# block 1

$ cat src/rtl/difftest_pkg.sv
// Shared encodings for the DiffTest commit-side controller.
package difftest_pkg;

    typedef enum logic [1:0] {
        HALT_NONE    = 2'b00,
        HALT_EBREAK  = 2'b01,
        HALT_TIMEOUT = 2'b10
    } halt_reason_e;

    typedef enum logic {
        RUN    = 1'b0,
        HALTED = 1'b1
    } ctrl_state_e;

    localparam int unsigned DEFAULT_TIMEOUT_CYCLES = 1000000;

endpackage

$ cat src/rtl/commit_watchdog.sv
// No-commit watchdog: pulses expired in the last idle cycle before the limit.
module commit_watchdog
    import difftest_pkg::*;
#(
    parameter int unsigned TIMEOUT_CYCLES = DEFAULT_TIMEOUT_CYCLES
) (
    input  logic clock,
    input  logic reset,
    input  logic enable,
    input  logic kick,
    output logic expired
);

    if (TIMEOUT_CYCLES == 0) begin : g_off
        assign expired = 1'b0;
    end else begin : g_on
        localparam int unsigned CW = $clog2(TIMEOUT_CYCLES + 1);
        localparam logic [CW-1:0] LAST = CW'(TIMEOUT_CYCLES - 1);

        logic [CW-1:0] cnt_q, cnt_d;

        always_comb begin
            cnt_d = cnt_q;
            if (enable) begin
                cnt_d = kick ? '0 : cnt_q + 1'b1;
            end
        end

        always_ff @(posedge clock or posedge reset) begin
            if (reset) begin
                cnt_q <= '0;
            end else begin
                cnt_q <= cnt_d;
            end
        end

        // A commit in the final cycle beats the timeout.
        assign expired = enable && !kick && (cnt_q == LAST);
    end

endmodule

$ cat src/rtl/difftest_commit_ctrl.sv
// Delays the retire strobe one cycle into the DiffTest enable, tracks halt
// (ebreak / watchdog) and keeps instret / cycle counters.
module difftest_commit_ctrl
    import difftest_pkg::*;
#(
    parameter int unsigned TIMEOUT_CYCLES = DEFAULT_TIMEOUT_CYCLES,
    parameter int unsigned CNT_W          = 64
) (
    input  logic             clock,
    input  logic             reset,
    input  logic             commit_valid,
    input  logic [31:0]      commit_pc,
    input  logic             commit_mmio,
    input  logic             commit_ebreak,
    input  logic [31:0]      a0_value,
    output logic             dt_enable,
    output logic [31:0]      dt_pc,
    output logic             dt_skip,
    output logic             halted,
    output logic [1:0]       halt_reason,
    output logic [31:0]      halt_code,
    output logic [CNT_W-1:0] instret,
    output logic [CNT_W-1:0] cycles
);

    ctrl_state_e      state_q, state_d;
    halt_reason_e     reason_q, reason_d;
    logic             en_q, en_d;
    logic [31:0]      pc_q, pc_d;
    logic             skip_q, skip_d;
    logic [31:0]      code_q, code_d;
    logic [CNT_W-1:0] instret_q, instret_d;
    logic [CNT_W-1:0] cycles_q, cycles_d;
    logic             wd_expired;

    commit_watchdog #(
        .TIMEOUT_CYCLES(TIMEOUT_CYCLES)
    ) u_watchdog (
        .clock  (clock),
        .reset  (reset),
        .enable (state_q == RUN),
        .kick   (commit_valid),
        .expired(wd_expired)
    );

    // The fire stage is the latch: the commit registered at the retire edge
    // is the dt_* output of the following cycle, so GPR/CSR state already matches.
    always_comb begin
        state_d   = state_q;
        reason_d  = reason_q;
        en_d      = 1'b0;
        pc_d      = pc_q;
        skip_d    = 1'b0;
        code_d    = code_q;
        instret_d = instret_q;
        cycles_d  = cycles_q;
        if (state_q == RUN) begin
            cycles_d = cycles_q + 1'b1;
            if (commit_valid) begin
                en_d      = 1'b1;
                pc_d      = commit_pc;
                skip_d    = commit_mmio;
                instret_d = instret_q + 1'b1;
                if (commit_ebreak) begin
                    state_d  = HALTED;
                    reason_d = HALT_EBREAK;
                    code_d   = a0_value;
                end
            end else if (wd_expired) begin
                state_d  = HALTED;
                reason_d = HALT_TIMEOUT;
                code_d   = '0;
            end
        end
    end

    always_ff @(posedge clock or posedge reset) begin
        if (reset) begin
            state_q   <= RUN;
            reason_q  <= HALT_NONE;
            en_q      <= 1'b0;
            pc_q      <= '0;
            skip_q    <= 1'b0;
            code_q    <= '0;
            instret_q <= '0;
            cycles_q  <= '0;
        end else begin
            state_q   <= state_d;
            reason_q  <= reason_d;
            en_q      <= en_d;
            pc_q      <= pc_d;
            skip_q    <= skip_d;
            code_q    <= code_d;
            instret_q <= instret_d;
            cycles_q  <= cycles_d;
        end
    end

    assign dt_enable   = en_q;
    assign dt_pc       = pc_q;
    assign dt_skip     = skip_q;
    assign halted      = (state_q == HALTED);
    assign halt_reason = reason_q;
    assign halt_code   = code_q;
    assign instret     = instret_q;
    assign cycles      = cycles_q;

endmodule

$ cat config.mk
export PLATFORM = sky130hd
export DESIGN_NAME = difftest_commit_ctrl
export DESIGN_NICKNAME = d
export VERILOG_FILES = /design/src/rtl/difftest_pkg.sv /design/src/rtl/commit_watchdog.sv /design/src/rtl/difftest_commit_ctrl.sv
export SDC_FILE = /design/constraint.sdc
export NUM_CORES = 1
export LEC_CHECK = 0
export CORE_ASPECT_RATIO = 0.5
export CORE_MARGIN = 4
export CORE_UTILIZATION = 52
export DETAILED_ROUTE_END_ITERATION = 8
export GPL_ROUTABILITY_DRIVEN = 1
export PLACE_DENSITY = 0.92
export SLEW_MARGIN = 20
export SYNTH_ARGS = -nofsm -noshare
export SYNTH_HDL_FRONTEND = slang
export SYNTH_SLANG_ARGS = --single-unit
$ cat constraint.sdc
create_clock -name clock -period 17.2 [get_ports clock]
set_input_delay 3.44 -clock clock [delete_from_list [all_inputs] [get_ports clock]]
set_output_delay 3.44 -clock clock [all_outputs]
set_load 0.03 [all_outputs]
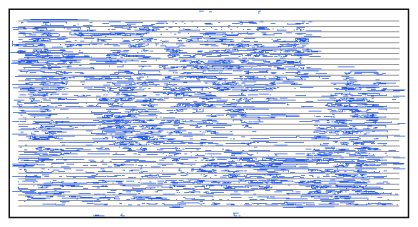
Block 1: the metal 1 layer
Scale: 2 px per µm. Supply wires on this layer in gray.
share of all routed wire: 39%
longest straight run: 32.7 µm
nets with wire on the layer: 1,077
WL final: 25,300 µm
GRT met1 Usage: 0.303

==> Changelog: implementation <==
### Changed

- Met3 GRT Util: 0.0560
- Period utilization: 0.329
- Fin util: 0.738
- First-pass GRT wire length: 40,800 µm
- Pwr top: sequential cells
- Overall power: 0.00127 W
- Unique cell types: 38
- # resized after CTS: 0
- Worst setup EP type: register
- Leakage power: 5.69 nW
- Synth warn: 0
- GR peak layer: met2
- Top cells excl fill/tap: 265 x clkdlybuf4s50_1, 217 x dfrtp_1, 124 x nand2_1
- Hold Slack: 0.490 ns
- XOR/XNOR Area Share: 0.129
- Power Dens Cells: 97.5 mW/mm²
- Status: finished clean
- Post-Synthesis Cells: 864
- Hold_sp: cycles[63]
- RSZ-0062 raised after global routing: false
- Top post-synthesis cells by count: 217 x dfrtp_1, 124 x nand2_1, 81 x xnor2_1
- Signal buf overhead: 0.206
- Flops: 217
- Worst EP arrival: between 6 and 7 ns
- CTS Root Cell: clkbuf_16
- Routed Antenna Nets: 0
- Synth area leader: dfrtp_1
- CP max FO: 8
- Signal buffers: 268
- Ys flops: 217
- Clock latency (worst-skew pair): 0.50 ns
- Die Wd: 199 µm
- Critical Path Stages: 6
- DR top layer: met4
- Ao+oa area frac: 0.0238

# block 2

Block 2, the metal 1 layer:
Scale: 4 px per µm. Supply wires on this layer in gray.
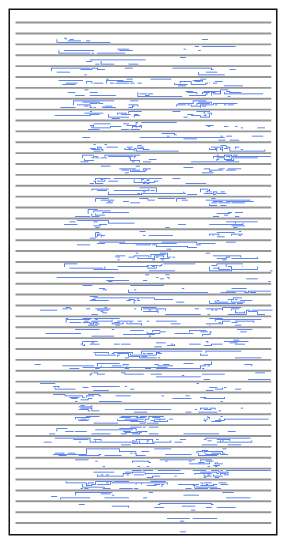
Block 2, signal wires on met2:
Scale: 3 px per µm.
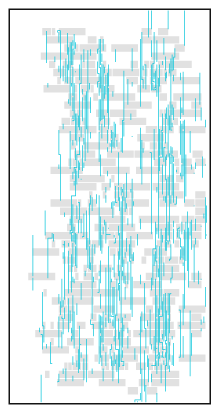
Block 2, M3 wires:
Scale: 4 px per µm.
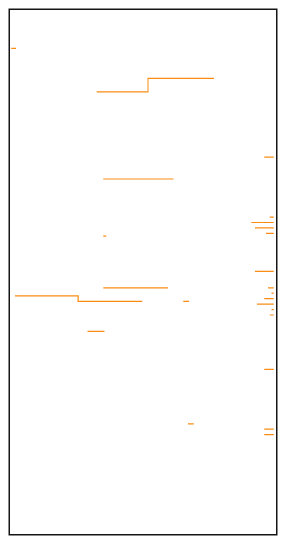
[src/rtl/clock_pkg.sv]
// Shared encodings for the seg_clock timekeeper: set-mode field codes and field limits.
// Latency: n/a (constants and a pure function only).
// Backpressure: none.
package clock_pkg;

    localparam logic [1:0] ST_RUN      = 2'd0;
    localparam logic [1:0] ST_SET_HOUR = 2'd1;
    localparam logic [1:0] ST_SET_MIN  = 2'd2;
    localparam logic [1:0] ST_SET_SEC  = 2'd3;

    localparam int HOUR_MAX   = 23;
    localparam int MINSEC_MAX = 59;
    localparam int HOUR_W     = 5;
    localparam int MINSEC_W   = 6;

    // key_mode walks RUN -> HOUR -> MIN -> SEC -> RUN
    function automatic logic [1:0] next_field(input logic [1:0] st);
        logic [1:0] nxt;
        case (st)
            ST_RUN:      nxt = ST_SET_HOUR;
            ST_SET_HOUR: nxt = ST_SET_MIN;
            ST_SET_MIN:  nxt = ST_SET_SEC;
            default:     nxt = ST_RUN;
        endcase
        return nxt;
    endfunction

endpackage

[src/rtl/mod_counter.sv]
// Modulo-(MAX+1) up-counter with combinational carry on wrap; used for sec/min/hour.
// Latency: value updates on the edge that samples inc; carry is same-cycle.
// Backpressure: none; every inc pulse is consumed.
module mod_counter #(
    parameter int MAX  = 59,
    parameter int W    = 6,
    parameter int INIT = 0
) (
    input  logic         clk,
    input  logic         rstn,
    input  logic         inc,
    output logic [W-1:0] value,
    output logic         carry
);

    logic at_max;

    assign at_max = (value == W'(MAX));
    assign carry  = inc && at_max;

    always_ff @(posedge clk or negedge rstn) begin
        if (!rstn) begin
            value <= W'(INIT);
        end else if (inc) begin
            value <= at_max ? '0 : value + W'(1);
        end
    end

endmodule

[src/rtl/clock_timekeeper.sv]
// Hour/min/sec timekeeper with 1 Hz prescaler, free-running scan strobe and key-driven set mode.
// Latency: time, tick_1hz and set_field update on the edge that samples the cause; all outputs registered.
// Backpressure: none; key pulses act on the cycle they arrive, key_mode wins over key_inc.
module clock_timekeeper
    import clock_pkg::*;
#(
    parameter int CLK_HZ    = 50_000_000,
    parameter int SCAN_DIV  = 50_000,
    parameter int INIT_HOUR = 22,
    parameter int INIT_MIN  = 46,
    parameter int INIT_SEC  = 40
) (
    input  logic                clk,
    input  logic                rstn,
    input  logic                key_mode,
    input  logic                key_inc,
    output logic [HOUR_W-1:0]   hour,
    output logic [MINSEC_W-1:0] min,
    output logic [MINSEC_W-1:0] sec,
    output logic                tick_1hz,
    output logic                scan_tick,
    output logic [1:0]          set_field
);

    localparam int PW = (CLK_HZ   > 1) ? $clog2(CLK_HZ)   : 1;
    localparam int SW = (SCAN_DIV > 1) ? $clog2(SCAN_DIV) : 1;

    logic [1:0]    state;
    logic [PW-1:0] presc;
    logic [SW-1:0] scan_cnt;

    logic run;
    logic presc_tc;
    logic tick_now;
    logic edit_inc;
    logic scan_tc;
    logic sec_inc, min_inc, hour_inc;
    logic sec_carry, min_carry;

    assign run      = (state == ST_RUN);
    assign presc_tc = (presc == PW'(CLK_HZ - 1));
    assign tick_now = run && presc_tc;
    assign edit_inc = key_inc && !key_mode;
    assign scan_tc  = (scan_cnt == SW'(SCAN_DIV - 1));

    // In RUN carries ripple sec->min->hour; in SET only the edited field moves.
    assign sec_inc  = tick_now || ((state == ST_SET_SEC) && edit_inc);
    assign min_inc  = run ? sec_carry : ((state == ST_SET_MIN)  && edit_inc);
    assign hour_inc = run ? min_carry : ((state == ST_SET_HOUR) && edit_inc);

    assign set_field = state;

    always_ff @(posedge clk or negedge rstn) begin
        if (!rstn) begin
            state <= ST_RUN;
        end else if (key_mode) begin
            state <= next_field(state);
        end
    end

    // Held at 0 while editing so leaving SET_SEC gives a full second before the next tick.
    always_ff @(posedge clk or negedge rstn) begin
        if (!rstn) begin
            presc    <= '0;
            tick_1hz <= 1'b0;
        end else begin
            tick_1hz <= tick_now;
            if (!run || presc_tc) begin
                presc <= '0;
            end else begin
                presc <= presc + PW'(1);
            end
        end
    end

    always_ff @(posedge clk or negedge rstn) begin
        if (!rstn) begin
            scan_cnt  <= '0;
            scan_tick <= 1'b0;
        end else begin
            scan_tick <= scan_tc;
            scan_cnt  <= scan_tc ? '0 : scan_cnt + SW'(1);
        end
    end

    mod_counter #(
        .MAX  (MINSEC_MAX),
        .W    (MINSEC_W),
        .INIT (INIT_SEC)
    ) u_sec (
        .clk   (clk),
        .rstn  (rstn),
        .inc   (sec_inc),
        .value (sec),
        .carry (sec_carry)
    );

    mod_counter #(
        .MAX  (MINSEC_MAX),
        .W    (MINSEC_W),
        .INIT (INIT_MIN)
    ) u_min (
        .clk   (clk),
        .rstn  (rstn),
        .inc   (min_inc),
        .value (min),
        .carry (min_carry)
    );

    mod_counter #(
        .MAX  (HOUR_MAX),
        .W    (HOUR_W),
        .INIT (INIT_HOUR)
    ) u_hour (
        .clk   (clk),
        .rstn  (rstn),
        .inc   (hour_inc),
        .value (hour),
        .carry ()
    );

endmodule

[config.mk]
export PLATFORM = sky130hd
export DESIGN_NAME = clock_timekeeper
export DESIGN_NICKNAME = d
export VERILOG_FILES = /design/src/rtl/clock_pkg.sv /design/src/rtl/mod_counter.sv /design/src/rtl/clock_timekeeper.sv
export SDC_FILE = /design/constraint.sdc
export NUM_CORES = 1
export LEC_CHECK = 0
export ABC_CLOCK_PERIOD_IN_PS = 2350
export CAP_MARGIN = 20
export CORE_ASPECT_RATIO = 2
export CORE_MARGIN = 1
export CORE_UTILIZATION = 37
export CTS_CLUSTER_DIAMETER = 60
export DETAILED_ROUTE_END_ITERATION = 7
export PLACE_DENSITY = 0.62
export SKIP_LAST_GASP = 1
export SYNTH_ARGS = -nofsm -noshare
export SYNTH_HDL_FRONTEND = slang
export SYNTH_SLANG_ARGS = --single-unit
[constraint.sdc]
create_clock -name clk -period 2.35 [get_ports clk]
set_clock_uncertainty 0.05 [all_clocks]
set_input_delay 0.47 -clock clk [delete_from_list [all_inputs] [get_ports clk]]
set_output_delay 0.47 -clock clk [all_outputs]
set_load 0.005 [all_outputs]
==> Changelog: implementation <==
### Changed

- Top cells excl fill/tap: 54 x dfrtp_1, 38 x nor2_1, 25 x nand2_1
- Routed length on met2: between 3000 and 4000 µm
- DR top layer: met4
- CP max FO: 7
- Clock latency (worst-skew pair): 0.33 ns
- Sequential power share: 0.414
- Dominant cell by count in the synthesized netlist: dfrtp_1
- Commonest Layout Cell: dfrtp_1
- GR peak layer: met2
- Crit-path slowest cell: dfrtp_1
- XOR/XNOR Area Share: 0.102
- Largest net degree at the start of global routing: 41
- Main flop type: dfrtp_1
- Wire per inst: roughly 14 µm
- Flop share of the area: 0.420
- Worst hold path class: in -> async
- Area of the multi-input gates: ~0.0015 mm²
- Signal buffers: 33
- Status: finished clean
- OpenROAD warning count: 29
- Logic power comb: 0.000603 W
- Net Sw Frac: 0.270
- Synthesis-to-finish area growth: 23.0%
- Share of layout cells above drive strength 1: 0.136
- Ao+oa area frac: 0.0780
- Num ports: 25
- Drt first pass iters: 4
- Synth warn: 0
- Overall power: 0.00324 W
- Placed inst area: 0.00349 mm²
- H-Tree Level Count: 3
- Net Count, Synth: 307
- Fa+ha+maj area frac: 0.0366
- Clk pin slew, worst setup/hold paths: about 0.05 ns
- NetSw: around 0.00087 W
## Picture notes: 'the metal 1 layer' of block 2
share of all routed wire: 41%
main direction: horizontal
longest straight run: 21.2 µm
wire length on this layer: 2,400 µm
nets with wire on the layer: 302
GRT met1 Usage: 0.163
WL final: 5880 µm
total number of vias: 2,224

## Picture notes: 'signal wires on met2' of block 2
wire length on this layer: 3,190 µm
longest straight run: 53.4 µm
nets with wire on the layer: 296

## Picture notes: 'M3 wires' of block 2
share of all routed wire: 2.4%
main direction: horizontal
nets with wire on the layer: 17
met3 GRT Util: 0.0417


# block 3

Block 3, the metal 1 layer:
Scale: 3 px per µm. Supply wires on this layer in gray.
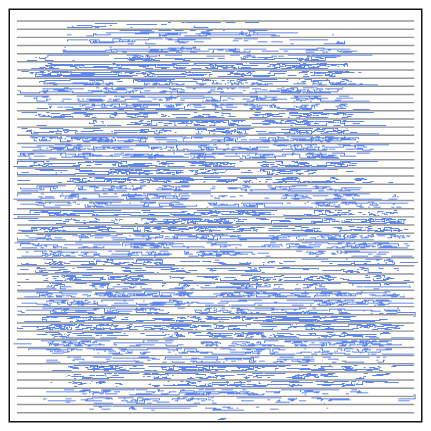
Block 3, signal wires on met2:
Scale: 2 px per µm.
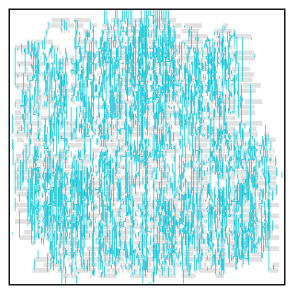
`src/rtl/shape_raster_engine_pkg.sv`:
```
// Shared types for the shape rasteriser: FSM states, bounding-box record
// layout and the scene record stride.
package raster_pkg;

  typedef enum logic [3:0] {
    S_IDLE,
    S_HDR_RD,
    S_HDR_WT,
    S_PIX_INIT,
    S_BB_RD,
    S_BB_WT,
    S_TEST,
    S_COL_RD,
    S_COL_WT,
    S_NEXT_SHAPE,
    S_WR,
    S_NEXT_PIX,
    S_DONE
  } state_t;

  localparam int BBOX_BYTES = 4;

  typedef struct packed {
    logic [7:0] x0;
    logic [7:0] y0;
    logic [7:0] x1;
    logic [7:0] y1;
  } bbox_t;

  function automatic int stride(input int colour_bytes);
    return BBOX_BYTES + colour_bytes;
  endfunction

endpackage

```
`src/rtl/shape_raster_engine_if.sv`:
```
// Byte-wide valid/ready memory request port with a separate read-response
// strobe, shared by the rasteriser (master) and the memory bridge (slave).
interface shape_raster_engine_if #(
  parameter int ADDR_W = 24
);

  logic              mem_req_valid;
  logic              mem_req_ready;
  logic              mem_req_we;
  logic [ADDR_W-1:0] mem_req_addr;
  logic [7:0]        mem_req_wdata;
  logic              mem_rsp_valid;
  logic [7:0]        mem_rsp_data;

  modport master (
    output mem_req_valid, mem_req_we, mem_req_addr, mem_req_wdata,
    input  mem_req_ready, mem_rsp_valid, mem_rsp_data
  );

  modport slave (
    input  mem_req_valid, mem_req_we, mem_req_addr, mem_req_wdata,
    output mem_req_ready, mem_rsp_valid, mem_rsp_data
  );

endinterface

```
`src/rtl/shape_raster_engine_mem_port.sv`:
```
// Request register stage for the rasteriser: holds one request stable until
// accepted and tracks the single read allowed in flight.
module raster_mem_port #(
  parameter int ADDR_W = 24
) (
  input  logic                  clk,
  input  logic                  rst_n,
  shape_raster_engine_if.master mem,
  input  logic                  i_issue,
  input  logic                  i_we,
  input  logic [ADDR_W-1:0]     i_addr,
  input  logic [7:0]            i_wdata,
  output logic                  o_free,
  output logic                  o_accepted,
  output logic                  o_rdata_valid,
  output logic [7:0]            o_rdata
);

  logic              r_valid;
  logic              r_we;
  logic [ADDR_W-1:0] r_addr;
  logic [7:0]        r_wdata;
  logic              r_rd_out;
  logic              w_free;

  assign w_free        = !r_valid && !r_rd_out;
  assign o_free        = w_free;
  assign o_accepted    = r_valid && mem.mem_req_ready;
  assign o_rdata_valid = r_rd_out && mem.mem_rsp_valid;
  assign o_rdata       = mem.mem_rsp_data;

  assign mem.mem_req_valid = r_valid;
  assign mem.mem_req_we    = r_we;
  assign mem.mem_req_addr  = r_addr;
  assign mem.mem_req_wdata = r_wdata;

  // A response without a read in flight is dropped by the r_rd_out gating.
  always_ff @(posedge clk or negedge rst_n) begin
    if (!rst_n) begin
      r_valid  <= 1'b0;
      r_we     <= 1'b0;
      r_addr   <= '0;
      r_wdata  <= '0;
      r_rd_out <= 1'b0;
    end else begin
      if (r_valid && mem.mem_req_ready) begin
        r_valid <= 1'b0;
        if (!r_we) r_rd_out <= 1'b1;
      end else if (i_issue && w_free) begin
        r_valid <= 1'b1;
        r_we    <= i_we;
        r_addr  <= i_addr;
        r_wdata <= i_wdata;
      end
      if (r_rd_out && mem.mem_rsp_valid) r_rd_out <= 1'b0;
    end
  end

endmodule

```
`src/rtl/shape_raster_engine.sv`:
```
// Bounding-box rasteriser: walks every pixel, re-reads the scene's boxes for
// each one, and writes the winning colour (last hit, else background).
module shape_raster_engine
  import raster_pkg::*;
#(
  parameter int                ADDR_W       = 24,
  parameter int                IMG_W        = 16,
  parameter int                IMG_H        = 16,
  parameter int                COLOUR_BYTES = 3,
  parameter logic [ADDR_W-1:0] SCENE_BASE   = '0,
  parameter logic [ADDR_W-1:0] FB_BASE      = ADDR_W'(24'h800000),
  parameter logic [31:0]       BG_COLOUR    = 32'h0
) (
  input  logic                  clk,
  input  logic                  rst_n,
  input  logic                  start,
  output logic                  busy,
  output logic                  done,
  shape_raster_engine_if.master mem
);

  localparam logic [7:0]        X_LAST   = 8'(IMG_W - 1);
  localparam logic [7:0]        Y_LAST   = 8'(IMG_H - 1);
  localparam logic [1:0]        CB_LAST  = 2'(COLOUR_BYTES - 1);
  localparam logic [1:0]        BB_LAST  = 2'(BBOX_BYTES - 1);
  localparam logic [ADDR_W-1:0] COL_SKIP = ADDR_W'(stride(COLOUR_BYTES) - BBOX_BYTES);

  state_t            r_state;
  state_t            w_next;
  logic [7:0]        r_n;
  logic [7:0]        r_shape;
  logic [7:0]        r_x;
  logic [7:0]        r_y;
  logic [1:0]        r_byte;
  bbox_t             r_bbox;
  logic [31:0]       r_colour;
  logic [ADDR_W-1:0] r_rd_ptr;
  logic [ADDR_W-1:0] r_fb_ptr;

  logic              w_issue;
  logic              w_we;
  logic [ADDR_W-1:0] w_addr;
  logic [7:0]        w_wdata;
  logic              w_free;
  logic              w_accepted;
  logic              w_rdata_valid;
  logic [7:0]        w_rdata;
  logic              w_hit;
  logic [7:0]        w_colour_byte;

  raster_mem_port #(.ADDR_W(ADDR_W)) u_mem_port (
    .clk           (clk),
    .rst_n         (rst_n),
    .mem           (mem),
    .i_issue       (w_issue),
    .i_we          (w_we),
    .i_addr        (w_addr),
    .i_wdata       (w_wdata),
    .o_free        (w_free),
    .o_accepted    (w_accepted),
    .o_rdata_valid (w_rdata_valid),
    .o_rdata       (w_rdata)
  );

  // Inverted boxes fail one of the two range compares and so never hit.
  assign w_hit = (r_x >= r_bbox.x0) && (r_x <= r_bbox.x1) &&
                 (r_y >= r_bbox.y0) && (r_y <= r_bbox.y1);
  assign w_colour_byte = r_colour[{r_byte, 3'b000} +: 8];

  always_ff @(posedge clk or negedge rst_n) begin
    if (!rst_n) r_state <= S_IDLE;
    else        r_state <= w_next;
  end

  always_comb begin
    w_next  = r_state;
    w_issue = 1'b0;
    w_we    = 1'b0;
    w_addr  = r_rd_ptr;
    w_wdata = '0;
    busy    = (r_state != S_IDLE) && (r_state != S_DONE);
    done    = (r_state == S_DONE);
    case (r_state)
      S_IDLE:       if (start) w_next = S_HDR_RD;
      S_HDR_RD: begin
        w_issue = 1'b1;
        w_addr  = SCENE_BASE;
        if (w_free) w_next = S_HDR_WT;
      end
      S_HDR_WT:     if (w_rdata_valid) w_next = S_PIX_INIT;
      S_PIX_INIT:   w_next = (r_n == 8'd0) ? S_WR : S_BB_RD;
      S_BB_RD: begin
        w_issue = 1'b1;
        if (w_free) w_next = S_BB_WT;
      end
      S_BB_WT:
        if (w_rdata_valid) w_next = (r_byte == BB_LAST) ? S_TEST : S_BB_RD;
      S_TEST:       w_next = w_hit ? S_COL_RD : S_NEXT_SHAPE;
      S_COL_RD: begin
        w_issue = 1'b1;
        if (w_free) w_next = S_COL_WT;
      end
      S_COL_WT:
        if (w_rdata_valid) w_next = (r_byte == CB_LAST) ? S_NEXT_SHAPE : S_COL_RD;
      S_NEXT_SHAPE: w_next = (r_shape == r_n - 8'd1) ? S_WR : S_BB_RD;
      S_WR: begin
        w_issue = 1'b1;
        w_we    = 1'b1;
        w_addr  = r_fb_ptr;
        w_wdata = w_colour_byte;
        if (w_accepted && r_byte == CB_LAST) w_next = S_NEXT_PIX;
      end
      S_NEXT_PIX:   w_next = (r_x == X_LAST && r_y == Y_LAST) ? S_DONE : S_PIX_INIT;
      S_DONE:       w_next = S_IDLE;
      default:      w_next = S_IDLE;
    endcase
  end

  // Scene pointer walks the records linearly; a miss skips the colour bytes.
  always_ff @(posedge clk or negedge rst_n) begin
    if (!rst_n) begin
      r_n      <= '0;
      r_shape  <= '0;
      r_x      <= '0;
      r_y      <= '0;
      r_byte   <= '0;
      r_bbox   <= '0;
      r_colour <= '0;
      r_rd_ptr <= '0;
      r_fb_ptr <= '0;
    end else begin
      case (r_state)
        S_HDR_WT:
          if (w_rdata_valid) begin
            r_n      <= w_rdata;
            r_x      <= '0;
            r_y      <= '0;
            r_fb_ptr <= FB_BASE;
          end
        S_PIX_INIT: begin
          r_shape  <= '0;
          r_colour <= BG_COLOUR;
          r_rd_ptr <= SCENE_BASE + ADDR_W'(1);
          r_byte   <= '0;
        end
        S_BB_WT:
          if (w_rdata_valid) begin
            case (r_byte)
              2'd0:    r_bbox.x0 <= w_rdata;
              2'd1:    r_bbox.y0 <= w_rdata;
              2'd2:    r_bbox.x1 <= w_rdata;
              default: r_bbox.y1 <= w_rdata;
            endcase
            r_rd_ptr <= r_rd_ptr + ADDR_W'(1);
            r_byte   <= (r_byte == BB_LAST) ? 2'd0 : r_byte + 2'd1;
          end
        S_TEST: begin
          r_byte <= '0;
          if (!w_hit) r_rd_ptr <= r_rd_ptr + COL_SKIP;
        end
        S_COL_WT:
          if (w_rdata_valid) begin
            r_colour[{r_byte, 3'b000} +: 8] <= w_rdata;
            r_rd_ptr <= r_rd_ptr + ADDR_W'(1);
            r_byte   <= (r_byte == CB_LAST) ? 2'd0 : r_byte + 2'd1;
          end
        S_NEXT_SHAPE: r_shape <= r_shape + 8'd1;
        S_WR:
          if (w_accepted) begin
            r_fb_ptr <= r_fb_ptr + ADDR_W'(1);
            r_byte   <= (r_byte == CB_LAST) ? 2'd0 : r_byte + 2'd1;
          end
        S_NEXT_PIX:
          if (r_x == X_LAST) begin
            r_x <= '0;
            r_y <= r_y + 8'd1;
          end else begin
            r_x <= r_x + 8'd1;
          end
        default: ;
      endcase
    end
  end

endmodule

```
`src/flat_wrapper.sv`:
```
// flat-port wrapper written by rule: the top's interface ports become plain ports
module shape_raster_engine_flat import raster_pkg::*;
#(
  parameter int                ADDR_W       = 24,
  parameter int                IMG_W        = 16,
  parameter int                IMG_H        = 16,
  parameter int                COLOUR_BYTES = 3,
  parameter logic [ADDR_W-1:0] SCENE_BASE   = '0,
  parameter logic [ADDR_W-1:0] FB_BASE      = ADDR_W'(24'h800000),
  parameter logic [31:0]       BG_COLOUR    = 32'h0
)
  (clk, rst_n, start, busy, done, mem_mem_req_valid, mem_mem_req_we, mem_mem_req_addr, mem_mem_req_wdata, mem_mem_req_ready, mem_mem_rsp_valid, mem_mem_rsp_data);
  shape_raster_engine_if #(.ADDR_W(ADDR_W)) mem_i ();
  input  logic clk;
  input  logic rst_n;
  input  logic start;
  output logic busy;
  output logic done;
  output wire logic [$bits(mem_i.mem_req_valid)-1:0] mem_mem_req_valid;
  output wire logic [$bits(mem_i.mem_req_we)-1:0] mem_mem_req_we;
  output wire logic [$bits(mem_i.mem_req_addr)-1:0] mem_mem_req_addr;
  output wire logic [$bits(mem_i.mem_req_wdata)-1:0] mem_mem_req_wdata;
  input wire logic [$bits(mem_i.mem_req_ready)-1:0] mem_mem_req_ready;
  input wire logic [$bits(mem_i.mem_rsp_valid)-1:0] mem_mem_rsp_valid;
  input wire logic [$bits(mem_i.mem_rsp_data)-1:0] mem_mem_rsp_data;
  assign mem_mem_req_valid = mem_i.mem_req_valid;
  assign mem_mem_req_we = mem_i.mem_req_we;
  assign mem_mem_req_addr = mem_i.mem_req_addr;
  assign mem_mem_req_wdata = mem_i.mem_req_wdata;
  assign mem_i.mem_req_ready = mem_mem_req_ready;
  assign mem_i.mem_rsp_valid = mem_mem_rsp_valid;
  assign mem_i.mem_rsp_data = mem_mem_rsp_data;
  shape_raster_engine #(.ADDR_W(ADDR_W), .IMG_W(IMG_W), .IMG_H(IMG_H), .COLOUR_BYTES(COLOUR_BYTES), .SCENE_BASE(SCENE_BASE), .FB_BASE(FB_BASE), .BG_COLOUR(BG_COLOUR)) u_core (.clk(clk), .rst_n(rst_n), .start(start), .busy(busy), .done(done), .mem(mem_i));
endmodule
```
`config.mk`:
```
export PLATFORM = sky130hd
export DESIGN_NAME = shape_raster_engine_flat
export DESIGN_NICKNAME = d
export VERILOG_FILES = /design/src/rtl/shape_raster_engine_pkg.sv /design/src/rtl/shape_raster_engine_if.sv /design/src/rtl/shape_raster_engine_mem_port.sv /design/src/rtl/shape_raster_engine.sv /design/src/flat_wrapper.sv
export SDC_FILE = /design/constraint.sdc
export NUM_CORES = 1
export LEC_CHECK = 0
export ABC_AREA = 1
export CAP_MARGIN = 20
export CORE_MARGIN = 2
export CORE_UTILIZATION = 62
export DETAILED_ROUTE_END_ITERATION = 6
export MAX_ROUTING_LAYER = met4
export PLACE_DENSITY = 0.88
export SLEW_MARGIN = 20
export SYNTH_ARGS = -nofsm -noshare
export SYNTH_HDL_FRONTEND = slang
export SYNTH_HIERARCHICAL = 1
export SYNTH_SLANG_ARGS = --single-unit
```
`constraint.sdc`:
```
create_clock -name clk -period 2.6 [get_ports clk]
set_input_delay 0.39 -clock clk [delete_from_list [all_inputs] [get_ports clk]]
set_output_delay 0.39 -clock clk [all_outputs]
set_load 0.01 [all_outputs]
```
==> Changelog: implementation <==
### Changed

- Num ports: 49
- Logic inverters: 189
- Hold_sp: u_core/u_mem_port/mem.mem_req_wdata[7]
- First-pass GRT wire length: 47,300 µm
- Worst setup EP type: output pin
- # resized after CTS: 0
- Synth area leader: dfrtp_1
- RR Startpoint: u_core/r_state[3]
- Critical R2R Capture: u_core/r_rd_ptr[14]
- Clk. pwr: 0.00264 W
- Commonest Layout Cell: nand2_1
- Status: finished clean
- Yosys stat chip area: 0.0110 mm²
- Flops: 185
- Die Wd: 137 µm
- Main flop type: dfrtp_1
- Signal buf overhead: 0.0570
- Dpl ws: 0.192 ns
- Routed Antenna Nets: 0
- Share of layout cells above drive strength 1: 0.0676
- Ys flops: between 150 and 200
- XOR/XNOR Area Share: 0.0288
- Flop area: 0.00463 mm²
- Period utilization: 0.931
- Clk pwr share: 0.225
- Clock buf count: 17
- Dominant cell by count in the synthesized netlist: nand2_1
- H-Tree Level Count: 4
- CP max FO: 4
- Initial detailed-routing violation count: 1,130
- Gpl congestion: 0.982
- Top cells excl fill/tap: 390 x nand2_1, 185 x dfrtp_1, 180 x inv_1
- Critical Path Stages: 5
- Diode count: 0
- Clk pin slew, worst setup/hold paths: 0.07 ns
Notes on 'the metal 1 layer' of block 3 above:
wire length on this layer: 12,600 µm
main direction: horizontal
nets with wire on the layer: 1,458
longest straight run: 40.5 µm
share of all routed wire: 44%
GRT met1 Usage: 0.461
total number of vias: 10,044
WL final: 28,600 µm

Notes on 'signal wires on met2' of block 3 above:
longest straight run: 49.6 µm
share of all routed wire: 46%


# block 4

Block 4, the metal 1 layer:
Scale: 6 px per µm. Supply wires on this layer in gray.
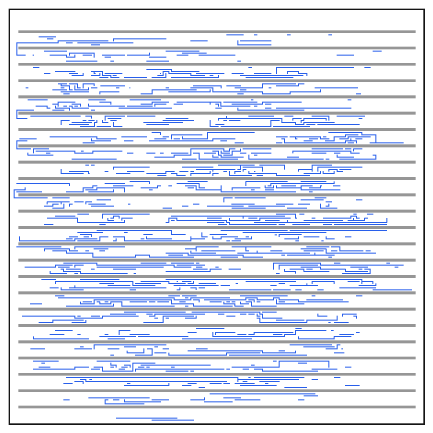
**config.mk**
```make
export PLATFORM = sky130hd
export DESIGN_NAME = clock_datapath_flat
export DESIGN_NICKNAME = d
export VERILOG_FILES = /design/src/rtl/clock_datapath_pkg.sv /design/src/rtl/clock_datapath_if.sv /design/src/rtl/clock_datapath_alu.sv /design/src/rtl/clock_datapath.sv /design/src/flat_wrapper.sv
export SDC_FILE = /design/constraint.sdc
export NUM_CORES = 1
export LEC_CHECK = 0
export CAP_MARGIN = 0
export CORE_UTILIZATION = 46
export DETAILED_ROUTE_END_ITERATION = 10
export HOLD_SLACK_MARGIN = 0.08
export PLACE_DENSITY = 0.77
export SYNTH_ARGS = -nofsm -noshare
export SYNTH_HDL_FRONTEND = slang
export SYNTH_SLANG_ARGS = --single-unit
```
**constraint.sdc**
```tcl
create_clock -name clk -period 1.85 [get_ports clk]
set_input_delay 0.185 -clock clk [delete_from_list [all_inputs] [get_ports clk]]
set_output_delay 0.185 -clock clk [all_outputs]
set_load 0.01 [all_outputs]
```
**src/rtl/clock_datapath_pkg.sv**
```systemverilog
// clock_dp_pkg: shared constants for the digital-clock register/ALU datapath.
//   WIDTH_DEF - default datapath and bus width
//   alu_op_e  - ALU operation select codes (OP_ADD, OP_SUB, OP_INC, OP_PASSB)
package clock_dp_pkg;

    localparam int WIDTH_DEF = 6;

    typedef enum logic [1:0] {
        OP_ADD   = 2'b00,
        OP_SUB   = 2'b01,
        OP_INC   = 2'b10,
        OP_PASSB = 2'b11
    } alu_op_e;

endpackage

```
**src/rtl/clock_datapath_if.sv**
```systemverilog
// clock_datapath_if: strobes from the PLA controllers and status returned to them.
//   master - controller side: drives la/lb/lr/ea/er/ext_en/ext_data/s/cin/kc,
//            observes bus, a_q/b_q/r_q, az, m, cc, u, bus_err
//   slave  - datapath side: the mirror image
interface clock_datapath_if import clock_dp_pkg::*; #(
    parameter int WIDTH = WIDTH_DEF
);
    logic             la;
    logic             lb;
    logic             lr;
    logic             ea;
    logic             er;
    logic             ext_en;
    logic [WIDTH-1:0] ext_data;
    logic [1:0]       s;
    logic             cin;
    logic             kc;

    logic [WIDTH-1:0] bus;
    logic [WIDTH-1:0] a_q;
    logic [WIDTH-1:0] b_q;
    logic [WIDTH-1:0] r_q;
    logic             az;
    logic             m;
    logic             cc;
    logic             u;
    logic             bus_err;

    modport master (
        output la, lb, lr, ea, er, ext_en, ext_data, s, cin, kc,
        input  bus, a_q, b_q, r_q, az, m, cc, u, bus_err
    );

    modport slave (
        input  la, lb, lr, ea, er, ext_en, ext_data, s, cin, kc,
        output bus, a_q, b_q, r_q, az, m, cc, u, bus_err
    );
endinterface

```
**src/rtl/clock_datapath_alu.sv**
```systemverilog
// dp_alu: combinational ALU for the clock datapath. Results are mod 2^WIDTH.
//   a, b - operands          s  - operation (alu_op_e)
//   cin  - carry-in (add)    y  - result      co - carry / no-borrow flag
module dp_alu import clock_dp_pkg::*; #(
    parameter int WIDTH = WIDTH_DEF
) (
    input  logic [WIDTH-1:0] a,
    input  logic [WIDTH-1:0] b,
    input  logic [1:0]       s,
    input  logic             cin,
    output logic [WIDTH-1:0] y,
    output logic             co
);
    logic [WIDTH:0] sum;

    // One WIDTH+1 adder view per op; the top bit is the carry in every case,
    // which gives "A >= B" for subtract and "A was all-ones" for increment.
    always_comb begin
        sum = '0;
        case (alu_op_e'(s))
            OP_ADD:   sum = {1'b0, a} + {1'b0, b} + {{WIDTH{1'b0}}, cin};
            OP_SUB:   sum = {1'b0, a} + {1'b0, ~b} + (WIDTH+1)'(1);
            OP_INC:   sum = {1'b0, a} + (WIDTH+1)'(1);
            OP_PASSB: sum = {1'b0, b};
            default:  sum = '0;
        endcase
        y  = sum[WIDTH-1:0];
        co = sum[WIDTH];
    end
endmodule

```
**src/rtl/clock_datapath.sv**
```systemverilog
// clock_datapath: registers A/B/R, shared bus, ALU and seconds prescaler for the
// digital-clock controllers.
//   clk   - system clock        rst_n - synchronous active-low reset
//   dp    - clock_datapath_if.slave (strobes in, bus/registers/flags out)
// Build option: define BUS_CHECK_EN to include the sticky bus-contention
// detector; otherwise bus_err is tied low. Bus priority is the same either way.
module clock_datapath import clock_dp_pkg::*; #(
    parameter int WIDTH    = WIDTH_DEF,
    parameter int TICK_DIV = 500
) (
    input  logic            clk,
    input  logic            rst_n,
    clock_datapath_if.slave dp
);
    localparam int             CW       = $clog2(TICK_DIV);
    localparam logic [CW-1:0]  CNT_LAST = CW'(TICK_DIV - 1);

    logic [WIDTH-1:0] a_q, a_d, b_q, b_d, r_q, r_d;
    logic             cc_q, cc_d;
    logic [CW-1:0]    cnt_q, cnt_d;
    logic             bus_err_q, bus_err_d;
    logic [WIDTH-1:0] bus;
    logic [WIDTH-1:0] alu_y;
    logic             alu_co;

    dp_alu #(.WIDTH(WIDTH)) u_alu (
        .a   (a_q),
        .b   (b_q),
        .s   (dp.s),
        .cin (dp.cin),
        .y   (alu_y),
        .co  (alu_co)
    );

    always_comb begin
        if (dp.ea)          bus = a_q;
        else if (dp.er)     bus = r_q;
        else if (dp.ext_en) bus = dp.ext_data;
        else                bus = '0;
    end

    always_comb begin
        a_d  = a_q;
        b_d  = b_q;
        r_d  = r_q;
        cc_d = cc_q;
        if (dp.la) a_d = bus;
        if (dp.lb) b_d = bus;
        if (dp.lr) begin
            r_d  = alu_y;
            cc_d = alu_co;
        end
        if (dp.kc || cnt_q == CNT_LAST) cnt_d = '0;
        else                            cnt_d = cnt_q + CW'(1);
    end

`ifdef BUS_CHECK_EN
    logic [1:0] n_drv;
    always_comb begin
        n_drv     = 2'(dp.ea) + 2'(dp.er) + 2'(dp.ext_en);
        bus_err_d = bus_err_q | (n_drv > 2'd1);
    end
`else
    always_comb bus_err_d = 1'b0;
`endif

    always_ff @(posedge clk) begin
        if (!rst_n) begin
            a_q       <= '0;
            b_q       <= '0;
            r_q       <= '0;
            cc_q      <= 1'b0;
            cnt_q     <= '0;
            bus_err_q <= 1'b0;
        end else begin
            a_q       <= a_d;
            b_q       <= b_d;
            r_q       <= r_d;
            cc_q      <= cc_d;
            cnt_q     <= cnt_d;
            bus_err_q <= bus_err_d;
        end
    end

    assign dp.bus     = bus;
    assign dp.a_q     = a_q;
    assign dp.b_q     = b_q;
    assign dp.r_q     = r_q;
    assign dp.az      = (a_q == '0);
    assign dp.m       = (r_q == b_q);
    assign dp.cc      = cc_q;
    // A clear request masks the tick in the very cycle it is asserted.
    assign dp.u       = (cnt_q == CNT_LAST) && !dp.kc;
    assign dp.bus_err = bus_err_q;
endmodule

```
**src/flat_wrapper.sv**
```systemverilog
// flat-port wrapper written by rule: the top's interface ports become plain ports
module clock_datapath_flat import clock_dp_pkg::*;
#(
    parameter int WIDTH    = WIDTH_DEF,
    parameter int TICK_DIV = 500
)
  (clk, rst_n, dp_la, dp_lb, dp_lr, dp_ea, dp_er, dp_ext_en, dp_ext_data, dp_s, dp_cin, dp_kc, dp_bus, dp_a_q, dp_b_q, dp_r_q, dp_az, dp_m, dp_cc, dp_u, dp_bus_err);
  clock_datapath_if #(.WIDTH(WIDTH)) dp_i ();
  input  logic clk;
  input  logic rst_n;
  input wire logic [$bits(dp_i.la)-1:0] dp_la;
  input wire logic [$bits(dp_i.lb)-1:0] dp_lb;
  input wire logic [$bits(dp_i.lr)-1:0] dp_lr;
  input wire logic [$bits(dp_i.ea)-1:0] dp_ea;
  input wire logic [$bits(dp_i.er)-1:0] dp_er;
  input wire logic [$bits(dp_i.ext_en)-1:0] dp_ext_en;
  input wire logic [$bits(dp_i.ext_data)-1:0] dp_ext_data;
  input wire logic [$bits(dp_i.s)-1:0] dp_s;
  input wire logic [$bits(dp_i.cin)-1:0] dp_cin;
  input wire logic [$bits(dp_i.kc)-1:0] dp_kc;
  output wire logic [$bits(dp_i.bus)-1:0] dp_bus;
  output wire logic [$bits(dp_i.a_q)-1:0] dp_a_q;
  output wire logic [$bits(dp_i.b_q)-1:0] dp_b_q;
  output wire logic [$bits(dp_i.r_q)-1:0] dp_r_q;
  output wire logic [$bits(dp_i.az)-1:0] dp_az;
  output wire logic [$bits(dp_i.m)-1:0] dp_m;
  output wire logic [$bits(dp_i.cc)-1:0] dp_cc;
  output wire logic [$bits(dp_i.u)-1:0] dp_u;
  output wire logic [$bits(dp_i.bus_err)-1:0] dp_bus_err;
  assign dp_i.la = dp_la;
  assign dp_i.lb = dp_lb;
  assign dp_i.lr = dp_lr;
  assign dp_i.ea = dp_ea;
  assign dp_i.er = dp_er;
  assign dp_i.ext_en = dp_ext_en;
  assign dp_i.ext_data = dp_ext_data;
  assign dp_i.s = dp_s;
  assign dp_i.cin = dp_cin;
  assign dp_i.kc = dp_kc;
  assign dp_bus = dp_i.bus;
  assign dp_a_q = dp_i.a_q;
  assign dp_b_q = dp_i.b_q;
  assign dp_r_q = dp_i.r_q;
  assign dp_az = dp_i.az;
  assign dp_m = dp_i.m;
  assign dp_cc = dp_i.cc;
  assign dp_u = dp_i.u;
  assign dp_bus_err = dp_i.bus_err;
  clock_datapath #(.WIDTH(WIDTH), .TICK_DIV(TICK_DIV)) u_core (.clk(clk), .rst_n(rst_n), .dp(dp_i));
endmodule
```
==> Changelog: implementation <==
### Changed

- Leakage power: 1.27 nW
- Num ports: 47
- Post-route cell area: 0.00301 mm²
- Ao+oa area frac: 0.158
- Filler instances: 333
- Comb power frac: 0.321
- Area of the multi-input gates: 0.00147 mm²
- Worst path most repeated cell: a21oi_1
- Routed Antenna Nets: 0
- Logic inverters: 16
- Dominant cell by count in the synthesized netlist: dfxtp_1
- Clock buf count: 4
- Failing checks: setup timing
- Met3 GRT Util: 0.0444
- Hold_sp: u_core.cnt_q[0]
- Worst hold path endpoint: u_core.cnt_q[0]
- Net Sw Frac: 0.290
- MUX share of area: 0.106
- Top reg by flops: u_core.cnt_q
- Sequential power share: 0.406
- Setup ws final: -0.138 ns
- RSZ-0062 raised after global routing: true
- Dpl cells: 363
- Global route total overflow: 0
- RR Startpoint: u_core.dp.a_q[0]
- Top cells by area: dfxtp_1 27%, ha_1 8.5%, mux2i_1 7.3%
- Vert. Die Dim: 68.9 µm
- Synth warn: 0
- DRC viols: 0
- Worst EP arrival: 2.21 ns
- Hold-fix buffers at CTS: 0
- CTS Root Cell: clkbuf_8
- Power Dens Cells: 535 mW/mm²
- Largest net degree at the start of global routing: 17
- P_seq: 0.000654 W
- GR Util All Layers: 0.273
- Clk. pwr: about 0.00044 W
- Area leader share: 0.272
- Port buffer count: 45
- Final setup viols: 3
- Post-Synthesis Cells: 237
- Final Max Tran Viols: 0
- Reg2Reg Depth: 8
- Syn_area_per_cell: 8.68 µm²
- Period utilization: 1.07
- Status: finished with violations
- Ys flops: 28
- Cell Chain, Critical Path: inv_2, ha_4, fa_2, nand2b_4, a21oi_4, a21oi_1, or4b_1, a21oi_1
- Clock sink count: 28
- XOR/XNOR Area Share: 0.0809
- Post-DP HPWL: 4690 µm
- TritonCTS clock tree: yes
Notes on 'the metal 1 layer' of block 4 above:
wire length on this layer: 2,720 µm
share of all routed wire: 46%
main direction: horizontal


# block 5

==> config.mk <==
export PLATFORM = sky130hd
export DESIGN_NAME = control_unit
export DESIGN_NICKNAME = d
export VERILOG_FILES = /design/src/rtl/cpu_ctrl_pkg.sv /design/src/rtl/control_unit_mem_wait_ctr.sv /design/src/rtl/control_unit.sv
export SDC_FILE = /design/constraint.sdc
export NUM_CORES = 1
export LEC_CHECK = 0
export ABC_AREA = 1
export CAP_MARGIN = 25
export CORE_MARGIN = 2
export CORE_UTILIZATION = 45
export CTS_CLUSTER_SIZE = 10
export DETAILED_ROUTE_END_ITERATION = 16
export PLACE_DENSITY = 0.86
export SYNTH_ARGS = -nofsm -noshare
export SYNTH_HDL_FRONTEND = slang
export SYNTH_HIERARCHICAL = 1
export SYNTH_SLANG_ARGS = --single-unit
==> constraint.sdc <==
create_clock -name clk -period 4.8 [get_ports clk]
set_input_delay 0.96 -clock clk [delete_from_list [all_inputs] [get_ports clk]]
set_output_delay 0.96 -clock clk [all_outputs]
set_load 0.005 [all_outputs]
==> src/rtl/cpu_ctrl_pkg.sv <==
// cpu_ctrl_pkg: opcodes, ALU one-hot indices, sequencer states and decode helpers
package cpu_ctrl_pkg;
  localparam logic [4:0] OP_LD = 5'd0, OP_LDI = 5'd1, OP_ST = 5'd2, OP_ADD = 5'd3, OP_SUB = 5'd4,
    OP_AND = 5'd5, OP_OR = 5'd6, OP_SHR = 5'd7, OP_SHRA = 5'd8, OP_SHL = 5'd9, OP_ROR = 5'd10,
    OP_ROL = 5'd11, OP_ADDI = 5'd12, OP_ANDI = 5'd13, OP_ORI = 5'd14, OP_MUL = 5'd15,
    OP_DIV = 5'd16, OP_NOT = 5'd18, OP_BR = 5'd19, OP_JR = 5'd20, OP_JAL = 5'd21,
    OP_IN = 5'd22, OP_OUT = 5'd23, OP_MFHI = 5'd24, OP_MFLO = 5'd25, OP_NOP = 5'd26,
    OP_HALT = 5'd27;
  localparam int ALU_ADD = 0, ALU_SUB = 1, ALU_AND = 2, ALU_OR = 3, ALU_SHR = 4, ALU_SHRA = 5,
    ALU_SHL = 6, ALU_ROR = 7, ALU_ROL = 8, ALU_MUL = 9, ALU_DIV = 10, ALU_NOT = 11;
  typedef enum logic [3:0] {RESET, T0, T1, T2, T3, T4, T5, T6, T7, HALT} state_t;
  function automatic logic is_alu(input logic [4:0] op);
    return op inside {OP_LDI, [OP_ADD:OP_ORI], OP_NOT};
  endfunction
  function automatic logic is_imm(input logic [4:0] op);
    return op inside {OP_LDI, OP_ADDI, OP_ANDI, OP_ORI};
  endfunction
  function automatic state_t last_step(input logic [4:0] op);
    return (op == OP_LD || op == OP_ST) ? T7 :
           (op inside {OP_BR, OP_MUL, OP_DIV}) ? T6 :
           is_alu(op) ? T5 : (op == OP_JAL) ? T4 : T3;
  endfunction
  function automatic logic [11:0] alu_sel(input logic [4:0] op);
    logic [11:0] a;
    a = '0;
    case (op)
      OP_LD, OP_LDI, OP_ST, OP_ADD, OP_ADDI, OP_BR: a[ALU_ADD] = 1'b1;
      OP_SUB: a[ALU_SUB] = 1'b1;
      OP_AND, OP_ANDI: a[ALU_AND] = 1'b1;
      OP_OR, OP_ORI: a[ALU_OR] = 1'b1;
      OP_SHR: a[ALU_SHR] = 1'b1;
      OP_SHRA: a[ALU_SHRA] = 1'b1;
      OP_SHL: a[ALU_SHL] = 1'b1;
      OP_ROR: a[ALU_ROR] = 1'b1;
      OP_ROL: a[ALU_ROL] = 1'b1;
      OP_MUL: a[ALU_MUL] = 1'b1;
      OP_DIV: a[ALU_DIV] = 1'b1;
      OP_NOT: a[ALU_NOT] = 1'b1;
      default: a = '0;
    endcase
    return a;
  endfunction
endpackage

==> src/rtl/control_unit_mem_wait_ctr.sv <==
// mem_wait_ctr: loadable down-counter; o_done is high once the count reaches zero
module mem_wait_ctr #(parameter int W = 3) (
  input  logic         clk,
  input  logic         rst,
  input  logic         i_load,
  input  logic [W-1:0] i_val,
  output logic         o_done
);
  logic [W-1:0] r_cnt;
  always_ff @(posedge clk)
    if (rst) r_cnt <= '0;
    else if (i_load) r_cnt <= i_val;
    else if (r_cnt != '0) r_cnt <= r_cnt - 1'b1;
  assign o_done = r_cnt == '0;
endmodule

==> src/rtl/control_unit.sv <==
// control_unit: hardwired fetch/decode/execute sequencer driving the bus datapath strobes
module control_unit import cpu_ctrl_pkg::*; #(
  parameter int MEM_RD_CYCLES = 1,
  parameter int MEM_WR_CYCLES = 1
) (
  input  logic        clk,
  input  logic        clr,
  input  logic [31:0] IR,
  input  logic        CON,
  input  logic        Stop,
  output logic        Run,
  output logic        Gra, Grb, Grc, Rin, Rout, BAout,
  output logic        Cout, PCout, MDRout, Zhighout, Zlowout, HIout, LOout, InPortout,
  output logic        PCin, IRin, MARin, MDRin, Yin, Zin, HIin, LOin, OutPortIn, CONin, r15write,
  output logic        MDRRead, RAMread, RAMwrite,
  output logic        IncPC,
  output logic        con_FF_Reset,
  output logic [11:0] ALUControl
);
  state_t r_state, w_next, w_start;
  logic [4:0] r_op, w_op;
  logic r_stop, w_wait, w_done, w_unused;
  logic [2:0] w_val;
  assign w_unused = ^IR[26:0];
  assign w_op = (r_state == T3) ? IR[31:27] : r_op;
  assign w_start = (r_stop || Stop) ? HALT : T0;
  assign w_wait = r_state == T1 || (r_state == T6 && w_op == OP_LD) || (r_state == T7 && w_op == OP_ST);
  assign w_val = (w_next == T7 && w_op == OP_ST) ? 3'(MEM_WR_CYCLES - 1) : 3'(MEM_RD_CYCLES - 1);
  assign Run = r_state != RESET && r_state != HALT;
  mem_wait_ctr #(.W(3)) u_wait (.clk(clk), .rst(clr), .i_load(w_next != r_state), .i_val(w_val), .o_done(w_done));
  always_ff @(posedge clk)
    if (clr) begin
      r_state <= RESET;
      r_op <= '0;
      r_stop <= 1'b0;
    end else begin
      r_state <= w_next;
      r_op <= w_op;
      r_stop <= r_stop | Stop;
    end
  always_comb begin
    w_next = state_t'(r_state + 4'd1);
    if (r_state == RESET) w_next = w_start;
    else if (r_state == HALT || (r_state == T3 && w_op == OP_HALT)) w_next = HALT;
    else if (w_wait && !w_done) w_next = r_state;
    else if (r_state == last_step(w_op)) w_next = w_start;
  end
  always_comb begin
    {Gra, Grb, Grc, Rin, Rout, BAout, Cout, PCout, MDRout, Zhighout, Zlowout, HIout, LOout,
     InPortout, PCin, IRin, MARin, MDRin, Yin, Zin, HIin, LOin, OutPortIn, CONin, r15write,
     MDRRead, RAMread, RAMwrite, IncPC, con_FF_Reset, ALUControl} = '0;
    case (r_state)
      T0: {PCout, MARin, IncPC, Zin, con_FF_Reset} = '1;
      T1: begin {Zlowout, PCin, RAMread, MDRRead} = '1; MDRin = w_done; end
      T2: {MDRout, IRin} = '1;
      T3: case (w_op)
        OP_LD, OP_ST: {Grb, BAout, Yin} = '1;
        OP_MUL, OP_DIV: {Gra, Rout, Yin} = '1;
        OP_BR: {Gra, Rout, CONin} = '1;
        OP_JR: {Gra, Rout, PCin} = '1;
        OP_JAL: {PCout, r15write} = '1;
        OP_MFHI: {HIout, Gra, Rin} = '1;
        OP_MFLO: {LOout, Gra, Rin} = '1;
        OP_IN: {InPortout, Gra, Rin} = '1;
        OP_OUT: {Gra, Rout, OutPortIn} = '1;
        default: if (is_alu(w_op)) {Grb, Rout, Yin} = '1;
      endcase
      T4: case (w_op)
        OP_LD, OP_ST: begin {Cout, Zin} = '1; ALUControl = alu_sel(w_op); end
        OP_MUL, OP_DIV: begin {Grb, Rout, Zin} = '1; ALUControl = alu_sel(w_op); end
        OP_BR: {PCout, Yin} = '1;
        OP_JAL: {Gra, Rout, PCin} = '1;
        default: if (is_alu(w_op)) begin
          Zin = 1'b1;
          ALUControl = alu_sel(w_op);
          Cout = is_imm(w_op);
          Rout = !is_imm(w_op);
          Grb = w_op == OP_NOT;
          Grc = !is_imm(w_op) && w_op != OP_NOT;
        end
      endcase
      T5: case (w_op)
        OP_LD, OP_ST: {Zlowout, MARin} = '1;
        OP_MUL, OP_DIV: {Zlowout, LOin} = '1;
        OP_BR: begin {Cout, Zin} = '1; ALUControl = alu_sel(w_op); end
        default: if (is_alu(w_op)) {Zlowout, Gra, Rin} = '1;
      endcase
      T6: case (w_op)
        OP_LD: begin {RAMread, MDRRead} = '1; MDRin = w_done; end
        OP_ST: {Gra, Rout, MDRin} = '1;
        OP_MUL, OP_DIV: {Zhighout, HIin} = '1;
        OP_BR: begin Zlowout = 1'b1; PCin = CON; end
        default: ;
      endcase
      T7: case (w_op)
        OP_LD: {MDRout, Gra, Rin} = '1;
        OP_ST: RAMwrite = 1'b1;
        default: ;
      endcase
      default: ;
    endcase
  end
endmodule

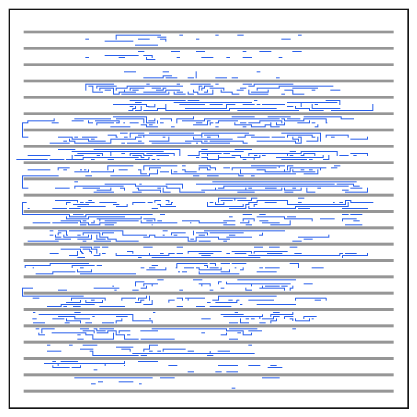
Block 5: the metal 1 layer
Scale: 6 px per µm. Supply wires on this layer in gray.
nets with wire on the layer: 314
longest straight run: 23.9 µm

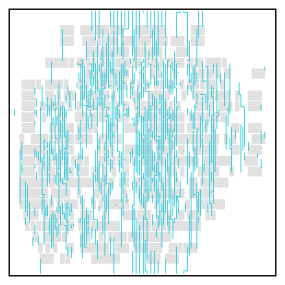
Block 5: signal wires on met2
Scale: 4 px per µm.
nets with wire on the layer: 289
wire length on this layer: 2,410 µm
WL final: 4830 µm
total number of vias: 1,963
met2 Use GR: 0.408

==> Changelog: implementation <==
### Changed

- Yosys stat chip area: between 0.0015 and 0.002 mm²
- Worst path most repeated cell: nand2_1
- Ys flops: 13
- Routed length on met2: about 2400 µm
- Signal buf overhead: 0.223
- DR top layer: met4
- Top reg by flops: r_op
- Syn_area_per_cell: 6.16 µm²
- OpenROAD warning count: 57
- Hold Fails Final Rpt: 0
- Routed Antenna Nets: 0
- Status: finished clean
- Simple share: 0.482
- Fin nets: roughly 380
- Clk pin slew, worst setup/hold paths: 0.05 ns
- Synth area leader: dfxtp_1
- Unique cell types: 43
- Die Wd: about 66 µm
- Top post-synthesis cells by count: 50 x nor2_1, 47 x inv_1, 43 x nand2_1
- Overall power: 0.000824 W
- Initial antenna violation count: 0
- Clock latency (worst-skew pair): ~0.24 ns
- Critical R2R Capture: u_wait/r_cnt[1]
- Comb gates: 208
- Main flop type: dfxtp_1
- Area leader share: 0.149
- Post-synth design cell area: 0.00174 mm²
- Synthesis-to-finish area growth: 33.1%
- Area of the multi-input gates: approximately 0.0012 mm²
- GR Util All Layers: 0.231
- Post-DP HPWL: around 3800 µm

# block 6

File: config.mk
export PLATFORM = sky130hd
export DESIGN_NAME = clkgen_seg7_mux
export DESIGN_NICKNAME = d
export VERILOG_FILES = /design/src/rtl/clkgen_seg7_mux.sv
export SDC_FILE = /design/constraint.sdc
export NUM_CORES = 1
export LEC_CHECK = 0
export CORE_ASPECT_RATIO = 1.2
export CORE_UTILIZATION = 62
export DETAILED_ROUTE_END_ITERATION = 7
export GPL_ROUTABILITY_DRIVEN = 1
export PLACE_DENSITY_LB_ADDON = 0.25
export SYNTH_ARGS = -nofsm -noshare
export SYNTH_HDL_FRONTEND = slang
export SYNTH_SLANG_ARGS = --single-unit
File: constraint.sdc
create_clock -name clk_i -period 3.7 [get_ports clk_i]
set_input_delay 0.555 -clock clk_i [delete_from_list [all_inputs] [get_ports clk_i]]
set_output_delay 0.555 -clock clk_i [all_outputs]
set_load 0.005 [all_outputs]
File: src/rtl/clkgen_seg7_mux.sv
`default_nettype none
// clkgen_seg7_mux: 500 Hz / 5 Hz / 1 Hz dividers plus a 4-digit multiplexed seven-segment scanner.
// Optional macro HEX_DIGITS_EN: show A-F glyphs for digit values 10-15 (otherwise blank). Rev 1.0
module clkgen_seg7_mux #(
  parameter int HALF_M    = 100000,
  parameter int HALF_FIVE = 10000000,
  parameter int HALF_ONE  = 50000000
) (
  input  logic       clk_i,
  input  logic       rst,
  input  logic [3:0] min_tens,
  input  logic [3:0] min_ones,
  input  logic [3:0] sec_tens,
  input  logic [3:0] sec_ones,
  output logic       clk_m,
  output logic       clk_five,
  output logic       clk_one,
  output logic [3:0] an,
  output logic [7:0] seg
);

  localparam int W_M    = (HALF_M    > 1) ? $clog2(HALF_M)    : 1;
  localparam int W_FIVE = (HALF_FIVE > 1) ? $clog2(HALF_FIVE) : 1;
  localparam int W_ONE  = (HALF_ONE  > 1) ? $clog2(HALF_ONE)  : 1;

  localparam logic [W_M-1:0]    LAST_M    = W_M'(HALF_M - 1);
  localparam logic [W_FIVE-1:0] LAST_FIVE = W_FIVE'(HALF_FIVE - 1);
  localparam logic [W_ONE-1:0]  LAST_ONE  = W_ONE'(HALF_ONE - 1);

  logic [W_M-1:0]    cnt_m;
  logic [W_FIVE-1:0] cnt_five;
  logic [W_ONE-1:0]  cnt_one;
  logic              wrap_m;
  logic              wrap_five;
  logic              wrap_one;
  logic              tick;

  assign wrap_m    = (cnt_m == LAST_M);
  assign wrap_five = (cnt_five == LAST_FIVE);
  assign wrap_one  = (cnt_one == LAST_ONE);

  // Each output toggles in the same cycle its counter wraps, giving period 2*HALF_x.
  always_ff @(posedge clk_i or posedge rst) begin
    if (rst) begin
      cnt_m <= '0;
      clk_m <= 1'b0;
    end else if (wrap_m) begin
      cnt_m <= '0;
      clk_m <= ~clk_m;
    end else begin
      cnt_m <= cnt_m + 1'b1;
    end
  end

  always_ff @(posedge clk_i or posedge rst) begin
    if (rst) begin
      cnt_five <= '0;
      clk_five <= 1'b0;
    end else if (wrap_five) begin
      cnt_five <= '0;
      clk_five <= ~clk_five;
    end else begin
      cnt_five <= cnt_five + 1'b1;
    end
  end

  always_ff @(posedge clk_i or posedge rst) begin
    if (rst) begin
      cnt_one <= '0;
      clk_one <= 1'b0;
    end else if (wrap_one) begin
      cnt_one <= '0;
      clk_one <= ~clk_one;
    end else begin
      cnt_one <= cnt_one + 1'b1;
    end
  end

  // Refresh tick marks the cycle in which clk_m goes 0->1.
  assign tick = wrap_m & ~clk_m;

  function automatic logic [7:0] seg_of(input logic [3:0] v);
    logic [7:0] s;
    case (v)
      4'd0:    s = 8'hC0;
      4'd1:    s = 8'hF9;
      4'd2:    s = 8'hA4;
      4'd3:    s = 8'hB0;
      4'd4:    s = 8'h99;
      4'd5:    s = 8'h92;
      4'd6:    s = 8'h82;
      4'd7:    s = 8'hF8;
      4'd8:    s = 8'h80;
      4'd9:    s = 8'h90;
`ifdef HEX_DIGITS_EN
      4'hA:    s = 8'h88;
      4'hB:    s = 8'h83;
      4'hC:    s = 8'hC6;
      4'hD:    s = 8'hA1;
      4'hE:    s = 8'h86;
      4'hF:    s = 8'h8E;
`endif
      default: s = 8'hFF;
    endcase
    return s;
  endfunction

  logic [1:0] idx;
  logic [3:0] cur_val;
  logic [3:0] cur_an;

  always_comb begin
    cur_val = sec_ones;
    cur_an  = 4'b1110;
    case (idx)
      2'd0: begin cur_val = sec_ones; cur_an = 4'b1110; end
      2'd1: begin cur_val = sec_tens; cur_an = 4'b1101; end
      2'd2: begin cur_val = min_ones; cur_an = 4'b1011; end
      default: begin cur_val = min_tens; cur_an = 4'b0111; end
    endcase
  end

  // Digit inputs are only looked at on the tick; an/seg hold in between.
  always_ff @(posedge clk_i or posedge rst) begin
    if (rst) begin
      idx <= 2'd0;
      an  <= 4'b1111;
      seg <= 8'hFF;
    end else if (tick) begin
      an  <= cur_an;
      seg <= seg_of(cur_val);
      idx <= idx + 2'd1;
    end
  end

endmodule
`default_nettype wire

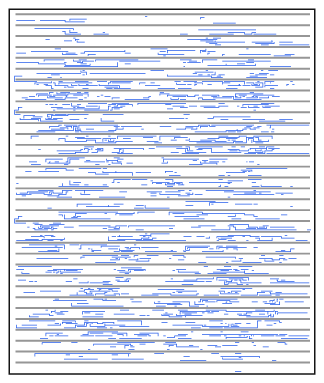
Block 6: the metal 1 layer
Scale: 4 px per µm. Supply wires on this layer in gray.
longest straight run: 23.9 µm
share of all routed wire: 44%
wire length on this layer: 3,140 µm
nets with wire on the layer: 405
total number of vias: 2,896
GRT met1 Usage: 0.290

==> Changelog: implementation <==
### Changed

- Met3 wire length: roughly 200 µm
- Hold depth: 2
- NetSw: around 0.00034 W
- Critical Path Start Type: register
- Combinational share of cell area: 0.398
- Ys flops: 83
- Worst vdd ir: 274 µV
- Ys cells: 393
- Flops: 83
- DR top layer: met4
- Logic inverters: 21
- Logic power comb: 0.0000568 W
- Num ports: 33
- CTS Root Cell: clkbuf_8
- Placed inst area: 0.00447 mm²
- Rel. slew slack: 0.464
- Ao+oa area frac: 0.0482
- Crit-path slowest cell: dfrtp_1
- Top cells excl fill/tap: 72 x dfrtp_1, 47 x nor2_1, 37 x xnor2_1
- Dpl ws: roughly 1.4 ns
- Slew @ Worst Pin: around 0.8 ns
- DRC viols: 0
- Status: finished clean
- Simple share: 0.229
- Final Skew: 0.00718 ns
- TritonCTS clock tree: yes
- WP data required: 3.96 ns
- Filler instances: between 400 and 500
- Die Wd: roughly 76 µm
- Post-Synthesis Cells: about 400
- Fin crit period: 2.12 ns
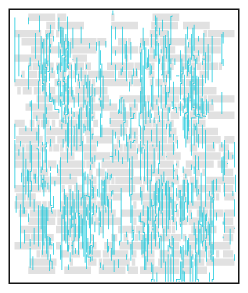
Block 6: signal wires on met2
Scale: 3 px per µm.
main direction: vertical
share of all routed wire: 52%
longest straight run: 27.9 µm
nets with wire on the layer: 382
wire length on this layer: 3,670 µm
WL final: 7120 µm
met2 Use GR: 0.402


# block 7

### src/rtl/mem_port_arbiter_if.sv
// Handshake bundle between the fetch/data requesters, the arbiter and the
// single-port memory. The arbiter sits on the slave side.
interface mem_port_arbiter_if #(
    parameter int ADDR_W = 32,
    parameter int DATA_W = 32
);
    logic              if_req;
    logic [ADDR_W-1:0] if_addr;
    logic              if_gnt;
    logic              if_done;
    logic [DATA_W-1:0] if_rdata;

    logic              dm_req;
    logic              dm_we;
    logic [ADDR_W-1:0] dm_addr;
    logic [DATA_W-1:0] dm_wdata;
    logic [3:0]        dm_be;
    logic              dm_gnt;
    logic              dm_done;
    logic [DATA_W-1:0] dm_rdata;

    logic              mem_en;
    logic              mem_we;
    logic [ADDR_W-1:0] mem_addr;
    logic [DATA_W-1:0] mem_wdata;
    logic [3:0]        mem_be;
    logic [DATA_W-1:0] mem_rdata;

    logic              busy;

    modport slave (
        input  if_req, if_addr,
        input  dm_req, dm_we, dm_addr, dm_wdata, dm_be,
        input  mem_rdata,
        output if_gnt, if_done, if_rdata,
        output dm_gnt, dm_done, dm_rdata,
        output mem_en, mem_we, mem_addr, mem_wdata, mem_be,
        output busy
    );

    modport master (
        output if_req, if_addr,
        output dm_req, dm_we, dm_addr, dm_wdata, dm_be,
        output mem_rdata,
        input  if_gnt, if_done, if_rdata,
        input  dm_gnt, dm_done, dm_rdata,
        input  mem_en, mem_we, mem_addr, mem_wdata, mem_be,
        input  busy
    );
endinterface

### src/rtl/mem_port_arbiter.sv
// Arbitrates one single-port memory between instruction fetch and data
// load/store: grant, fixed-latency access, one-cycle done. Data wins unless fetch starves.
module mem_port_arbiter #(
    parameter int ADDR_W       = 32,
    parameter int DATA_W       = 32,
    parameter int MEM_LATENCY  = 2,
    parameter int STARVE_LIMIT = 4
) (
    input logic               clk,
    input logic               rst,
    mem_port_arbiter_if.slave bus
);
    typedef enum logic [1:0] {IDLE, ACCESS, RESP} state_t;

    localparam logic [3:0] LAT_LAST   = 4'(MEM_LATENCY - 1);
    localparam logic [3:0] STARVE_MAX = 4'(STARVE_LIMIT);

    state_t            state_q, state_d;
    logic [3:0]        lat_q, lat_d;
    logic [3:0]        starve_q, starve_d;
    logic              win_if_q, win_if_d;
    logic              pick_if;

    logic              if_gnt_d, if_done_d, dm_gnt_d, dm_done_d;
    logic              mem_en_d, mem_we_d, busy_d;
    logic [ADDR_W-1:0] mem_addr_d;
    logic [DATA_W-1:0] mem_wdata_d, if_rdata_d, dm_rdata_d;
    logic [3:0]        mem_be_d;

    // Fetch only beats a pending data request once it has lost STARVE_LIMIT times in a row.
    assign pick_if = bus.if_req && (!bus.dm_req || starve_q == STARVE_MAX);

    always_comb begin
        // NOTE: every target gets a default first, so no path through the case infers a latch.
        state_d     = state_q;
        lat_d       = lat_q;
        starve_d    = starve_q;
        win_if_d    = win_if_q;
        if_gnt_d    = 1'b0;
        dm_gnt_d    = 1'b0;
        if_done_d   = 1'b0;
        dm_done_d   = 1'b0;
        mem_en_d    = bus.mem_en;
        mem_we_d    = bus.mem_we;
        mem_addr_d  = bus.mem_addr;
        mem_wdata_d = bus.mem_wdata;
        mem_be_d    = bus.mem_be;
        if_rdata_d  = bus.if_rdata;
        dm_rdata_d  = bus.dm_rdata;
        busy_d      = bus.busy;

        case (state_q)
            IDLE: begin
                if (bus.if_req || bus.dm_req) begin
                    state_d  = ACCESS;
                    lat_d    = LAT_LAST;
                    win_if_d = pick_if;
                    mem_en_d = 1'b1;
                    busy_d   = 1'b1;
                    if (pick_if) begin
                        if_gnt_d   = 1'b1;
                        mem_we_d   = 1'b0;
                        mem_addr_d = bus.if_addr;
                        mem_be_d   = 4'b1111;
                        starve_d   = '0;
                    end else begin
                        dm_gnt_d    = 1'b1;
                        mem_we_d    = bus.dm_we;
                        mem_addr_d  = bus.dm_addr;
                        mem_wdata_d = bus.dm_wdata;
                        mem_be_d    = bus.dm_be;
                        if (bus.if_req && starve_q != STARVE_MAX) begin
                            starve_d = starve_q + 4'd1;
                        end
                    end
                end
            end
            ACCESS: begin
                if (lat_q == '0) begin
                    // Read data is only valid at the end of the last enable cycle.
                    if (win_if_q) begin
                        if_rdata_d = bus.mem_rdata;
                    end else if (!bus.mem_we) begin
                        dm_rdata_d = bus.mem_rdata;
                    end
                    if_done_d = win_if_q;
                    dm_done_d = !win_if_q;
                    mem_en_d  = 1'b0;
                    mem_we_d  = 1'b0;
                    state_d   = RESP;
                end else begin
                    lat_d = lat_q - 4'd1;
                end
            end
            RESP: begin
                busy_d  = 1'b0;
                state_d = IDLE;
            end
            default: state_d = IDLE;
        endcase
    end

    // NOTE: sequential state uses non-blocking assignments so every register samples pre-edge values.
    always_ff @(posedge clk or negedge rst) begin
        if (!rst) begin
            state_q       <= IDLE;
            lat_q         <= '0;
            starve_q      <= '0;
            win_if_q      <= 1'b0;
            bus.if_gnt    <= 1'b0;
            bus.dm_gnt    <= 1'b0;
            bus.if_done   <= 1'b0;
            bus.dm_done   <= 1'b0;
            bus.mem_en    <= 1'b0;
            bus.mem_we    <= 1'b0;
            bus.mem_addr  <= '0;
            bus.mem_wdata <= '0;
            bus.mem_be    <= '0;
            bus.if_rdata  <= '0;
            bus.dm_rdata  <= '0;
            bus.busy      <= 1'b0;
        end else begin
            state_q       <= state_d;
            lat_q         <= lat_d;
            starve_q      <= starve_d;
            win_if_q      <= win_if_d;
            bus.if_gnt    <= if_gnt_d;
            bus.dm_gnt    <= dm_gnt_d;
            bus.if_done   <= if_done_d;
            bus.dm_done   <= dm_done_d;
            bus.mem_en    <= mem_en_d;
            bus.mem_we    <= mem_we_d;
            bus.mem_addr  <= mem_addr_d;
            bus.mem_wdata <= mem_wdata_d;
            bus.mem_be    <= mem_be_d;
            bus.if_rdata  <= if_rdata_d;
            bus.dm_rdata  <= dm_rdata_d;
            bus.busy      <= busy_d;
        end
    end
endmodule

### src/flat_wrapper.sv
// flat-port wrapper written by rule: the top's interface ports become plain ports
module mem_port_arbiter_flat 
#(
    parameter int ADDR_W       = 32,
    parameter int DATA_W       = 32,
    parameter int MEM_LATENCY  = 2,
    parameter int STARVE_LIMIT = 4
)
  (clk, rst, bus_if_req, bus_if_addr, bus_dm_req, bus_dm_we, bus_dm_addr, bus_dm_wdata, bus_dm_be, bus_mem_rdata, bus_if_gnt, bus_if_done, bus_if_rdata, bus_dm_gnt, bus_dm_done, bus_dm_rdata, bus_mem_en, bus_mem_we, bus_mem_addr, bus_mem_wdata, bus_mem_be, bus_busy);
  mem_port_arbiter_if #(.ADDR_W(ADDR_W), .DATA_W(DATA_W)) bus_i ();
  input logic clk;
  input logic rst;
  input wire logic [$bits(bus_i.if_req)-1:0] bus_if_req;
  input wire logic [$bits(bus_i.if_addr)-1:0] bus_if_addr;
  input wire logic [$bits(bus_i.dm_req)-1:0] bus_dm_req;
  input wire logic [$bits(bus_i.dm_we)-1:0] bus_dm_we;
  input wire logic [$bits(bus_i.dm_addr)-1:0] bus_dm_addr;
  input wire logic [$bits(bus_i.dm_wdata)-1:0] bus_dm_wdata;
  input wire logic [$bits(bus_i.dm_be)-1:0] bus_dm_be;
  input wire logic [$bits(bus_i.mem_rdata)-1:0] bus_mem_rdata;
  output wire logic [$bits(bus_i.if_gnt)-1:0] bus_if_gnt;
  output wire logic [$bits(bus_i.if_done)-1:0] bus_if_done;
  output wire logic [$bits(bus_i.if_rdata)-1:0] bus_if_rdata;
  output wire logic [$bits(bus_i.dm_gnt)-1:0] bus_dm_gnt;
  output wire logic [$bits(bus_i.dm_done)-1:0] bus_dm_done;
  output wire logic [$bits(bus_i.dm_rdata)-1:0] bus_dm_rdata;
  output wire logic [$bits(bus_i.mem_en)-1:0] bus_mem_en;
  output wire logic [$bits(bus_i.mem_we)-1:0] bus_mem_we;
  output wire logic [$bits(bus_i.mem_addr)-1:0] bus_mem_addr;
  output wire logic [$bits(bus_i.mem_wdata)-1:0] bus_mem_wdata;
  output wire logic [$bits(bus_i.mem_be)-1:0] bus_mem_be;
  output wire logic [$bits(bus_i.busy)-1:0] bus_busy;
  assign bus_i.if_req = bus_if_req;
  assign bus_i.if_addr = bus_if_addr;
  assign bus_i.dm_req = bus_dm_req;
  assign bus_i.dm_we = bus_dm_we;
  assign bus_i.dm_addr = bus_dm_addr;
  assign bus_i.dm_wdata = bus_dm_wdata;
  assign bus_i.dm_be = bus_dm_be;
  assign bus_i.mem_rdata = bus_mem_rdata;
  assign bus_if_gnt = bus_i.if_gnt;
  assign bus_if_done = bus_i.if_done;
  assign bus_if_rdata = bus_i.if_rdata;
  assign bus_dm_gnt = bus_i.dm_gnt;
  assign bus_dm_done = bus_i.dm_done;
  assign bus_dm_rdata = bus_i.dm_rdata;
  assign bus_mem_en = bus_i.mem_en;
  assign bus_mem_we = bus_i.mem_we;
  assign bus_mem_addr = bus_i.mem_addr;
  assign bus_mem_wdata = bus_i.mem_wdata;
  assign bus_mem_be = bus_i.mem_be;
  assign bus_busy = bus_i.busy;
  mem_port_arbiter #(.ADDR_W(ADDR_W), .DATA_W(DATA_W), .MEM_LATENCY(MEM_LATENCY), .STARVE_LIMIT(STARVE_LIMIT)) u_core (.clk(clk), .rst(rst), .bus(bus_i));
endmodule
### config.mk
export PLATFORM = sky130hd
export DESIGN_NAME = mem_port_arbiter_flat
export DESIGN_NICKNAME = d
export VERILOG_FILES = /design/src/rtl/mem_port_arbiter_if.sv /design/src/rtl/mem_port_arbiter.sv /design/src/flat_wrapper.sv
export SDC_FILE = /design/constraint.sdc
export NUM_CORES = 1
export LEC_CHECK = 0
export ABC_AREA = 1
export CORE_ASPECT_RATIO = 1.2
export CORE_MARGIN = 8
export CORE_UTILIZATION = 35
export DETAILED_ROUTE_END_ITERATION = 12
export MAX_ROUTING_LAYER = met4
export PLACE_DENSITY_LB_ADDON = 0.3
export SYNTH_ARGS = -nofsm -noshare
export SYNTH_HDL_FRONTEND = slang
export SYNTH_SLANG_ARGS = --single-unit
### constraint.sdc
create_clock -name clk -period 3.7 [get_ports clk]
set_input_delay 0.74 -clock clk [delete_from_list [all_inputs] [get_ports clk]]
set_output_delay 0.74 -clock clk [all_outputs]
set_load 0.02 [all_outputs]
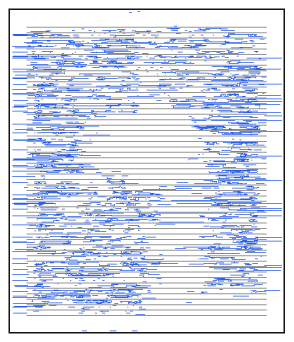
Block 7: the metal 1 layer
Scale: 2 px per µm. Supply wires on this layer in gray.
wire length on this layer: 7,790 µm
main direction: horizontal

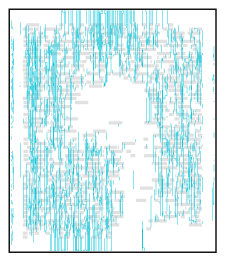
Block 7: signal wires on met2
Scale: 1.5 px per µm.
share of all routed wire: 48%
main direction: vertical
total number of vias: 5,331
met2 Use GR: 0.285
WL final: 19,300 µm

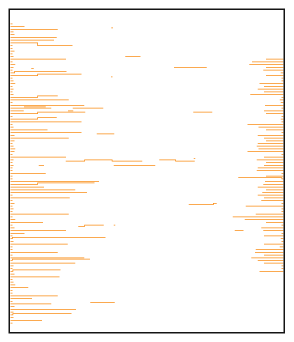
Block 7: M3 wires
Scale: 2 px per µm.
longest straight run: 46.5 µm
nets with wire on the layer: 198
wire length on this layer: 2,170 µm
share of all routed wire: 11%
main direction: horizontal

==> Changelog: implementation <==
### Changed

- Status: finished clean
- MaxCap Viol Count: 0
- Internal power: 0.00552 W
- Routed vias/inst: 4.59
- Final Max Tran Viols: 0
- Wire per inst: 16.6 µm
- Hold Slack: 0.415 ns
- P_seq: 0.00289 W
- Clk pin slew, worst setup/hold paths: approximately 0.06 ns
- Post-DP HPWL: 14,200 µm
- Dominant kind of combinational cell: simple AND/OR/NAND/NOR gates
- Clock sink count: 150
- Unique cell types: 26
- Global route total overflow: 0
- Setup_tns: 0 ns
- Share of layout cells above drive strength 1: 0.0775
- Sequential power share: 0.319
- Ys cells: 663
- CP Capture Point: bus_mem_addr[4]
- OpenROAD warning count: 29
- Signal buf overhead: 0.294
- Count of library flops with an enable pin: 0
- Area leader share: 0.613
- Ys flops: 150
- Initial antenna violation count: 0
- Vias in the first global route: 5,586
- Total CTS buffers: 17
- H-Tree Level Count: 4
- Die Wd: 137 µm
- Die area: 0.0220 mm²
- Leakage power: between 4 and 5 nW
- Floorplan utilization: 0.354
- Dpl cells: 1,131
- Syn_area_per_cell: 9.24 µm²
- Port buffer count: roughly 280
- Crit-path slowest cell: clkdlybuf4s50_1
- Dominant cell by count in the synthesized netlist: nand2_1
- Top cells excl fill/tap: 274 x clkdlybuf4s50_1, 255 x nand2_1, 150 x dfrtp_1
- Post-synth design cell area: 0.00613 mm²
- Area of the multi-input gates: 0.00196 mm²

# block 8

Block 8, the metal 1 layer:
Scale: 3 px per µm. Supply wires on this layer in gray.
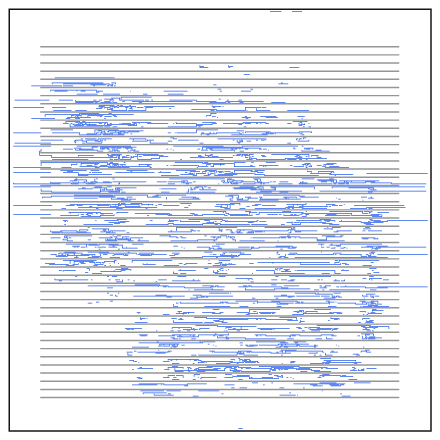
Block 8, signal wires on met2:
Scale: 2 px per µm.
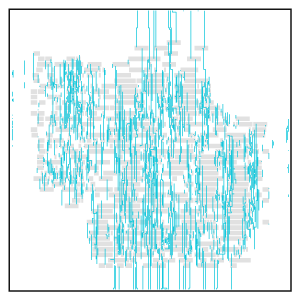
## config.mk

```make
export PLATFORM = sky130hd
export DESIGN_NAME = ifetch_buf
export DESIGN_NICKNAME = d
export VERILOG_FILES = /design/src/rtl/ifetch_buf.sv
export SDC_FILE = /design/constraint.sdc
export NUM_CORES = 1
export LEC_CHECK = 0
export ABC_AREA = 1
export CORE_MARGIN = 10
export CORE_UTILIZATION = 40
export CTS_CLUSTER_DIAMETER = 40
export CTS_CLUSTER_SIZE = 10
export DETAILED_ROUTE_END_ITERATION = 7
export PLACE_DENSITY = 0.72
export SLEW_MARGIN = 40
export SYNTH_ARGS = -nofsm -noshare
export SYNTH_HDL_FRONTEND = slang
export SYNTH_SLANG_ARGS = --single-unit
```

## constraint.sdc

```tcl
create_clock -name clk -period 3.1 [get_ports clk]
set_clock_uncertainty 0.05 [all_clocks]
set_input_delay 0.31 -clock clk [delete_from_list [all_inputs] [get_ports clk]]
set_output_delay 0.31 -clock clk [all_outputs]
set_load 0.03 [all_outputs]
```

## src/rtl/ifetch_buf.sv

```systemverilog
// ifetch_buf -- instruction fetch unit with a small prefetch queue.
//
// Issues sequential reads to a one-cycle-latency instruction memory and parks
// the returned words, tagged with their address, in a DEPTH-entry FIFO that
// feeds the decode stage through a valid/ready handshake. A redirect from the
// execute stage flushes the queue and restarts fetching at the target address.
//
// Parameters:
//   ADDR_W   instruction-address width
//   INSTR_W  instruction word width
//   DEPTH    queue entries (power of two, >= 2)
//   RESET_PC first fetch address after reset
//
// Ports:
//   clk, reset          clock and synchronous active-high reset
//   iBr_taken, iBr_dir  redirect request and target
//   oImemReq, oImemAddr instruction-memory read strobe and address
//   iImemData           read data, valid one cycle after oImemReq
//   oValid, iReady      head handshake towards decode
//   oInstr, oPc         head instruction and its address (zero when empty)
//   oNew_pc             oPc + 1 (zero when empty)
//   oCount              queue occupancy
//   oFetchCnt           accepted handshakes   (IFETCH_BUF_PERF_EN only)
//   oStallCnt           cycles without a head (IFETCH_BUF_PERF_EN only)
//
// Build option: define IFETCH_BUF_PERF_EN to add the two performance counters.

module ifetch_buf #(
    parameter int unsigned ADDR_W   = 10,
    parameter int unsigned INSTR_W  = 16,
    parameter int unsigned DEPTH    = 4,
    parameter int unsigned RESET_PC = 0
) (
    input  logic                     clk,
    input  logic                     reset,
    input  logic                     iBr_taken,
    input  logic [ADDR_W-1:0]        iBr_dir,
    output logic                     oImemReq,
    output logic [ADDR_W-1:0]        oImemAddr,
    input  logic [INSTR_W-1:0]       iImemData,
    output logic                     oValid,
    input  logic                     iReady,
    output logic [INSTR_W-1:0]       oInstr,
    output logic [ADDR_W-1:0]        oPc,
    output logic [ADDR_W-1:0]        oNew_pc,
    output logic [$clog2(DEPTH):0]   oCount
`ifdef IFETCH_BUF_PERF_EN
    ,
    output logic [31:0]              oFetchCnt,
    output logic [31:0]              oStallCnt
`endif
);

    localparam int unsigned PTR_W = $clog2(DEPTH);
    localparam int unsigned CNT_W = PTR_W + 1;
    localparam int unsigned OCC_W = CNT_W + 1;

    localparam logic [ADDR_W-1:0] ADDR_ONE  = ADDR_W'(1);
    localparam logic [PTR_W-1:0]  PTR_ONE   = PTR_W'(1);
    localparam logic [CNT_W-1:0]  CNT_ONE   = CNT_W'(1);
    localparam logic [OCC_W-1:0]  DEPTH_OCC = OCC_W'(DEPTH);
    localparam logic [ADDR_W-1:0] PC_RST    = ADDR_W'(RESET_PC);

    // Fetch pointer and the single outstanding request (memory latency is one cycle).
    logic [ADDR_W-1:0] fpc_q, fpc_d;
    logic              inflight_q, inflight_d;
    logic [ADDR_W-1:0] inflight_pc_q, inflight_pc_d;

    // Queue bookkeeping.
    logic [PTR_W-1:0]  rd_ptr_q, rd_ptr_d;
    logic [PTR_W-1:0]  wr_ptr_q, wr_ptr_d;
    logic [CNT_W-1:0]  count_q, count_d;

    // Queue storage; contents are only observed through the count, so no reset.
    logic [INSTR_W-1:0] instr_mem [DEPTH];
    logic [ADDR_W-1:0]  pc_mem    [DEPTH];

    logic              head_valid;
    logic              req;
    logic              push;
    logic              pop;
    logic [OCC_W-1:0]  occupancy;
    logic [ADDR_W-1:0] head_pc;

    // ------------------------------------------------------------------
    // Handshake / credit decode
    // ------------------------------------------------------------------
    always_comb begin
        head_valid = (count_q != '0) && !reset;
        occupancy  = {1'b0, count_q} + {{CNT_W{1'b0}}, inflight_q};
        // Queued plus in-flight entries never exceed DEPTH, so a response
        // always finds a free slot even if decode stalls.
        req        = !reset && !iBr_taken && (occupancy < DEPTH_OCC);
        // Responses arriving in a redirect cycle belong to the old stream.
        push       = inflight_q && !reset && !iBr_taken;
        pop        = head_valid && iReady && !iBr_taken;
    end

    // ------------------------------------------------------------------
    // Next-state logic
    // ------------------------------------------------------------------
    always_comb begin
        fpc_d         = fpc_q;
        inflight_d    = req;
        inflight_pc_d = fpc_q;
        rd_ptr_d      = rd_ptr_q;
        wr_ptr_d      = wr_ptr_q;
        count_d       = count_q;

        if (iBr_taken) begin
            fpc_d    = iBr_dir;
            rd_ptr_d = '0;
            wr_ptr_d = '0;
            count_d  = '0;
        end else begin
            if (req) begin
                fpc_d = fpc_q + ADDR_ONE;
            end
            if (push) begin
                wr_ptr_d = wr_ptr_q + PTR_ONE;
            end
            if (pop) begin
                rd_ptr_d = rd_ptr_q + PTR_ONE;
            end
            unique case ({push, pop})
                2'b10:   count_d = count_q + CNT_ONE;
                2'b01:   count_d = count_q - CNT_ONE;
                default: count_d = count_q;
            endcase
        end
    end

    // ------------------------------------------------------------------
    // State registers
    // ------------------------------------------------------------------
    always_ff @(posedge clk) begin
        if (reset) begin
            fpc_q         <= PC_RST;
            inflight_q    <= 1'b0;
            inflight_pc_q <= '0;
            rd_ptr_q      <= '0;
            wr_ptr_q      <= '0;
            count_q       <= '0;
        end else begin
            fpc_q         <= fpc_d;
            inflight_q    <= inflight_d;
            inflight_pc_q <= inflight_pc_d;
            rd_ptr_q      <= rd_ptr_d;
            wr_ptr_q      <= wr_ptr_d;
            count_q       <= count_d;
        end
    end

    always_ff @(posedge clk) begin
        if (push) begin
            instr_mem[wr_ptr_q] <= iImemData;
            pc_mem[wr_ptr_q]    <= inflight_pc_q;
        end
    end

    // ------------------------------------------------------------------
    // Outputs
    // ------------------------------------------------------------------
    always_comb begin
        head_pc   = pc_mem[rd_ptr_q];
        oImemReq  = req;
        oImemAddr = fpc_q;
        oValid    = head_valid;
        oCount    = count_q;
        oInstr    = '0;
        oPc       = '0;
        oNew_pc   = '0;
        if (head_valid) begin
            oInstr  = instr_mem[rd_ptr_q];
            oPc     = head_pc;
            oNew_pc = head_pc + ADDR_ONE;
        end
    end

`ifdef IFETCH_BUF_PERF_EN
    // Counters track the consumer side only; redirects leave them alone.
    logic [31:0] fetch_cnt_q;
    logic [31:0] stall_cnt_q;

    always_ff @(posedge clk) begin
        if (reset) begin
            fetch_cnt_q <= '0;
            stall_cnt_q <= '0;
        end else begin
            if (pop) begin
                fetch_cnt_q <= fetch_cnt_q + 32'd1;
            end
            if (!head_valid) begin
                stall_cnt_q <= stall_cnt_q + 32'd1;
            end
        end
    end

    assign oFetchCnt = fetch_cnt_q;
    assign oStallCnt = stall_cnt_q;
`endif

endmodule

```

==> Changelog: implementation <==
### Changed

- Status: finished clean
- RSZ-0062 raised after global routing: false
- Hold_sp: inflight_pc_q[6]
- Post-DP HPWL: 8810 µm
- Met2 Use GR: 0.218
- GR Util All Layers: 0.136
- Critical Path Start Type: register
- Initial detailed-routing violation count: 214
- Top reg by flops: instr_mem
- Worst hold path class: reg -> reg
- Comb power frac: 0.044
- TritonCTS clock tree: yes
- Delay of the slowest cell on the worst path: 0.38 ns
- Syn_area_per_cell: between 10 and 15 µm²
- Leading registers by flop count: instr_mem x64, pc_mem x40
- Global route total overflow: 0
- XOR/XNOR Area Share: 0.00911
- Internal power: roughly 0.0033 W
- Ys async rst share: 0
- Drt first pass iters: 5
- FP Rows: 43
- Setup_tns: 0 ns
- Dominant kind of combinational cell: simple AND/OR/NAND/NOR gates
- Routed vias/inst: 4.88
- Flop area: 0.00372 mm²
- Max Freq: 345 MHz
- CP max FO: 27
- Logic power comb: 0.000182 W
- Net Count, Synth: 609
- Flop share of the area: 0.493
- Worst hold path endpoint: pc_mem[1][6]
- Period utilization: 0.936
- Setup CP Type: reg -> out
## Picture notes: 'the metal 1 layer' of block 8
main direction: horizontal
longest straight run: 35.4 µm
nets with wire on the layer: 644
wire length on this layer: 5,780 µm

## Picture notes: 'signal wires on met2' of block 8
nets with wire on the layer: 558
longest straight run: 70.5 µm
share of all routed wire: 48%
wire length on this layer: 6,380 µm
main direction: vertical
WL final: 13,200 µm
total number of vias: 4,161


# block 9

### src/rtl/sram_port_arbiter.sv
// ---------------------------------------------------------------------------
// sram_port_arbiter
//
// Two-master arbiter in front of the single-port on-chip SRAM (32-bit words,
// 1-cycle read latency). Master 0 is the Nios II data master, master 1 the
// coprocessor DMA/result-writer. At most one SRAM access is issued per cycle.
// Read data is steered back to the issuing master via a one-stage tag.
// Accesses at or beyond DEPTH are accepted but never reach the SRAM: writes
// are dropped, reads return zero, and each one is counted as an error.
//
// Ports
//   clk, reset_n          system clock, synchronous active-low reset
//   reset_req             SRAM freeze: no grants, sram_clken low
//   mN_*                  Avalon-MM style slave port per master (N = 0, 1)
//   sram_*                single-port SRAM interface
//   err_count, err_pulse  saturating out-of-range count, 1-cycle pulse
// ---------------------------------------------------------------------------

// Per-master request decode: request present, write wins over read, range.
module sram_port_arbiter_req #(
    parameter int AW    = 12,
    parameter int DEPTH = 2560
) (
    input  logic          rd,
    input  logic          wr,
    input  logic [AW-1:0] addr,
    output logic          req,
    output logic          is_wr,
    output logic          in_rng
);
    assign req    = rd | wr;
    assign is_wr  = wr;
    assign in_rng = (32'(addr) < 32'(DEPTH));
endmodule

module sram_port_arbiter #(
    parameter int DEPTH = 2560,
    parameter int AW    = 12,
    parameter int DW    = 32,
    parameter int FAIR  = 1,
    parameter int ERRW  = 8
) (
    input  logic            clk,
    input  logic            reset_n,
    input  logic            reset_req,

    input  logic [AW-1:0]   m0_address,
    input  logic [DW/8-1:0] m0_byteenable,
    input  logic            m0_read,
    input  logic            m0_write,
    input  logic [DW-1:0]   m0_writedata,
    output logic            m0_waitrequest,
    output logic [DW-1:0]   m0_readdata,
    output logic            m0_readdatavalid,

    input  logic [AW-1:0]   m1_address,
    input  logic [DW/8-1:0] m1_byteenable,
    input  logic            m1_read,
    input  logic            m1_write,
    input  logic [DW-1:0]   m1_writedata,
    output logic            m1_waitrequest,
    output logic [DW-1:0]   m1_readdata,
    output logic            m1_readdatavalid,

    output logic [AW-1:0]   sram_address,
    output logic [DW/8-1:0] sram_byteenable,
    output logic            sram_chipselect,
    output logic            sram_write,
    output logic [DW-1:0]   sram_writedata,
    output logic            sram_clken,
    input  logic [DW-1:0]   sram_readdata,

    output logic [ERRW-1:0] err_count,
    output logic            err_pulse
);
    localparam int NM = 2;

    // Masters packed into arrays so the datapath is indexed by grant select.
    logic [NM-1:0]                rd, wr;
    logic [NM-1:0][AW-1:0]        addr;
    logic [NM-1:0][DW/8-1:0]      be;
    logic [NM-1:0][DW-1:0]        wdata;
    logic [NM-1:0]                req, is_wr, in_rng;

    assign rd    = {m1_read, m0_read};
    assign wr    = {m1_write, m0_write};
    assign addr  = {m1_address, m0_address};
    assign be    = {m1_byteenable, m0_byteenable};
    assign wdata = {m1_writedata, m0_writedata};

    for (genvar i = 0; i < NM; i++) begin : g_req
        sram_port_arbiter_req #(.AW(AW), .DEPTH(DEPTH)) u_req (
            .rd     (rd[i]),
            .wr     (wr[i]),
            .addr   (addr[i]),
            .req    (req[i]),
            .is_wr  (is_wr[i]),
            .in_rng (in_rng[i])
        );
    end

    // State
    logic            last_grant_q, last_grant_d;
    logic            tag_vld_q, tag_vld_d;
    logic            tag_mst_q, tag_mst_d;
    logic            tag_rng_q, tag_rng_d;
    logic [ERRW-1:0] err_count_q, err_count_d;
    logic            err_pulse_q, err_pulse_d;

    logic [NM-1:0]   grant;
    logic            granted;
    logic            gsel;

    // Grant: single requester wins outright; on contention FAIR picks the
    // master not granted last, otherwise master 0 always wins.
    always_comb begin
        grant = '0;
        if (!reset_req) begin
            if (req[0] && req[1]) begin
                if (FAIR != 0 && !last_grant_q) grant = 2'b10;
                else                            grant = 2'b01;
            end else begin
                grant = req;
            end
        end
    end

    assign granted = |grant;
    // With nothing granted gsel is 0, so the SRAM mux rests on master 0.
    assign gsel    = grant[1];

    assign m0_waitrequest = req[0] & ~grant[0];
    assign m1_waitrequest = req[1] & ~grant[1];

    assign sram_address    = addr[gsel];
    assign sram_byteenable = be[gsel];
    assign sram_writedata  = wdata[gsel];
    assign sram_chipselect = granted & in_rng[gsel];
    assign sram_write      = granted & is_wr[gsel] & in_rng[gsel];
    assign sram_clken      = ~reset_req;

    always_comb begin
        last_grant_d = granted ? gsel : last_grant_q;

        // Tag loads on every accepted read, including out-of-range reads,
        // which return zero with normal timing.
        tag_vld_d = granted & ~is_wr[gsel];
        tag_mst_d = gsel;
        tag_rng_d = in_rng[gsel];

        err_pulse_d = granted & ~in_rng[gsel];
        err_count_d = err_count_q;
        if (err_pulse_d && !(&err_count_q)) err_count_d = err_count_q + 1'b1;
    end

    always_ff @(posedge clk) begin
        if (!reset_n) begin
            last_grant_q <= 1'b1;   // master 0 wins the first contention
            tag_vld_q    <= 1'b0;
            tag_mst_q    <= 1'b0;
            tag_rng_q    <= 1'b0;
            err_count_q  <= '0;
            err_pulse_q  <= 1'b0;
        end else begin
            last_grant_q <= last_grant_d;
            tag_vld_q    <= tag_vld_d;
            tag_mst_q    <= tag_mst_d;
            tag_rng_q    <= tag_rng_d;
            err_count_q  <= err_count_d;
            err_pulse_q  <= err_pulse_d;
        end
    end

    // Read return: both masters see the same data bus, qualified by valid.
    assign m0_readdatavalid = tag_vld_q & ~tag_mst_q;
    assign m1_readdatavalid = tag_vld_q &  tag_mst_q;
    assign m0_readdata      = tag_rng_q ? sram_readdata : '0;
    assign m1_readdata      = tag_rng_q ? sram_readdata : '0;

    assign err_count = err_count_q;
    assign err_pulse = err_pulse_q;
endmodule
### config.mk
export PLATFORM = sky130hd
export DESIGN_NAME = sram_port_arbiter
export DESIGN_NICKNAME = d
export VERILOG_FILES = /design/src/rtl/sram_port_arbiter.sv
export SDC_FILE = /design/constraint.sdc
export NUM_CORES = 1
export LEC_CHECK = 0
export CAP_MARGIN = 25
export CORE_AREA = 2 2 102 104
export CTS_CLUSTER_DIAMETER = 100
export DETAILED_ROUTE_END_ITERATION = 10
export DIE_AREA = 0 0 104 106
export PLACE_DENSITY = 0.69
export SLEW_MARGIN = 5
export SYNTH_ARGS = -nofsm -noshare
export SYNTH_HDL_FRONTEND = slang
export SYNTH_HIERARCHICAL = 1
export SYNTH_SLANG_ARGS = --single-unit
### constraint.sdc
create_clock -name clk -period 3.41 [get_ports clk]
set_input_delay 0.682 -clock clk [delete_from_list [all_inputs] [get_ports clk]]
set_output_delay 0.682 -clock clk [all_outputs]
set_load 0.01 [all_outputs]
==> Changelog: implementation <==
### Changed

- Status: finished clean
- Synthesis-to-finish area growth: 155%
- Num ports: 263
- Logic power comb: between 0.0005 and 0.0006 W
- Setup CP Type: in -> out
- Clock latency (worst-skew pair): 0.25 ns
- Hold Slack: 0.490 ns
- First-pass GRT wire length: approximately 12,000 µm
- Ao+oa area frac: 0.0569
- Drt first pass iters: 5
- Register-to-register setup slack: ~1.7 ns
- Final Max Tran Viols: 0
- # resized after CTS: 0
- Met3 wire length: 875 µm
- Logic inverters: 4
- Signal buf overhead: 0.628
- Count of library flops with an enable pin: 0
- Combinational share of cell area: 0.260
- Internal power: 0.000601 W
- Initial antenna violation count: 0
- MUX share of area: 0.327
- NetSw: 0.000243 W
- Net Count, Synth: between 300 and 400
- Routed length on met2: 4340 µm
- DR top layer: met4
- Ys async rst share: 0
- CTS Root Cell: clkbuf_8
- Top cells by area: mux2_2 31%, dfxtp_1 15%, buf_4 15%
- Rel. slew slack: 0.486
- WL met1: approximately 3000 µm
- Final setup viols: 0
- Comb gates: between 100 and 150
- Core Box Area: 0.0100 mm²
- XOR/XNOR Area Share: 0.0102
- Die Wd: 104 µm
- Vias in the first global route: 2,330
- Max Freq: roughly 300 MHz
- Fin crit period: between 3 and 4 ns
- Total CTS buffers: 3
- DRC viols: 0
- Worst vdd ir: 98.7 µV
- Flop share of the area: 0.0594
- Post-CTS setup buffers: 0
- Ys cells: 204
- GRT met1 Usage: 0.145
- Dpl cells: 565
- Top post-synthesis cells by count: 48 x mux2_2, 34 x and2_1, 34 x buf_4
- Fa+ha+maj area frac: 0.00729
- Diode count: 0
- Routed Antenna Nets: 0
- CP Capture Point: sram_address[1]
- Worst hold path endpoint: err_count[1]
- Initial detailed-routing violation count: ~85
- Simple share: 0.262
- Floorplan utilization: 0.172
- CP max FO: 27
- Worst setup EP type: output pin
- Largest net degree at the start of global routing: 33
- Sequential power share: 0.198
- CP Buf/Inv Count: 3
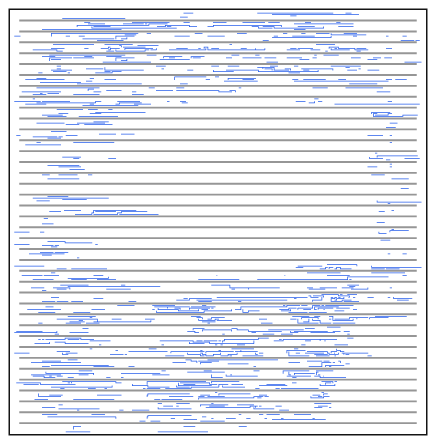
Block 9: the metal 1 layer
Scale: 4 px per µm. Supply wires on this layer in gray.
longest straight run: 23.5 µm
main direction: horizontal
wire length on this layer: 3,070 µm
share of all routed wire: 37%

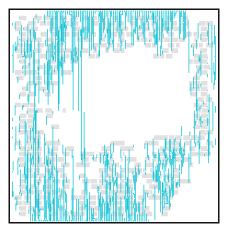
Block 9: signal wires on met2
Scale: 2 px per µm.
wire length on this layer: 4,340 µm
longest straight run: 65.3 µm
main direction: vertical
share of all routed wire: 52%
nets with wire on the layer: 499


# block 10

Block 10, M3 wires:
Scale: 4 px per µm.
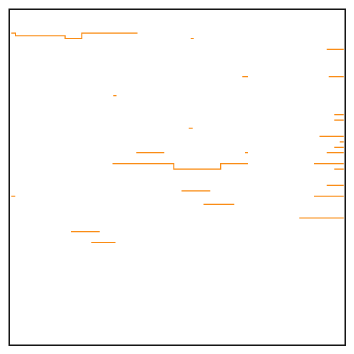
## config.mk

```make
export PLATFORM = sky130hd
export DESIGN_NAME = ps2_scancode_rx
export DESIGN_NICKNAME = d
export VERILOG_FILES = /design/src/rtl/ps2_pkg.sv /design/src/rtl/ps2_sync_filter.sv /design/src/rtl/ps2_scancode_rx.sv
export SDC_FILE = /design/constraint.sdc
export NUM_CORES = 1
export LEC_CHECK = 0
export CORE_MARGIN = 2
export CORE_UTILIZATION = 48
export DETAILED_ROUTE_END_ITERATION = 10
export PLACE_DENSITY = 0.72
export SYNTH_ARGS = -nofsm -noshare
export SYNTH_HDL_FRONTEND = slang
export SYNTH_SLANG_ARGS = --single-unit
```

## constraint.sdc

```tcl
create_clock -name clk -period 4.2 [get_ports clk]
set_input_delay 0.84 -clock clk [delete_from_list [all_inputs] [get_ports clk]]
set_output_delay 0.84 -clock clk [all_outputs]
set_load 0.02 [all_outputs]
```

## src/rtl/ps2_pkg.sv

```systemverilog
// ps2_pkg
//   Shared definitions for the PS/2 scan-code receiver.
//   - ps2_state_t : receive FSM states
//   - PS2_PFX_EXT : extended-key prefix byte (E0)
//   - PS2_PFX_BRK : break (key release) prefix byte (F0)
package ps2_pkg;

    typedef enum logic [1:0] {
        IDLE   = 2'd0,
        DATA   = 2'd1,
        PARITY = 2'd2,
        STOP   = 2'd3
    } ps2_state_t;

    localparam logic [7:0] PS2_PFX_EXT = 8'hE0;
    localparam logic [7:0] PS2_PFX_BRK = 8'hF0;

    // Odd parity over data plus parity bit: true when the 9-bit word has an odd count of ones.
    function automatic logic ps2_parity_ok(input logic [7:0] data, input logic par);
        return ^{par, data};
    endfunction

endpackage

```

## src/rtl/ps2_sync_filter.sv

```systemverilog
// ps2_sync_filter
//   Brings one asynchronous PS/2 pin into the clk domain and debounces it.
//   A 2-FF synchroniser feeds a counter filter: the output level only changes
//   after FILTER_LEN consecutive synchronised samples at the new value.
//   Ports:
//     clk   in  system clock
//     rst   in  synchronous reset, active high (all flops reset to 1 = idle bus)
//     pin   in  raw asynchronous pin
//     level out filtered, synchronised level
module ps2_sync_filter #(
    parameter int FILTER_LEN = 20
) (
    input  logic clk,
    input  logic rst,
    input  logic pin,
    output logic level
);

    localparam int CW = (FILTER_LEN > 2) ? $clog2(FILTER_LEN) : 1;

    logic          sync1;
    logic          sync2;
    logic [CW-1:0] cnt;

    always_ff @(posedge clk) begin
        if (rst) begin
            sync1 <= 1'b1;
            sync2 <= 1'b1;
            level <= 1'b1;
            cnt   <= '0;
        end else begin
            sync1 <= pin;
            sync2 <= sync1;
            if (sync2 != level) begin
                // cnt counts earlier differing samples; this one makes FILTER_LEN.
                if (cnt == CW'(FILTER_LEN - 1)) begin
                    level <= sync2;
                    cnt   <= '0;
                end else begin
                    cnt <= cnt + 1'b1;
                end
            end else begin
                // Any sample back at the current level restarts the run.
                cnt <= '0;
            end
        end
    end

endmodule

```

## src/rtl/ps2_scancode_rx.sv

```systemverilog
// ps2_scancode_rx
//   Fully synchronous PS/2 device-to-host receiver with a scan-code prefix decoder.
//   kclk/kdata are only sampled by clk; a filtered kclk falling edge advances the FSM.
//   Ports:
//     clk, rst          system clock, synchronous active-high reset
//     kclk, kdata       raw PS/2 pins (asynchronous)
//     rx_byte/rx_valid  last good raw byte, 1-cycle strobe when updated
//     key_code/key_ext/key_brk/key_valid
//                       decoded key event (E0/F0 prefixes folded in), 1-cycle strobe
//     parity_err        1-cycle strobe: parity mismatch, byte dropped
//     frame_err         1-cycle strobe: stop bit 0 or inter-edge timeout
//     busy              high while the receive FSM is not IDLE
//   Strobe semantics: every *_valid / *_err output is high for exactly one clk and its
//   companion data outputs are stable in that cycle and hold until the next strobe;
//   there is no back-pressure, the consumer must take the data in the strobe cycle.
module ps2_scancode_rx
    import ps2_pkg::*;
#(
    parameter int CLK_HZ       = 100_000_000,
    parameter int FILTER_LEN   = 20,
    parameter int TIMEOUT_US   = 2000,
    parameter int PARITY_CHECK = 1
) (
    input  logic       clk,
    input  logic       rst,
    input  logic       kclk,
    input  logic       kdata,
    output logic [7:0] rx_byte,
    output logic       rx_valid,
    output logic [7:0] key_code,
    output logic       key_ext,
    output logic       key_brk,
    output logic       key_valid,
    output logic       parity_err,
    output logic       frame_err,
    output logic       busy
);

    localparam int TIMEOUT_CYC = CLK_HZ / 1_000_000 * TIMEOUT_US;
    localparam int GAP_W       = $clog2(TIMEOUT_CYC + 1);

    // ---------------------------------------------------------------
    // Input conditioning
    // ---------------------------------------------------------------
    logic kclk_f;
    logic kdata_f;
    logic kclk_f_d;
    logic fall;

    ps2_sync_filter #(.FILTER_LEN(FILTER_LEN)) u_kclk_filt (
        .clk   (clk),
        .rst   (rst),
        .pin   (kclk),
        .level (kclk_f)
    );

    ps2_sync_filter #(.FILTER_LEN(FILTER_LEN)) u_kdata_filt (
        .clk   (clk),
        .rst   (rst),
        .pin   (kdata),
        .level (kdata_f)
    );

    always_ff @(posedge clk) begin
        if (rst) begin
            kclk_f_d <= 1'b1;
        end else begin
            kclk_f_d <= kclk_f;
        end
    end

    assign fall = kclk_f_d & ~kclk_f;

    // ---------------------------------------------------------------
    // Receive FSM and gap timer
    // ---------------------------------------------------------------
    ps2_state_t       state;
    logic [2:0]       bit_idx;
    logic [7:0]       shreg;
    logic             par_bit;
    logic [GAP_W-1:0] gap_cnt;
    logic             par_ok;
    logic             timeout;

    assign par_ok  = (PARITY_CHECK == 0) || ps2_parity_ok(shreg, par_bit);
    // A fall in the terminal-count cycle keeps the frame alive.
    assign timeout = (state != IDLE) && !fall && (gap_cnt == GAP_W'(TIMEOUT_CYC));
    assign busy    = (state != IDLE);

    always_ff @(posedge clk) begin
        if (rst) begin
            state      <= IDLE;
            bit_idx    <= '0;
            shreg      <= '0;
            par_bit    <= 1'b0;
            gap_cnt    <= '0;
            rx_byte    <= '0;
            rx_valid   <= 1'b0;
            parity_err <= 1'b0;
            frame_err  <= 1'b0;
        end else begin
            rx_valid   <= 1'b0;
            parity_err <= 1'b0;
            frame_err  <= 1'b0;

            // Gap timer: idles at zero, restarts on every fall inside a frame.
            if (state == IDLE || fall) begin
                gap_cnt <= '0;
            end else if (gap_cnt != GAP_W'(TIMEOUT_CYC)) begin
                gap_cnt <= gap_cnt + 1'b1;
            end

            if (timeout) begin
                frame_err <= 1'b1;
                state     <= IDLE;
                gap_cnt   <= '0;
            end else if (fall) begin
                unique case (state)
                    IDLE: begin
                        if (!kdata_f) begin
                            state   <= DATA;
                            bit_idx <= '0;
                        end
                    end
                    DATA: begin
                        shreg   <= {kdata_f, shreg[7:1]};
                        bit_idx <= bit_idx + 1'b1;
                        if (bit_idx == 3'd7) begin
                            state <= PARITY;
                        end
                    end
                    PARITY: begin
                        par_bit <= kdata_f;
                        state   <= STOP;
                    end
                    STOP: begin
                        // A bad stop bit dominates a parity error.
                        if (!kdata_f) begin
                            frame_err <= 1'b1;
                        end else if (!par_ok) begin
                            parity_err <= 1'b1;
                        end else begin
                            rx_byte  <= shreg;
                            rx_valid <= 1'b1;
                        end
                        state <= IDLE;
                    end
                    default: state <= IDLE;
                endcase
            end
        end
    end

    // ---------------------------------------------------------------
    // Prefix decoder: folds E0/F0 into the following key byte
    // ---------------------------------------------------------------
    logic ext_flag;
    logic brk_flag;

    always_ff @(posedge clk) begin
        if (rst) begin
            ext_flag  <= 1'b0;
            brk_flag  <= 1'b0;
            key_code  <= '0;
            key_ext   <= 1'b0;
            key_brk   <= 1'b0;
            key_valid <= 1'b0;
        end else begin
            key_valid <= 1'b0;
            if (parity_err || frame_err) begin
                // A lost byte may have been the key the prefixes belonged to.
                ext_flag <= 1'b0;
                brk_flag <= 1'b0;
            end else if (rx_valid) begin
                if (rx_byte == PS2_PFX_EXT) begin
                    ext_flag <= 1'b1;
                end else if (rx_byte == PS2_PFX_BRK) begin
                    brk_flag <= 1'b1;
                end else begin
                    key_code  <= rx_byte;
                    key_ext   <= ext_flag;
                    key_brk   <= brk_flag;
                    key_valid <= 1'b1;
                    ext_flag  <= 1'b0;
                    brk_flag  <= 1'b0;
                end
            end
        end
    end

endmodule

```

==> Changelog: implementation <==
### Changed

- WL met1: 2540 µm
- Synth Seq Share: 0.480
- Largest cell class by area: combinational gates
- CP max FO: 7
- Tapcells: 77
- Net Count, Synth: 340
- Clock latency (worst-skew pair): 0.34 ns
- P_seq: between 0.0006 and 0.0007 W
- First-pass GRT wire length: 9400 µm
- Post-DP HPWL: 3790 µm
- Hold_sp: u_kclk_filt.sync1
- Total CTS buffers: 9
- Routed vias/inst: 5.15
- Fin util: 0.571
- Fa+ha+maj area frac: 0.0411
- Diode count: 0
- Wire per inst: 12.2 µm
- Share of layout cells above drive strength 1: 0.0670
- Post-route cell area: about 0.0036 mm²
- Status: finished clean
- Delay of the slowest cell on the worst path: between 0.6 and 0.7 ns
- Floorplan utilization: 0.488
- Clk. pwr: 0.000555 W
- Clk pin slew, worst setup/hold paths: 0.07 ns
- MaxCap Viol Count: 0
- Ys flops: 73
- NetSw: 0.000259 W
- FP Rows: 29
- Synthesis-to-finish area growth: 17.2%
- Synth area leader: dfxtp_1
- Clk buf depth: 2
- TritonCTS clock tree: yes
- Worst setup EP type: output pin
- Cell Chain, Critical Path: inv_1, ha_1, inv_1, clkdlybuf4s50_1
- Hold Fails Final Rpt: 0
- Overall power: 0.00127 W
- Top cells by area: dfxtp_1 48%, mux2i_1 8.2%, nor2_1 6.0%
- Syn_area_per_cell: 9.33 µm²
- Met3 GRT Util: 0.0396
- Yosys stat chip area: ~0.0030 mm²
- Final setup viols: 0
- Initial detailed-routing violation count: 98
- Critical R2R Capture: key_code[5]
- Register-to-register setup slack: 2.01 ns
- Critical Path Stages: 4
- Count of library flops with an enable pin: 0
- Crit-path slowest cell: clkdlybuf4s50_1
- Leakage power: 1.29 nW
- Pwr top: sequential cells
- Period utilization: 0.632
- Ys async rst share: 0
- Top reg by flops: gap_cnt
- Synth warn: 0
- Filler instances: about 550
- Fin crit period: between 2 and 3 ns
- Worst EP arrival: around 1.8 ns
- Signal buf overhead: 0.0751
- Dominant cell by count in the synthesized netlist: dfxtp_1
- Largest net degree at the start of global routing: 28
- Slew @ Worst Pin: approximately 1.2 ns
- WL final: around 5300 µm
- Post-Synthesis Cells: roughly 330
- Initial antenna violation count: 0
Notes on 'M3 wires' of block 10 above:
nets with wire on the layer: 19
share of all routed wire: 3.1%
longest straight run: 15.2 µm
main direction: horizontal
wire length on this layer: 162 µm


# block 11

### src/rtl/lsu_ctrl.sv
// rtl/lsu_ctrl.sv - load/store unit controller: alignment check, byte-lane steering, bus timeout
// Single-transaction FSM between the pipeline and a one-outstanding memory bus.
module lsu_ctrl #(
  parameter int TIMEOUT = 16
) (
  input  logic        clk,
  input  logic        rst_n,
  input  logic        req,
  input  logic        we,
  input  logic [2:0]  op,
  input  logic [31:0] addr,
  input  logic [31:0] wdata,
  output logic        busy,
  output logic        done,
  output logic [31:0] rdata,
  output logic        exc_adel,
  output logic        exc_ades,
  output logic        bus_err,
  output logic        mem_req,
  output logic        mem_we,
  output logic [31:0] mem_addr,
  output logic [3:0]  mem_be,
  output logic [31:0] mem_wdata,
  input  logic        mem_ack,
  input  logic [31:0] mem_rdata,
  output logic [1:0]  ext_addr,
  output logic [2:0]  ext_con,
  output logic [31:0] ext_din,
  input  logic [31:0] ext_dout
);

  localparam int CW = (TIMEOUT > 2) ? $clog2(TIMEOUT) : 1;
  localparam logic [CW-1:0] CNT_LAST = CW'(TIMEOUT - 1);

  typedef enum logic [2:0] {IDLE, ACCESS, EXTEND, RESP, ERR} state_t;

  state_t        state_q;
  logic [CW-1:0] cnt_q;
  logic          we_q;
  logic          busy_q, done_q, exc_adel_q, exc_ades_q, bus_err_q;
  logic [31:0]   rdata_q;
  logic          mem_req_q, mem_we_q;
  logic [31:0]   mem_addr_q, mem_wdata_q;
  logic [3:0]    mem_be_q;
  logic [1:0]    ext_addr_q;
  logic [2:0]    ext_con_q;
  logic [31:0]   ext_din_q;

  logic          misaligned;
  logic [3:0]    mem_be_d;
  logic [31:0]   mem_wdata_d;

  always_comb begin
    misaligned = 1'b0;
    case (op)
      3'd1, 3'd2: misaligned = 1'b0;
      3'd3, 3'd4: misaligned = addr[0];
      default:    misaligned = |addr[1:0];
    endcase
  end

  // Loads always fetch the full word; the extender picks the lane afterwards.
  always_comb begin
    mem_be_d    = 4'b1111;
    mem_wdata_d = wdata;
    if (we) begin
      case (op)
        3'd1, 3'd2: begin
          mem_be_d    = 4'b0001 << addr[1:0];
          mem_wdata_d = {4{wdata[7:0]}};
        end
        3'd3, 3'd4: begin
          mem_be_d    = addr[1] ? 4'b1100 : 4'b0011;
          mem_wdata_d = {2{wdata[15:0]}};
        end
        default: ;
      endcase
    end
  end

  always_ff @(posedge clk or negedge rst_n) begin
    if (!rst_n) begin
      state_q     <= IDLE;
      cnt_q       <= '0;
      we_q        <= 1'b0;
      busy_q      <= 1'b0;
      done_q      <= 1'b0;
      exc_adel_q  <= 1'b0;
      exc_ades_q  <= 1'b0;
      bus_err_q   <= 1'b0;
      rdata_q     <= '0;
      mem_req_q   <= 1'b0;
      mem_we_q    <= 1'b0;
      mem_addr_q  <= '0;
      mem_be_q    <= '0;
      mem_wdata_q <= '0;
      ext_addr_q  <= '0;
      ext_con_q   <= '0;
      ext_din_q   <= '0;
    end else begin
      done_q     <= 1'b0;
      exc_adel_q <= 1'b0;
      exc_ades_q <= 1'b0;
      bus_err_q  <= 1'b0;
      case (state_q)
        IDLE: begin
          if (req) begin
            we_q   <= we;
            busy_q <= 1'b1;
            if (misaligned) begin
              state_q    <= ERR;
              done_q     <= 1'b1;
              exc_adel_q <= ~we;
              exc_ades_q <= we;
            end else begin
              state_q     <= ACCESS;
              cnt_q       <= '0;
              mem_req_q   <= 1'b1;
              mem_we_q    <= we;
              mem_addr_q  <= {addr[31:2], 2'b00};
              mem_be_q    <= mem_be_d;
              mem_wdata_q <= mem_wdata_d;
              ext_addr_q  <= addr[1:0];
              ext_con_q   <= op;
            end
          end
        end
        ACCESS: begin
          // An ack arriving on the last counted cycle still completes normally.
          if (mem_ack) begin
            mem_req_q <= 1'b0;
            if (we_q) begin
              state_q <= RESP;
              done_q  <= 1'b1;
            end else begin
              ext_din_q <= mem_rdata;
              state_q   <= EXTEND;
            end
          end else if (cnt_q == CNT_LAST) begin
            mem_req_q <= 1'b0;
            state_q   <= RESP;
            done_q    <= 1'b1;
            bus_err_q <= 1'b1;
          end else begin
            cnt_q <= cnt_q + CW'(1);
          end
        end
        EXTEND: begin
          rdata_q <= ext_dout;
          state_q <= RESP;
          done_q  <= 1'b1;
        end
        RESP, ERR: begin
          state_q <= IDLE;
          busy_q  <= 1'b0;
        end
        default: begin
          state_q <= IDLE;
          busy_q  <= 1'b0;
        end
      endcase
    end
  end

  assign busy      = busy_q;
  assign done      = done_q;
  assign rdata     = rdata_q;
  assign exc_adel  = exc_adel_q;
  assign exc_ades  = exc_ades_q;
  assign bus_err   = bus_err_q;
  assign mem_req   = mem_req_q;
  assign mem_we    = mem_we_q;
  assign mem_addr  = mem_addr_q;
  assign mem_be    = mem_be_q;
  assign mem_wdata = mem_wdata_q;
  assign ext_addr  = ext_addr_q;
  assign ext_con   = ext_con_q;
  assign ext_din   = ext_din_q;

endmodule

### config.mk
export PLATFORM = sky130hd
export DESIGN_NAME = lsu_ctrl
export DESIGN_NICKNAME = d
export VERILOG_FILES = /design/src/rtl/lsu_ctrl.sv
export SDC_FILE = /design/constraint.sdc
export NUM_CORES = 1
export LEC_CHECK = 0
export CAP_MARGIN = 20
export CORE_ASPECT_RATIO = 0.5
export CORE_UTILIZATION = 25
export CTS_CLUSTER_DIAMETER = 120
export DETAILED_ROUTE_END_ITERATION = 8
export SYNTH_ARGS = -nofsm -noshare
export SYNTH_HDL_FRONTEND = slang
export SYNTH_SLANG_ARGS = --single-unit
### constraint.sdc
create_clock -name clk -period 2.2 [get_ports clk]
set_input_delay 0.33 -clock clk [delete_from_list [all_inputs] [get_ports clk]]
set_output_delay 0.33 -clock clk [all_outputs]
set_load 0.02 [all_outputs]
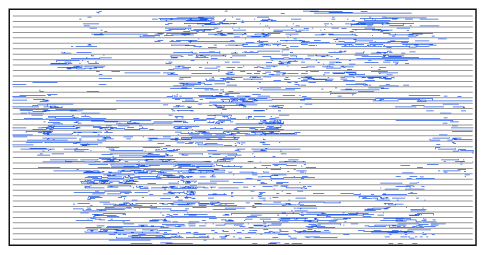
Block 11: the metal 1 layer
Scale: 2 px per µm. Supply wires on this layer in gray.
wire length on this layer: 8,030 µm
main direction: horizontal
longest straight run: 51.7 µm
WL final: 19,400 µm
total number of vias: 4,740
GRT met1 Usage: 0.170

==> Changelog: implementation <==
### Changed

- Status: finished clean
- RSZ-0062 raised after global routing: false
- GR peak layer: met2
- Post-DP HPWL: 14,800 µm
- Synth Seq Share: 0.565
- CTS Root Cell: clkbuf_16
- Hold-fix buffers at CTS: 1
- RR Startpoint: state_q[0]
- Largest net degree at the start of global routing: 43
- Fin util: 0.411
- Num ports: roughly 280
- Final setup viols: 0
- Routed length on met2: 10,400 µm
- # resized after CTS: 0
- Main flop type: dfrtp_1
- Post-Synthesis Cells: between 400 and 500
- Clock sink count: 150
- Ys async rst share: 1.00
- Post-synth design cell area: 0.00665 mm²
- MaxCap Viol Count: 0
- Final Skew: 0.00889 ns
- First-pass GRT wire length: around 29,000 µm
- Core Box Area: ~0.026 mm²
- Logic inverters: 5
- H-Tree Level Count: 4
- Setup_tns: 0 ns
- Net Sw Frac: 0.352
- Dpl cells: 1,063
- Drt first pass iters: 4
- Internal power: 0.00980 W
- Dominant cell by count in the synthesized netlist: dfrtp_1
- Syn_area_per_cell: about 15 µm²
- Area leader share: 0.565
- Cell Chain, Critical Path: clkdlybuf4s50_1, nor4b_1, a221oi_2, nor2_4, buf_12, mux2_2
- WL met1: ~8000 µm
- Setup ws final: between 0.3 and 0.4 ns
- Clk pin slew, worst setup/hold paths: 0.06 ns
- Vert. Die Dim: 117 µm
- Commonest Layout Cell: clkdlybuf4s50_1
- Port buffer count: 277
- Signal buffers: 309
- Synth warn: 0
- Max Freq: 529 MHz
- Placed inst area: ~0.010 mm²
- FP Rows: 41
- Clk buf depth: 2
- Dpl ws: -0.142 ns
- Power Dens Cells: 1430 mW/mm²
- Reg2Reg Depth: 5
- Clk pwr share: 0.178
- Vias in the first global route: 4,845
- Final Max Tran Viols: 0
- Routed vias/inst: 4.32
- WP data required: between 2 and 3 ns
- Global route total overflow: 0
- Largest cell class by area: registers
- Leakage power: approximately 4.4 nW
- Flop area: roughly 0.0038 mm²
- Overall power: 0.0151 W
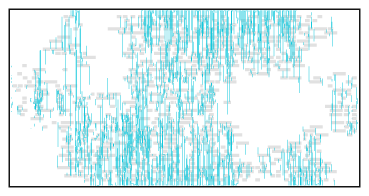
Block 11: signal wires on met2
Scale: 1.5 px per µm.
wire length on this layer: 10,400 µm
nets with wire on the layer: 812
met2 Use GR: 0.248


# block 12

Block 12, the metal 1 layer:
Scale: 4 px per µm. Supply wires on this layer in gray.
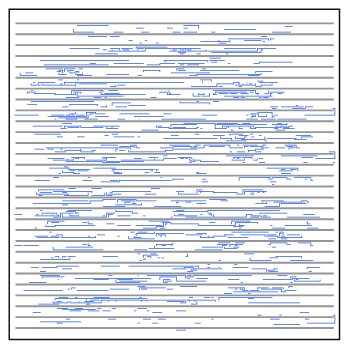
Block 12, signal wires on met2:
Scale: 3 px per µm.
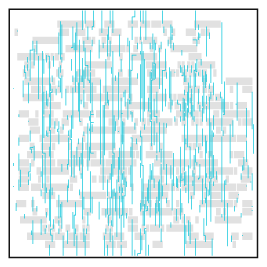
Block 12, M3 wires:
Scale: 4 px per µm.
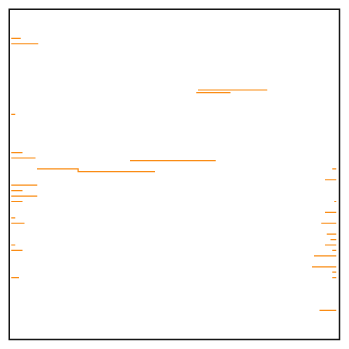
`config.mk`:
```
export PLATFORM = sky130hd
export DESIGN_NAME = bcd_serial_adder
export DESIGN_NICKNAME = d
export VERILOG_FILES = /design/src/rtl/bcd_serial_adder.sv
export SDC_FILE = /design/constraint.sdc
export NUM_CORES = 1
export LEC_CHECK = 0
export ABC_AREA = 1
export ABC_CLOCK_PERIOD_IN_PS = 6900
export CELL_PAD_IN_SITES_DETAIL_PLACEMENT = 0
export CELL_PAD_IN_SITES_GLOBAL_PLACEMENT = 1
export CORE_UTILIZATION = 40
export CTS_CLUSTER_SIZE = 12
export DETAILED_ROUTE_END_ITERATION = 6
export HOLD_SLACK_MARGIN = 0.1
export PLACE_DENSITY_LB_ADDON = 0.1
export SLEW_MARGIN = 40
export SYNTH_ARGS = -nofsm -noshare
export SYNTH_HDL_FRONTEND = slang
export SYNTH_SLANG_ARGS = --single-unit
```
`constraint.sdc`:
```
create_clock -name clk -period 6.9 [get_ports clk]
set_input_delay 1.38 -clock clk [delete_from_list [all_inputs] [get_ports clk]]
set_output_delay 1.38 -clock clk [all_outputs]
set_load 0.01 [all_outputs]
```
`src/rtl/bcd_serial_adder.sv`:
```
// Digit-serial packed-BCD adder: one digit pair per clock, LSD first, with a registered inter-digit carry.
// Optional invalid-digit flag built only when BCD_INVALID_DIGIT_CHECK_EN is defined.
module bcd_serial_adder #(
  parameter int DIGITS = 4
) (
  input  logic                clk,
  input  logic                rst,
  input  logic                start,
  input  logic [4*DIGITS-1:0] a,
  input  logic [4*DIGITS-1:0] b,
  input  logic                cin,
  output logic                busy,
  output logic                done,
  output logic [4*DIGITS-1:0] sum,
  output logic                cout,
  output logic                err
);
  typedef enum logic [1:0] {IDLE, ADD, DONE} state_t;

  state_t              state_q, state_d;
  logic [4*DIGITS-1:0] a_q, a_d, b_q, b_d, sum_q, sum_d, sum_shift;
  logic [3:0]          cnt_q, cnt_d;
  logic                c_q, c_d, cout_q, cout_d;
  logic [3:0]          ad, bd, digit;
  logic [4:0]          s;
  logic                gt9, last, accept;

  assign ad     = a_q[3:0];
  assign bd     = b_q[3:0];
  assign s      = {1'b0, ad} + {1'b0, bd} + {4'b0, c_q};
  assign gt9    = s > 5'd9;
  assign digit  = gt9 ? s[3:0] + 4'd6 : s[3:0];
  assign last   = cnt_q == 4'(DIGITS - 1);
  assign accept = start && (state_q != ADD);

  // New digits enter at the MSB end so the LSD ends up in [3:0].
  generate
    if (DIGITS == 1) begin : g_one
      assign sum_shift = digit;
    end else begin : g_many
      assign sum_shift = {digit, sum_q[4*DIGITS-1:4]};
    end
  endgenerate

  always_ff @(posedge clk or posedge rst) begin
    if (rst) state_q <= IDLE;
    else     state_q <= state_d;
  end

  always_comb begin
    state_d = state_q;
    case (state_q)
      IDLE:    if (start) state_d = ADD;
      ADD:     if (last)  state_d = DONE;
      DONE:    state_d = start ? ADD : IDLE;
      default: state_d = IDLE;
    endcase
  end

  always_comb begin
    busy = (state_q == ADD);
    done = (state_q == DONE);
  end

  always_comb begin
    a_d    = a_q;
    b_d    = b_q;
    c_d    = c_q;
    cnt_d  = cnt_q;
    sum_d  = sum_q;
    cout_d = cout_q;
    if (accept) begin
      a_d    = a;
      b_d    = b;
      c_d    = cin;
      cnt_d  = '0;
      sum_d  = '0;
      cout_d = 1'b0;
    end else if (state_q == ADD) begin
      a_d   = a_q >> 4;
      b_d   = b_q >> 4;
      c_d   = gt9;
      cnt_d = cnt_q + 4'd1;
      sum_d = sum_shift;
      if (last) cout_d = gt9;
    end
  end

  always_ff @(posedge clk or posedge rst) begin
    if (rst) begin
      a_q    <= '0;
      b_q    <= '0;
      c_q    <= 1'b0;
      cnt_q  <= '0;
      sum_q  <= '0;
      cout_q <= 1'b0;
    end else begin
      a_q    <= a_d;
      b_q    <= b_d;
      c_q    <= c_d;
      cnt_q  <= cnt_d;
      sum_q  <= sum_d;
      cout_q <= cout_d;
    end
  end

  assign sum  = sum_q;
  assign cout = cout_q;

`ifdef BCD_INVALID_DIGIT_CHECK_EN
  logic err_q, err_d;

  // Sticky across the whole operation; cleared only by an accepted start.
  always_comb begin
    err_d = err_q;
    if (accept)                err_d = 1'b0;
    else if (state_q == ADD)   err_d = err_q | (ad > 4'd9) | (bd > 4'd9);
  end

  always_ff @(posedge clk or posedge rst) begin
    if (rst) err_q <= 1'b0;
    else     err_q <= err_d;
  end

  assign err = err_q;
`else
  assign err = 1'b0;
`endif
endmodule

```
==> Changelog: implementation <==
### Changed

- CP Capture Point: busy
- Worst EP arrival: 2.28 ns
- Filler instances: between 500 and 600
- First-pass GRT wire length: 9480 µm
- Hold depth: 2
- Ys flops: 56
- Power Dens Cells: 461 mW/mm²
- Worst path most repeated cell: inv_1
- P_seq: 0.000544 W
- Drt first pass iters: 4
- Hold-fix buffers at CTS: 0
- Hold Slack: 0.494 ns
- Yosys stat chip area: around 0.0026 mm²
- Dominant kind of combinational cell: simple AND/OR/NAND/NOR gates
- DRC viols: 0
- Ys async rst share: 1.00
- Core Box Area: a little over 0.006 mm²
- Comb gates: 185
- Clock latency (worst-skew pair): roughly 0.31 ns
- Met3 GRT Util: 0.0396
- Internal power: 0.000881 W
- Logic power comb: 0.000739 W
- Die Wd: 82.2 µm
- Slew @ Worst Pin: approximately 0.73 ns
- Overall power: about 0.0015 W
- Syn_area_per_cell: 8.87 µm²
- Register-to-register setup slack: 4.47 ns
- Delay of the slowest cell on the worst path: between 0.6 and 0.7 ns
- Met2 Use GR: 0.322
- H-Tree Level Count: 2
- Vias in the first global route: just over 2,000
- GRT met1 Usage: 0.238
- Critical R2R Capture: sum[13]
- Synth warn: 0
- Leakage power: 1.50 nW
- Sequential power share: 0.362
- Critical Path Start Type: register
- Synth Seq Share: 0.544
- DR top layer: met4
- WL final: about 5500 µm
- Synth area leader: dfrtp_1
- Signal buf overhead: 0.168
- Total number of vias: approximately 2,000
- Flop area: 0.00140 mm²
- XOR/XNOR Area Share: 0
- Vert. Die Dim: 82.2 µm
- Top post-synthesis cells by count: 93 x nand2_1, 56 x dfrtp_1, 33 x inv_1
- Post-route cell area: 0.00326 mm²
- Ao+oa area frac: 0.118
- Cell Chain, Critical Path: inv_1, nand2_4, inv_1, clkdlybuf4s50_1
- Ys cells: 290
- Synthesis-to-finish area growth: 26.8%
- Final Skew: slightly above 0.004 ns
- Status: finished clean
- Flops: 56
- Hold Fails Final Rpt: 0
## Picture notes: 'the metal 1 layer' of block 12
share of all routed wire: 47%
nets with wire on the layer: 333
longest straight run: 29.9 µm
wire length on this layer: 2,560 µm
main direction: horizontal

## Picture notes: 'signal wires on met2' of block 12
wire length on this layer: 2,750 µm
main direction: vertical
share of all routed wire: 50%
longest straight run: 34.7 µm
nets with wire on the layer: 303

## Picture notes: 'M3 wires' of block 12
longest straight run: 21.2 µm
wire length on this layer: 152 µm
nets with wire on the layer: 31
main direction: horizontal
share of all routed wire: 2.8%



## Gallery

Placed standard cells.
shot_01.png
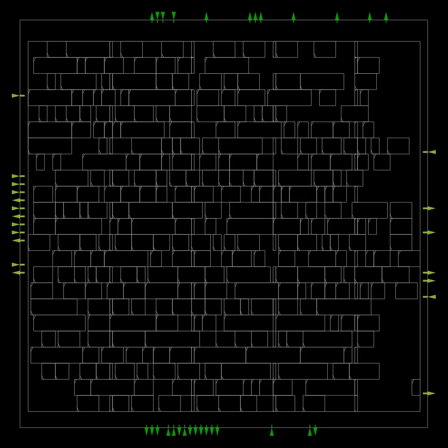
shot_02.png
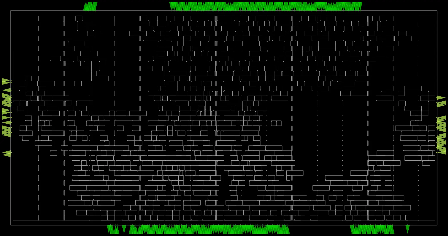
shot_03.png
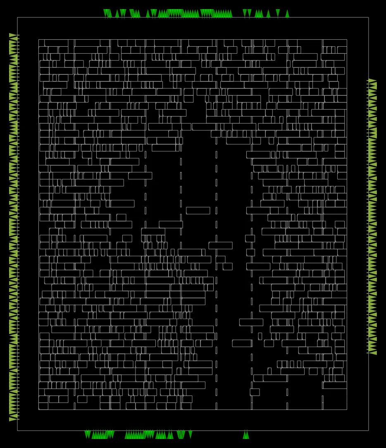
shot_04.png
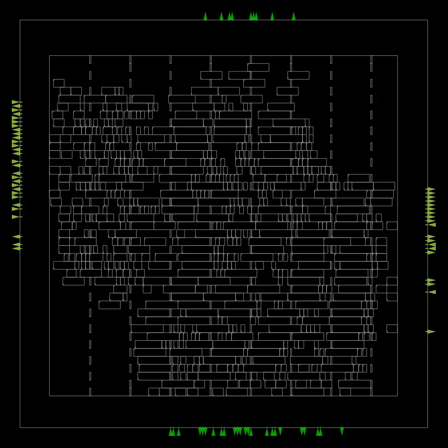
shot_05.png
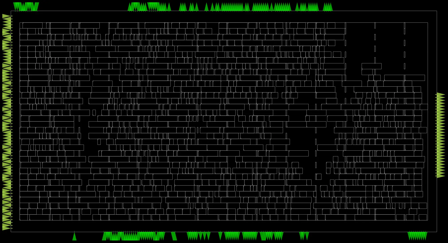
shot_06.png
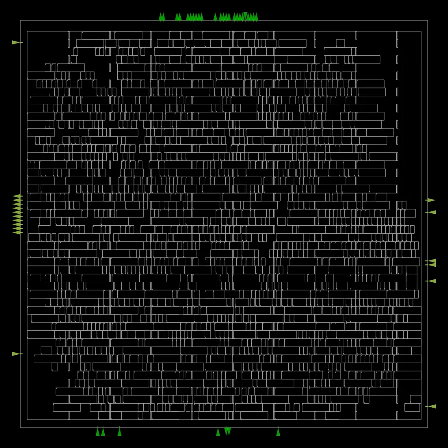
| picture | from |
|---|---|
| shot_04.png | block 8 |
| shot_06.png | block 3 |
| shot_02.png | block 11 |
| shot_01.png | block 4 |
| shot_03.png | block 7 |
| shot_05.png | block 1 |
Of these, fewest sequential cells: shot_01.png


==> screenshots <==
Ports around the boundary.
panel A
Scale: 4 px per µm. Pins as bars across the die edge, other pins in gray.
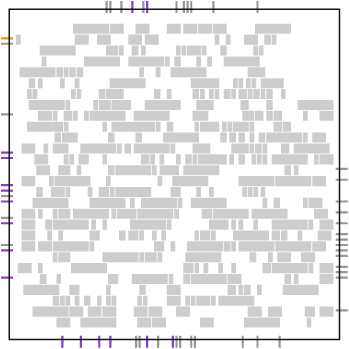
panel B
Scale: 4 px per µm. Pins as bars across the die edge, other pins in gray.
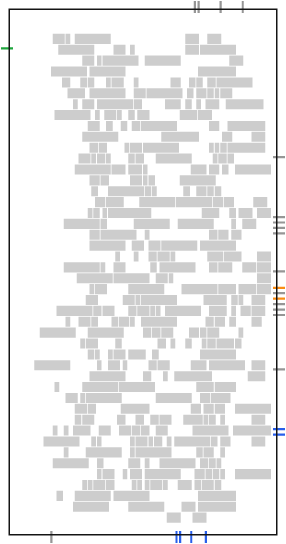
panel C
Scale: 4 px per µm. Pins as bars across the die edge, other pins in gray.
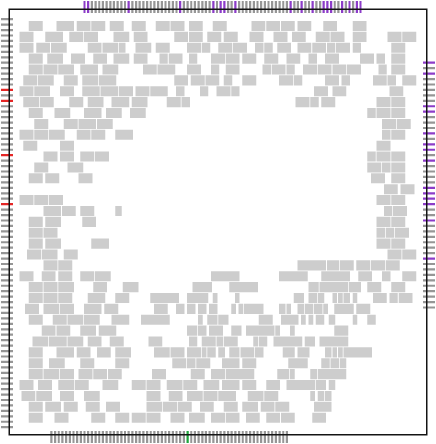
panel D
Scale: 4 px per µm. Pins as bars across the die edge, other pins in gray.
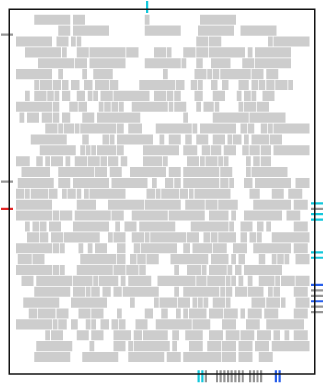
panel E
Scale: 6 px per µm. Pins as bars across the die edge, other pins in gray.
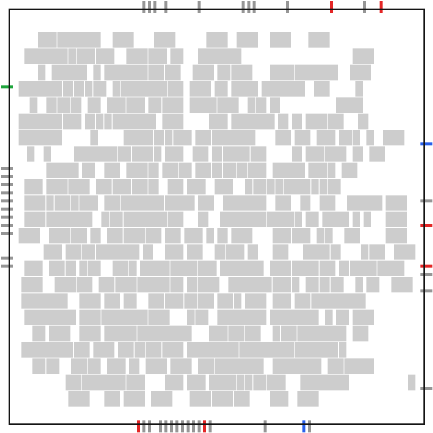
panel F
Scale: 2 px per µm. Pins as bars across the die edge, other pins in gray.
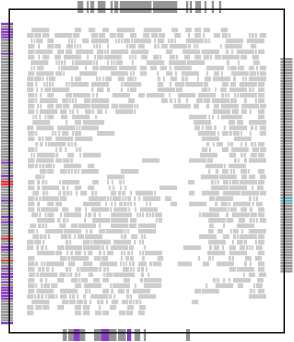
| from | picture |
|---|---|
| block 7 | panel F |
| block 4 | panel E |
| block 6 | panel D |
| block 2 | panel B |
| block 12 | panel A |
| block 9 | panel C |
- smallest die: panel E
- fewest pins: panel B

Key to panel E:
legend:
  blue:
    port: dp_s
    pins: 2
    direction: input
    edge: 1 bottom, 1 right
  red:
    port: dp_b_q
    pins: 6
    direction: output
    edge: 2 bottom, 2 right, 2 top
  green:
    port: clk
    pins: 1
    direction: input
    edge: left
all pins by edge: 16 bottom, 12 left, 12 top, 7 right

Power and IR drop assume default switching activity.
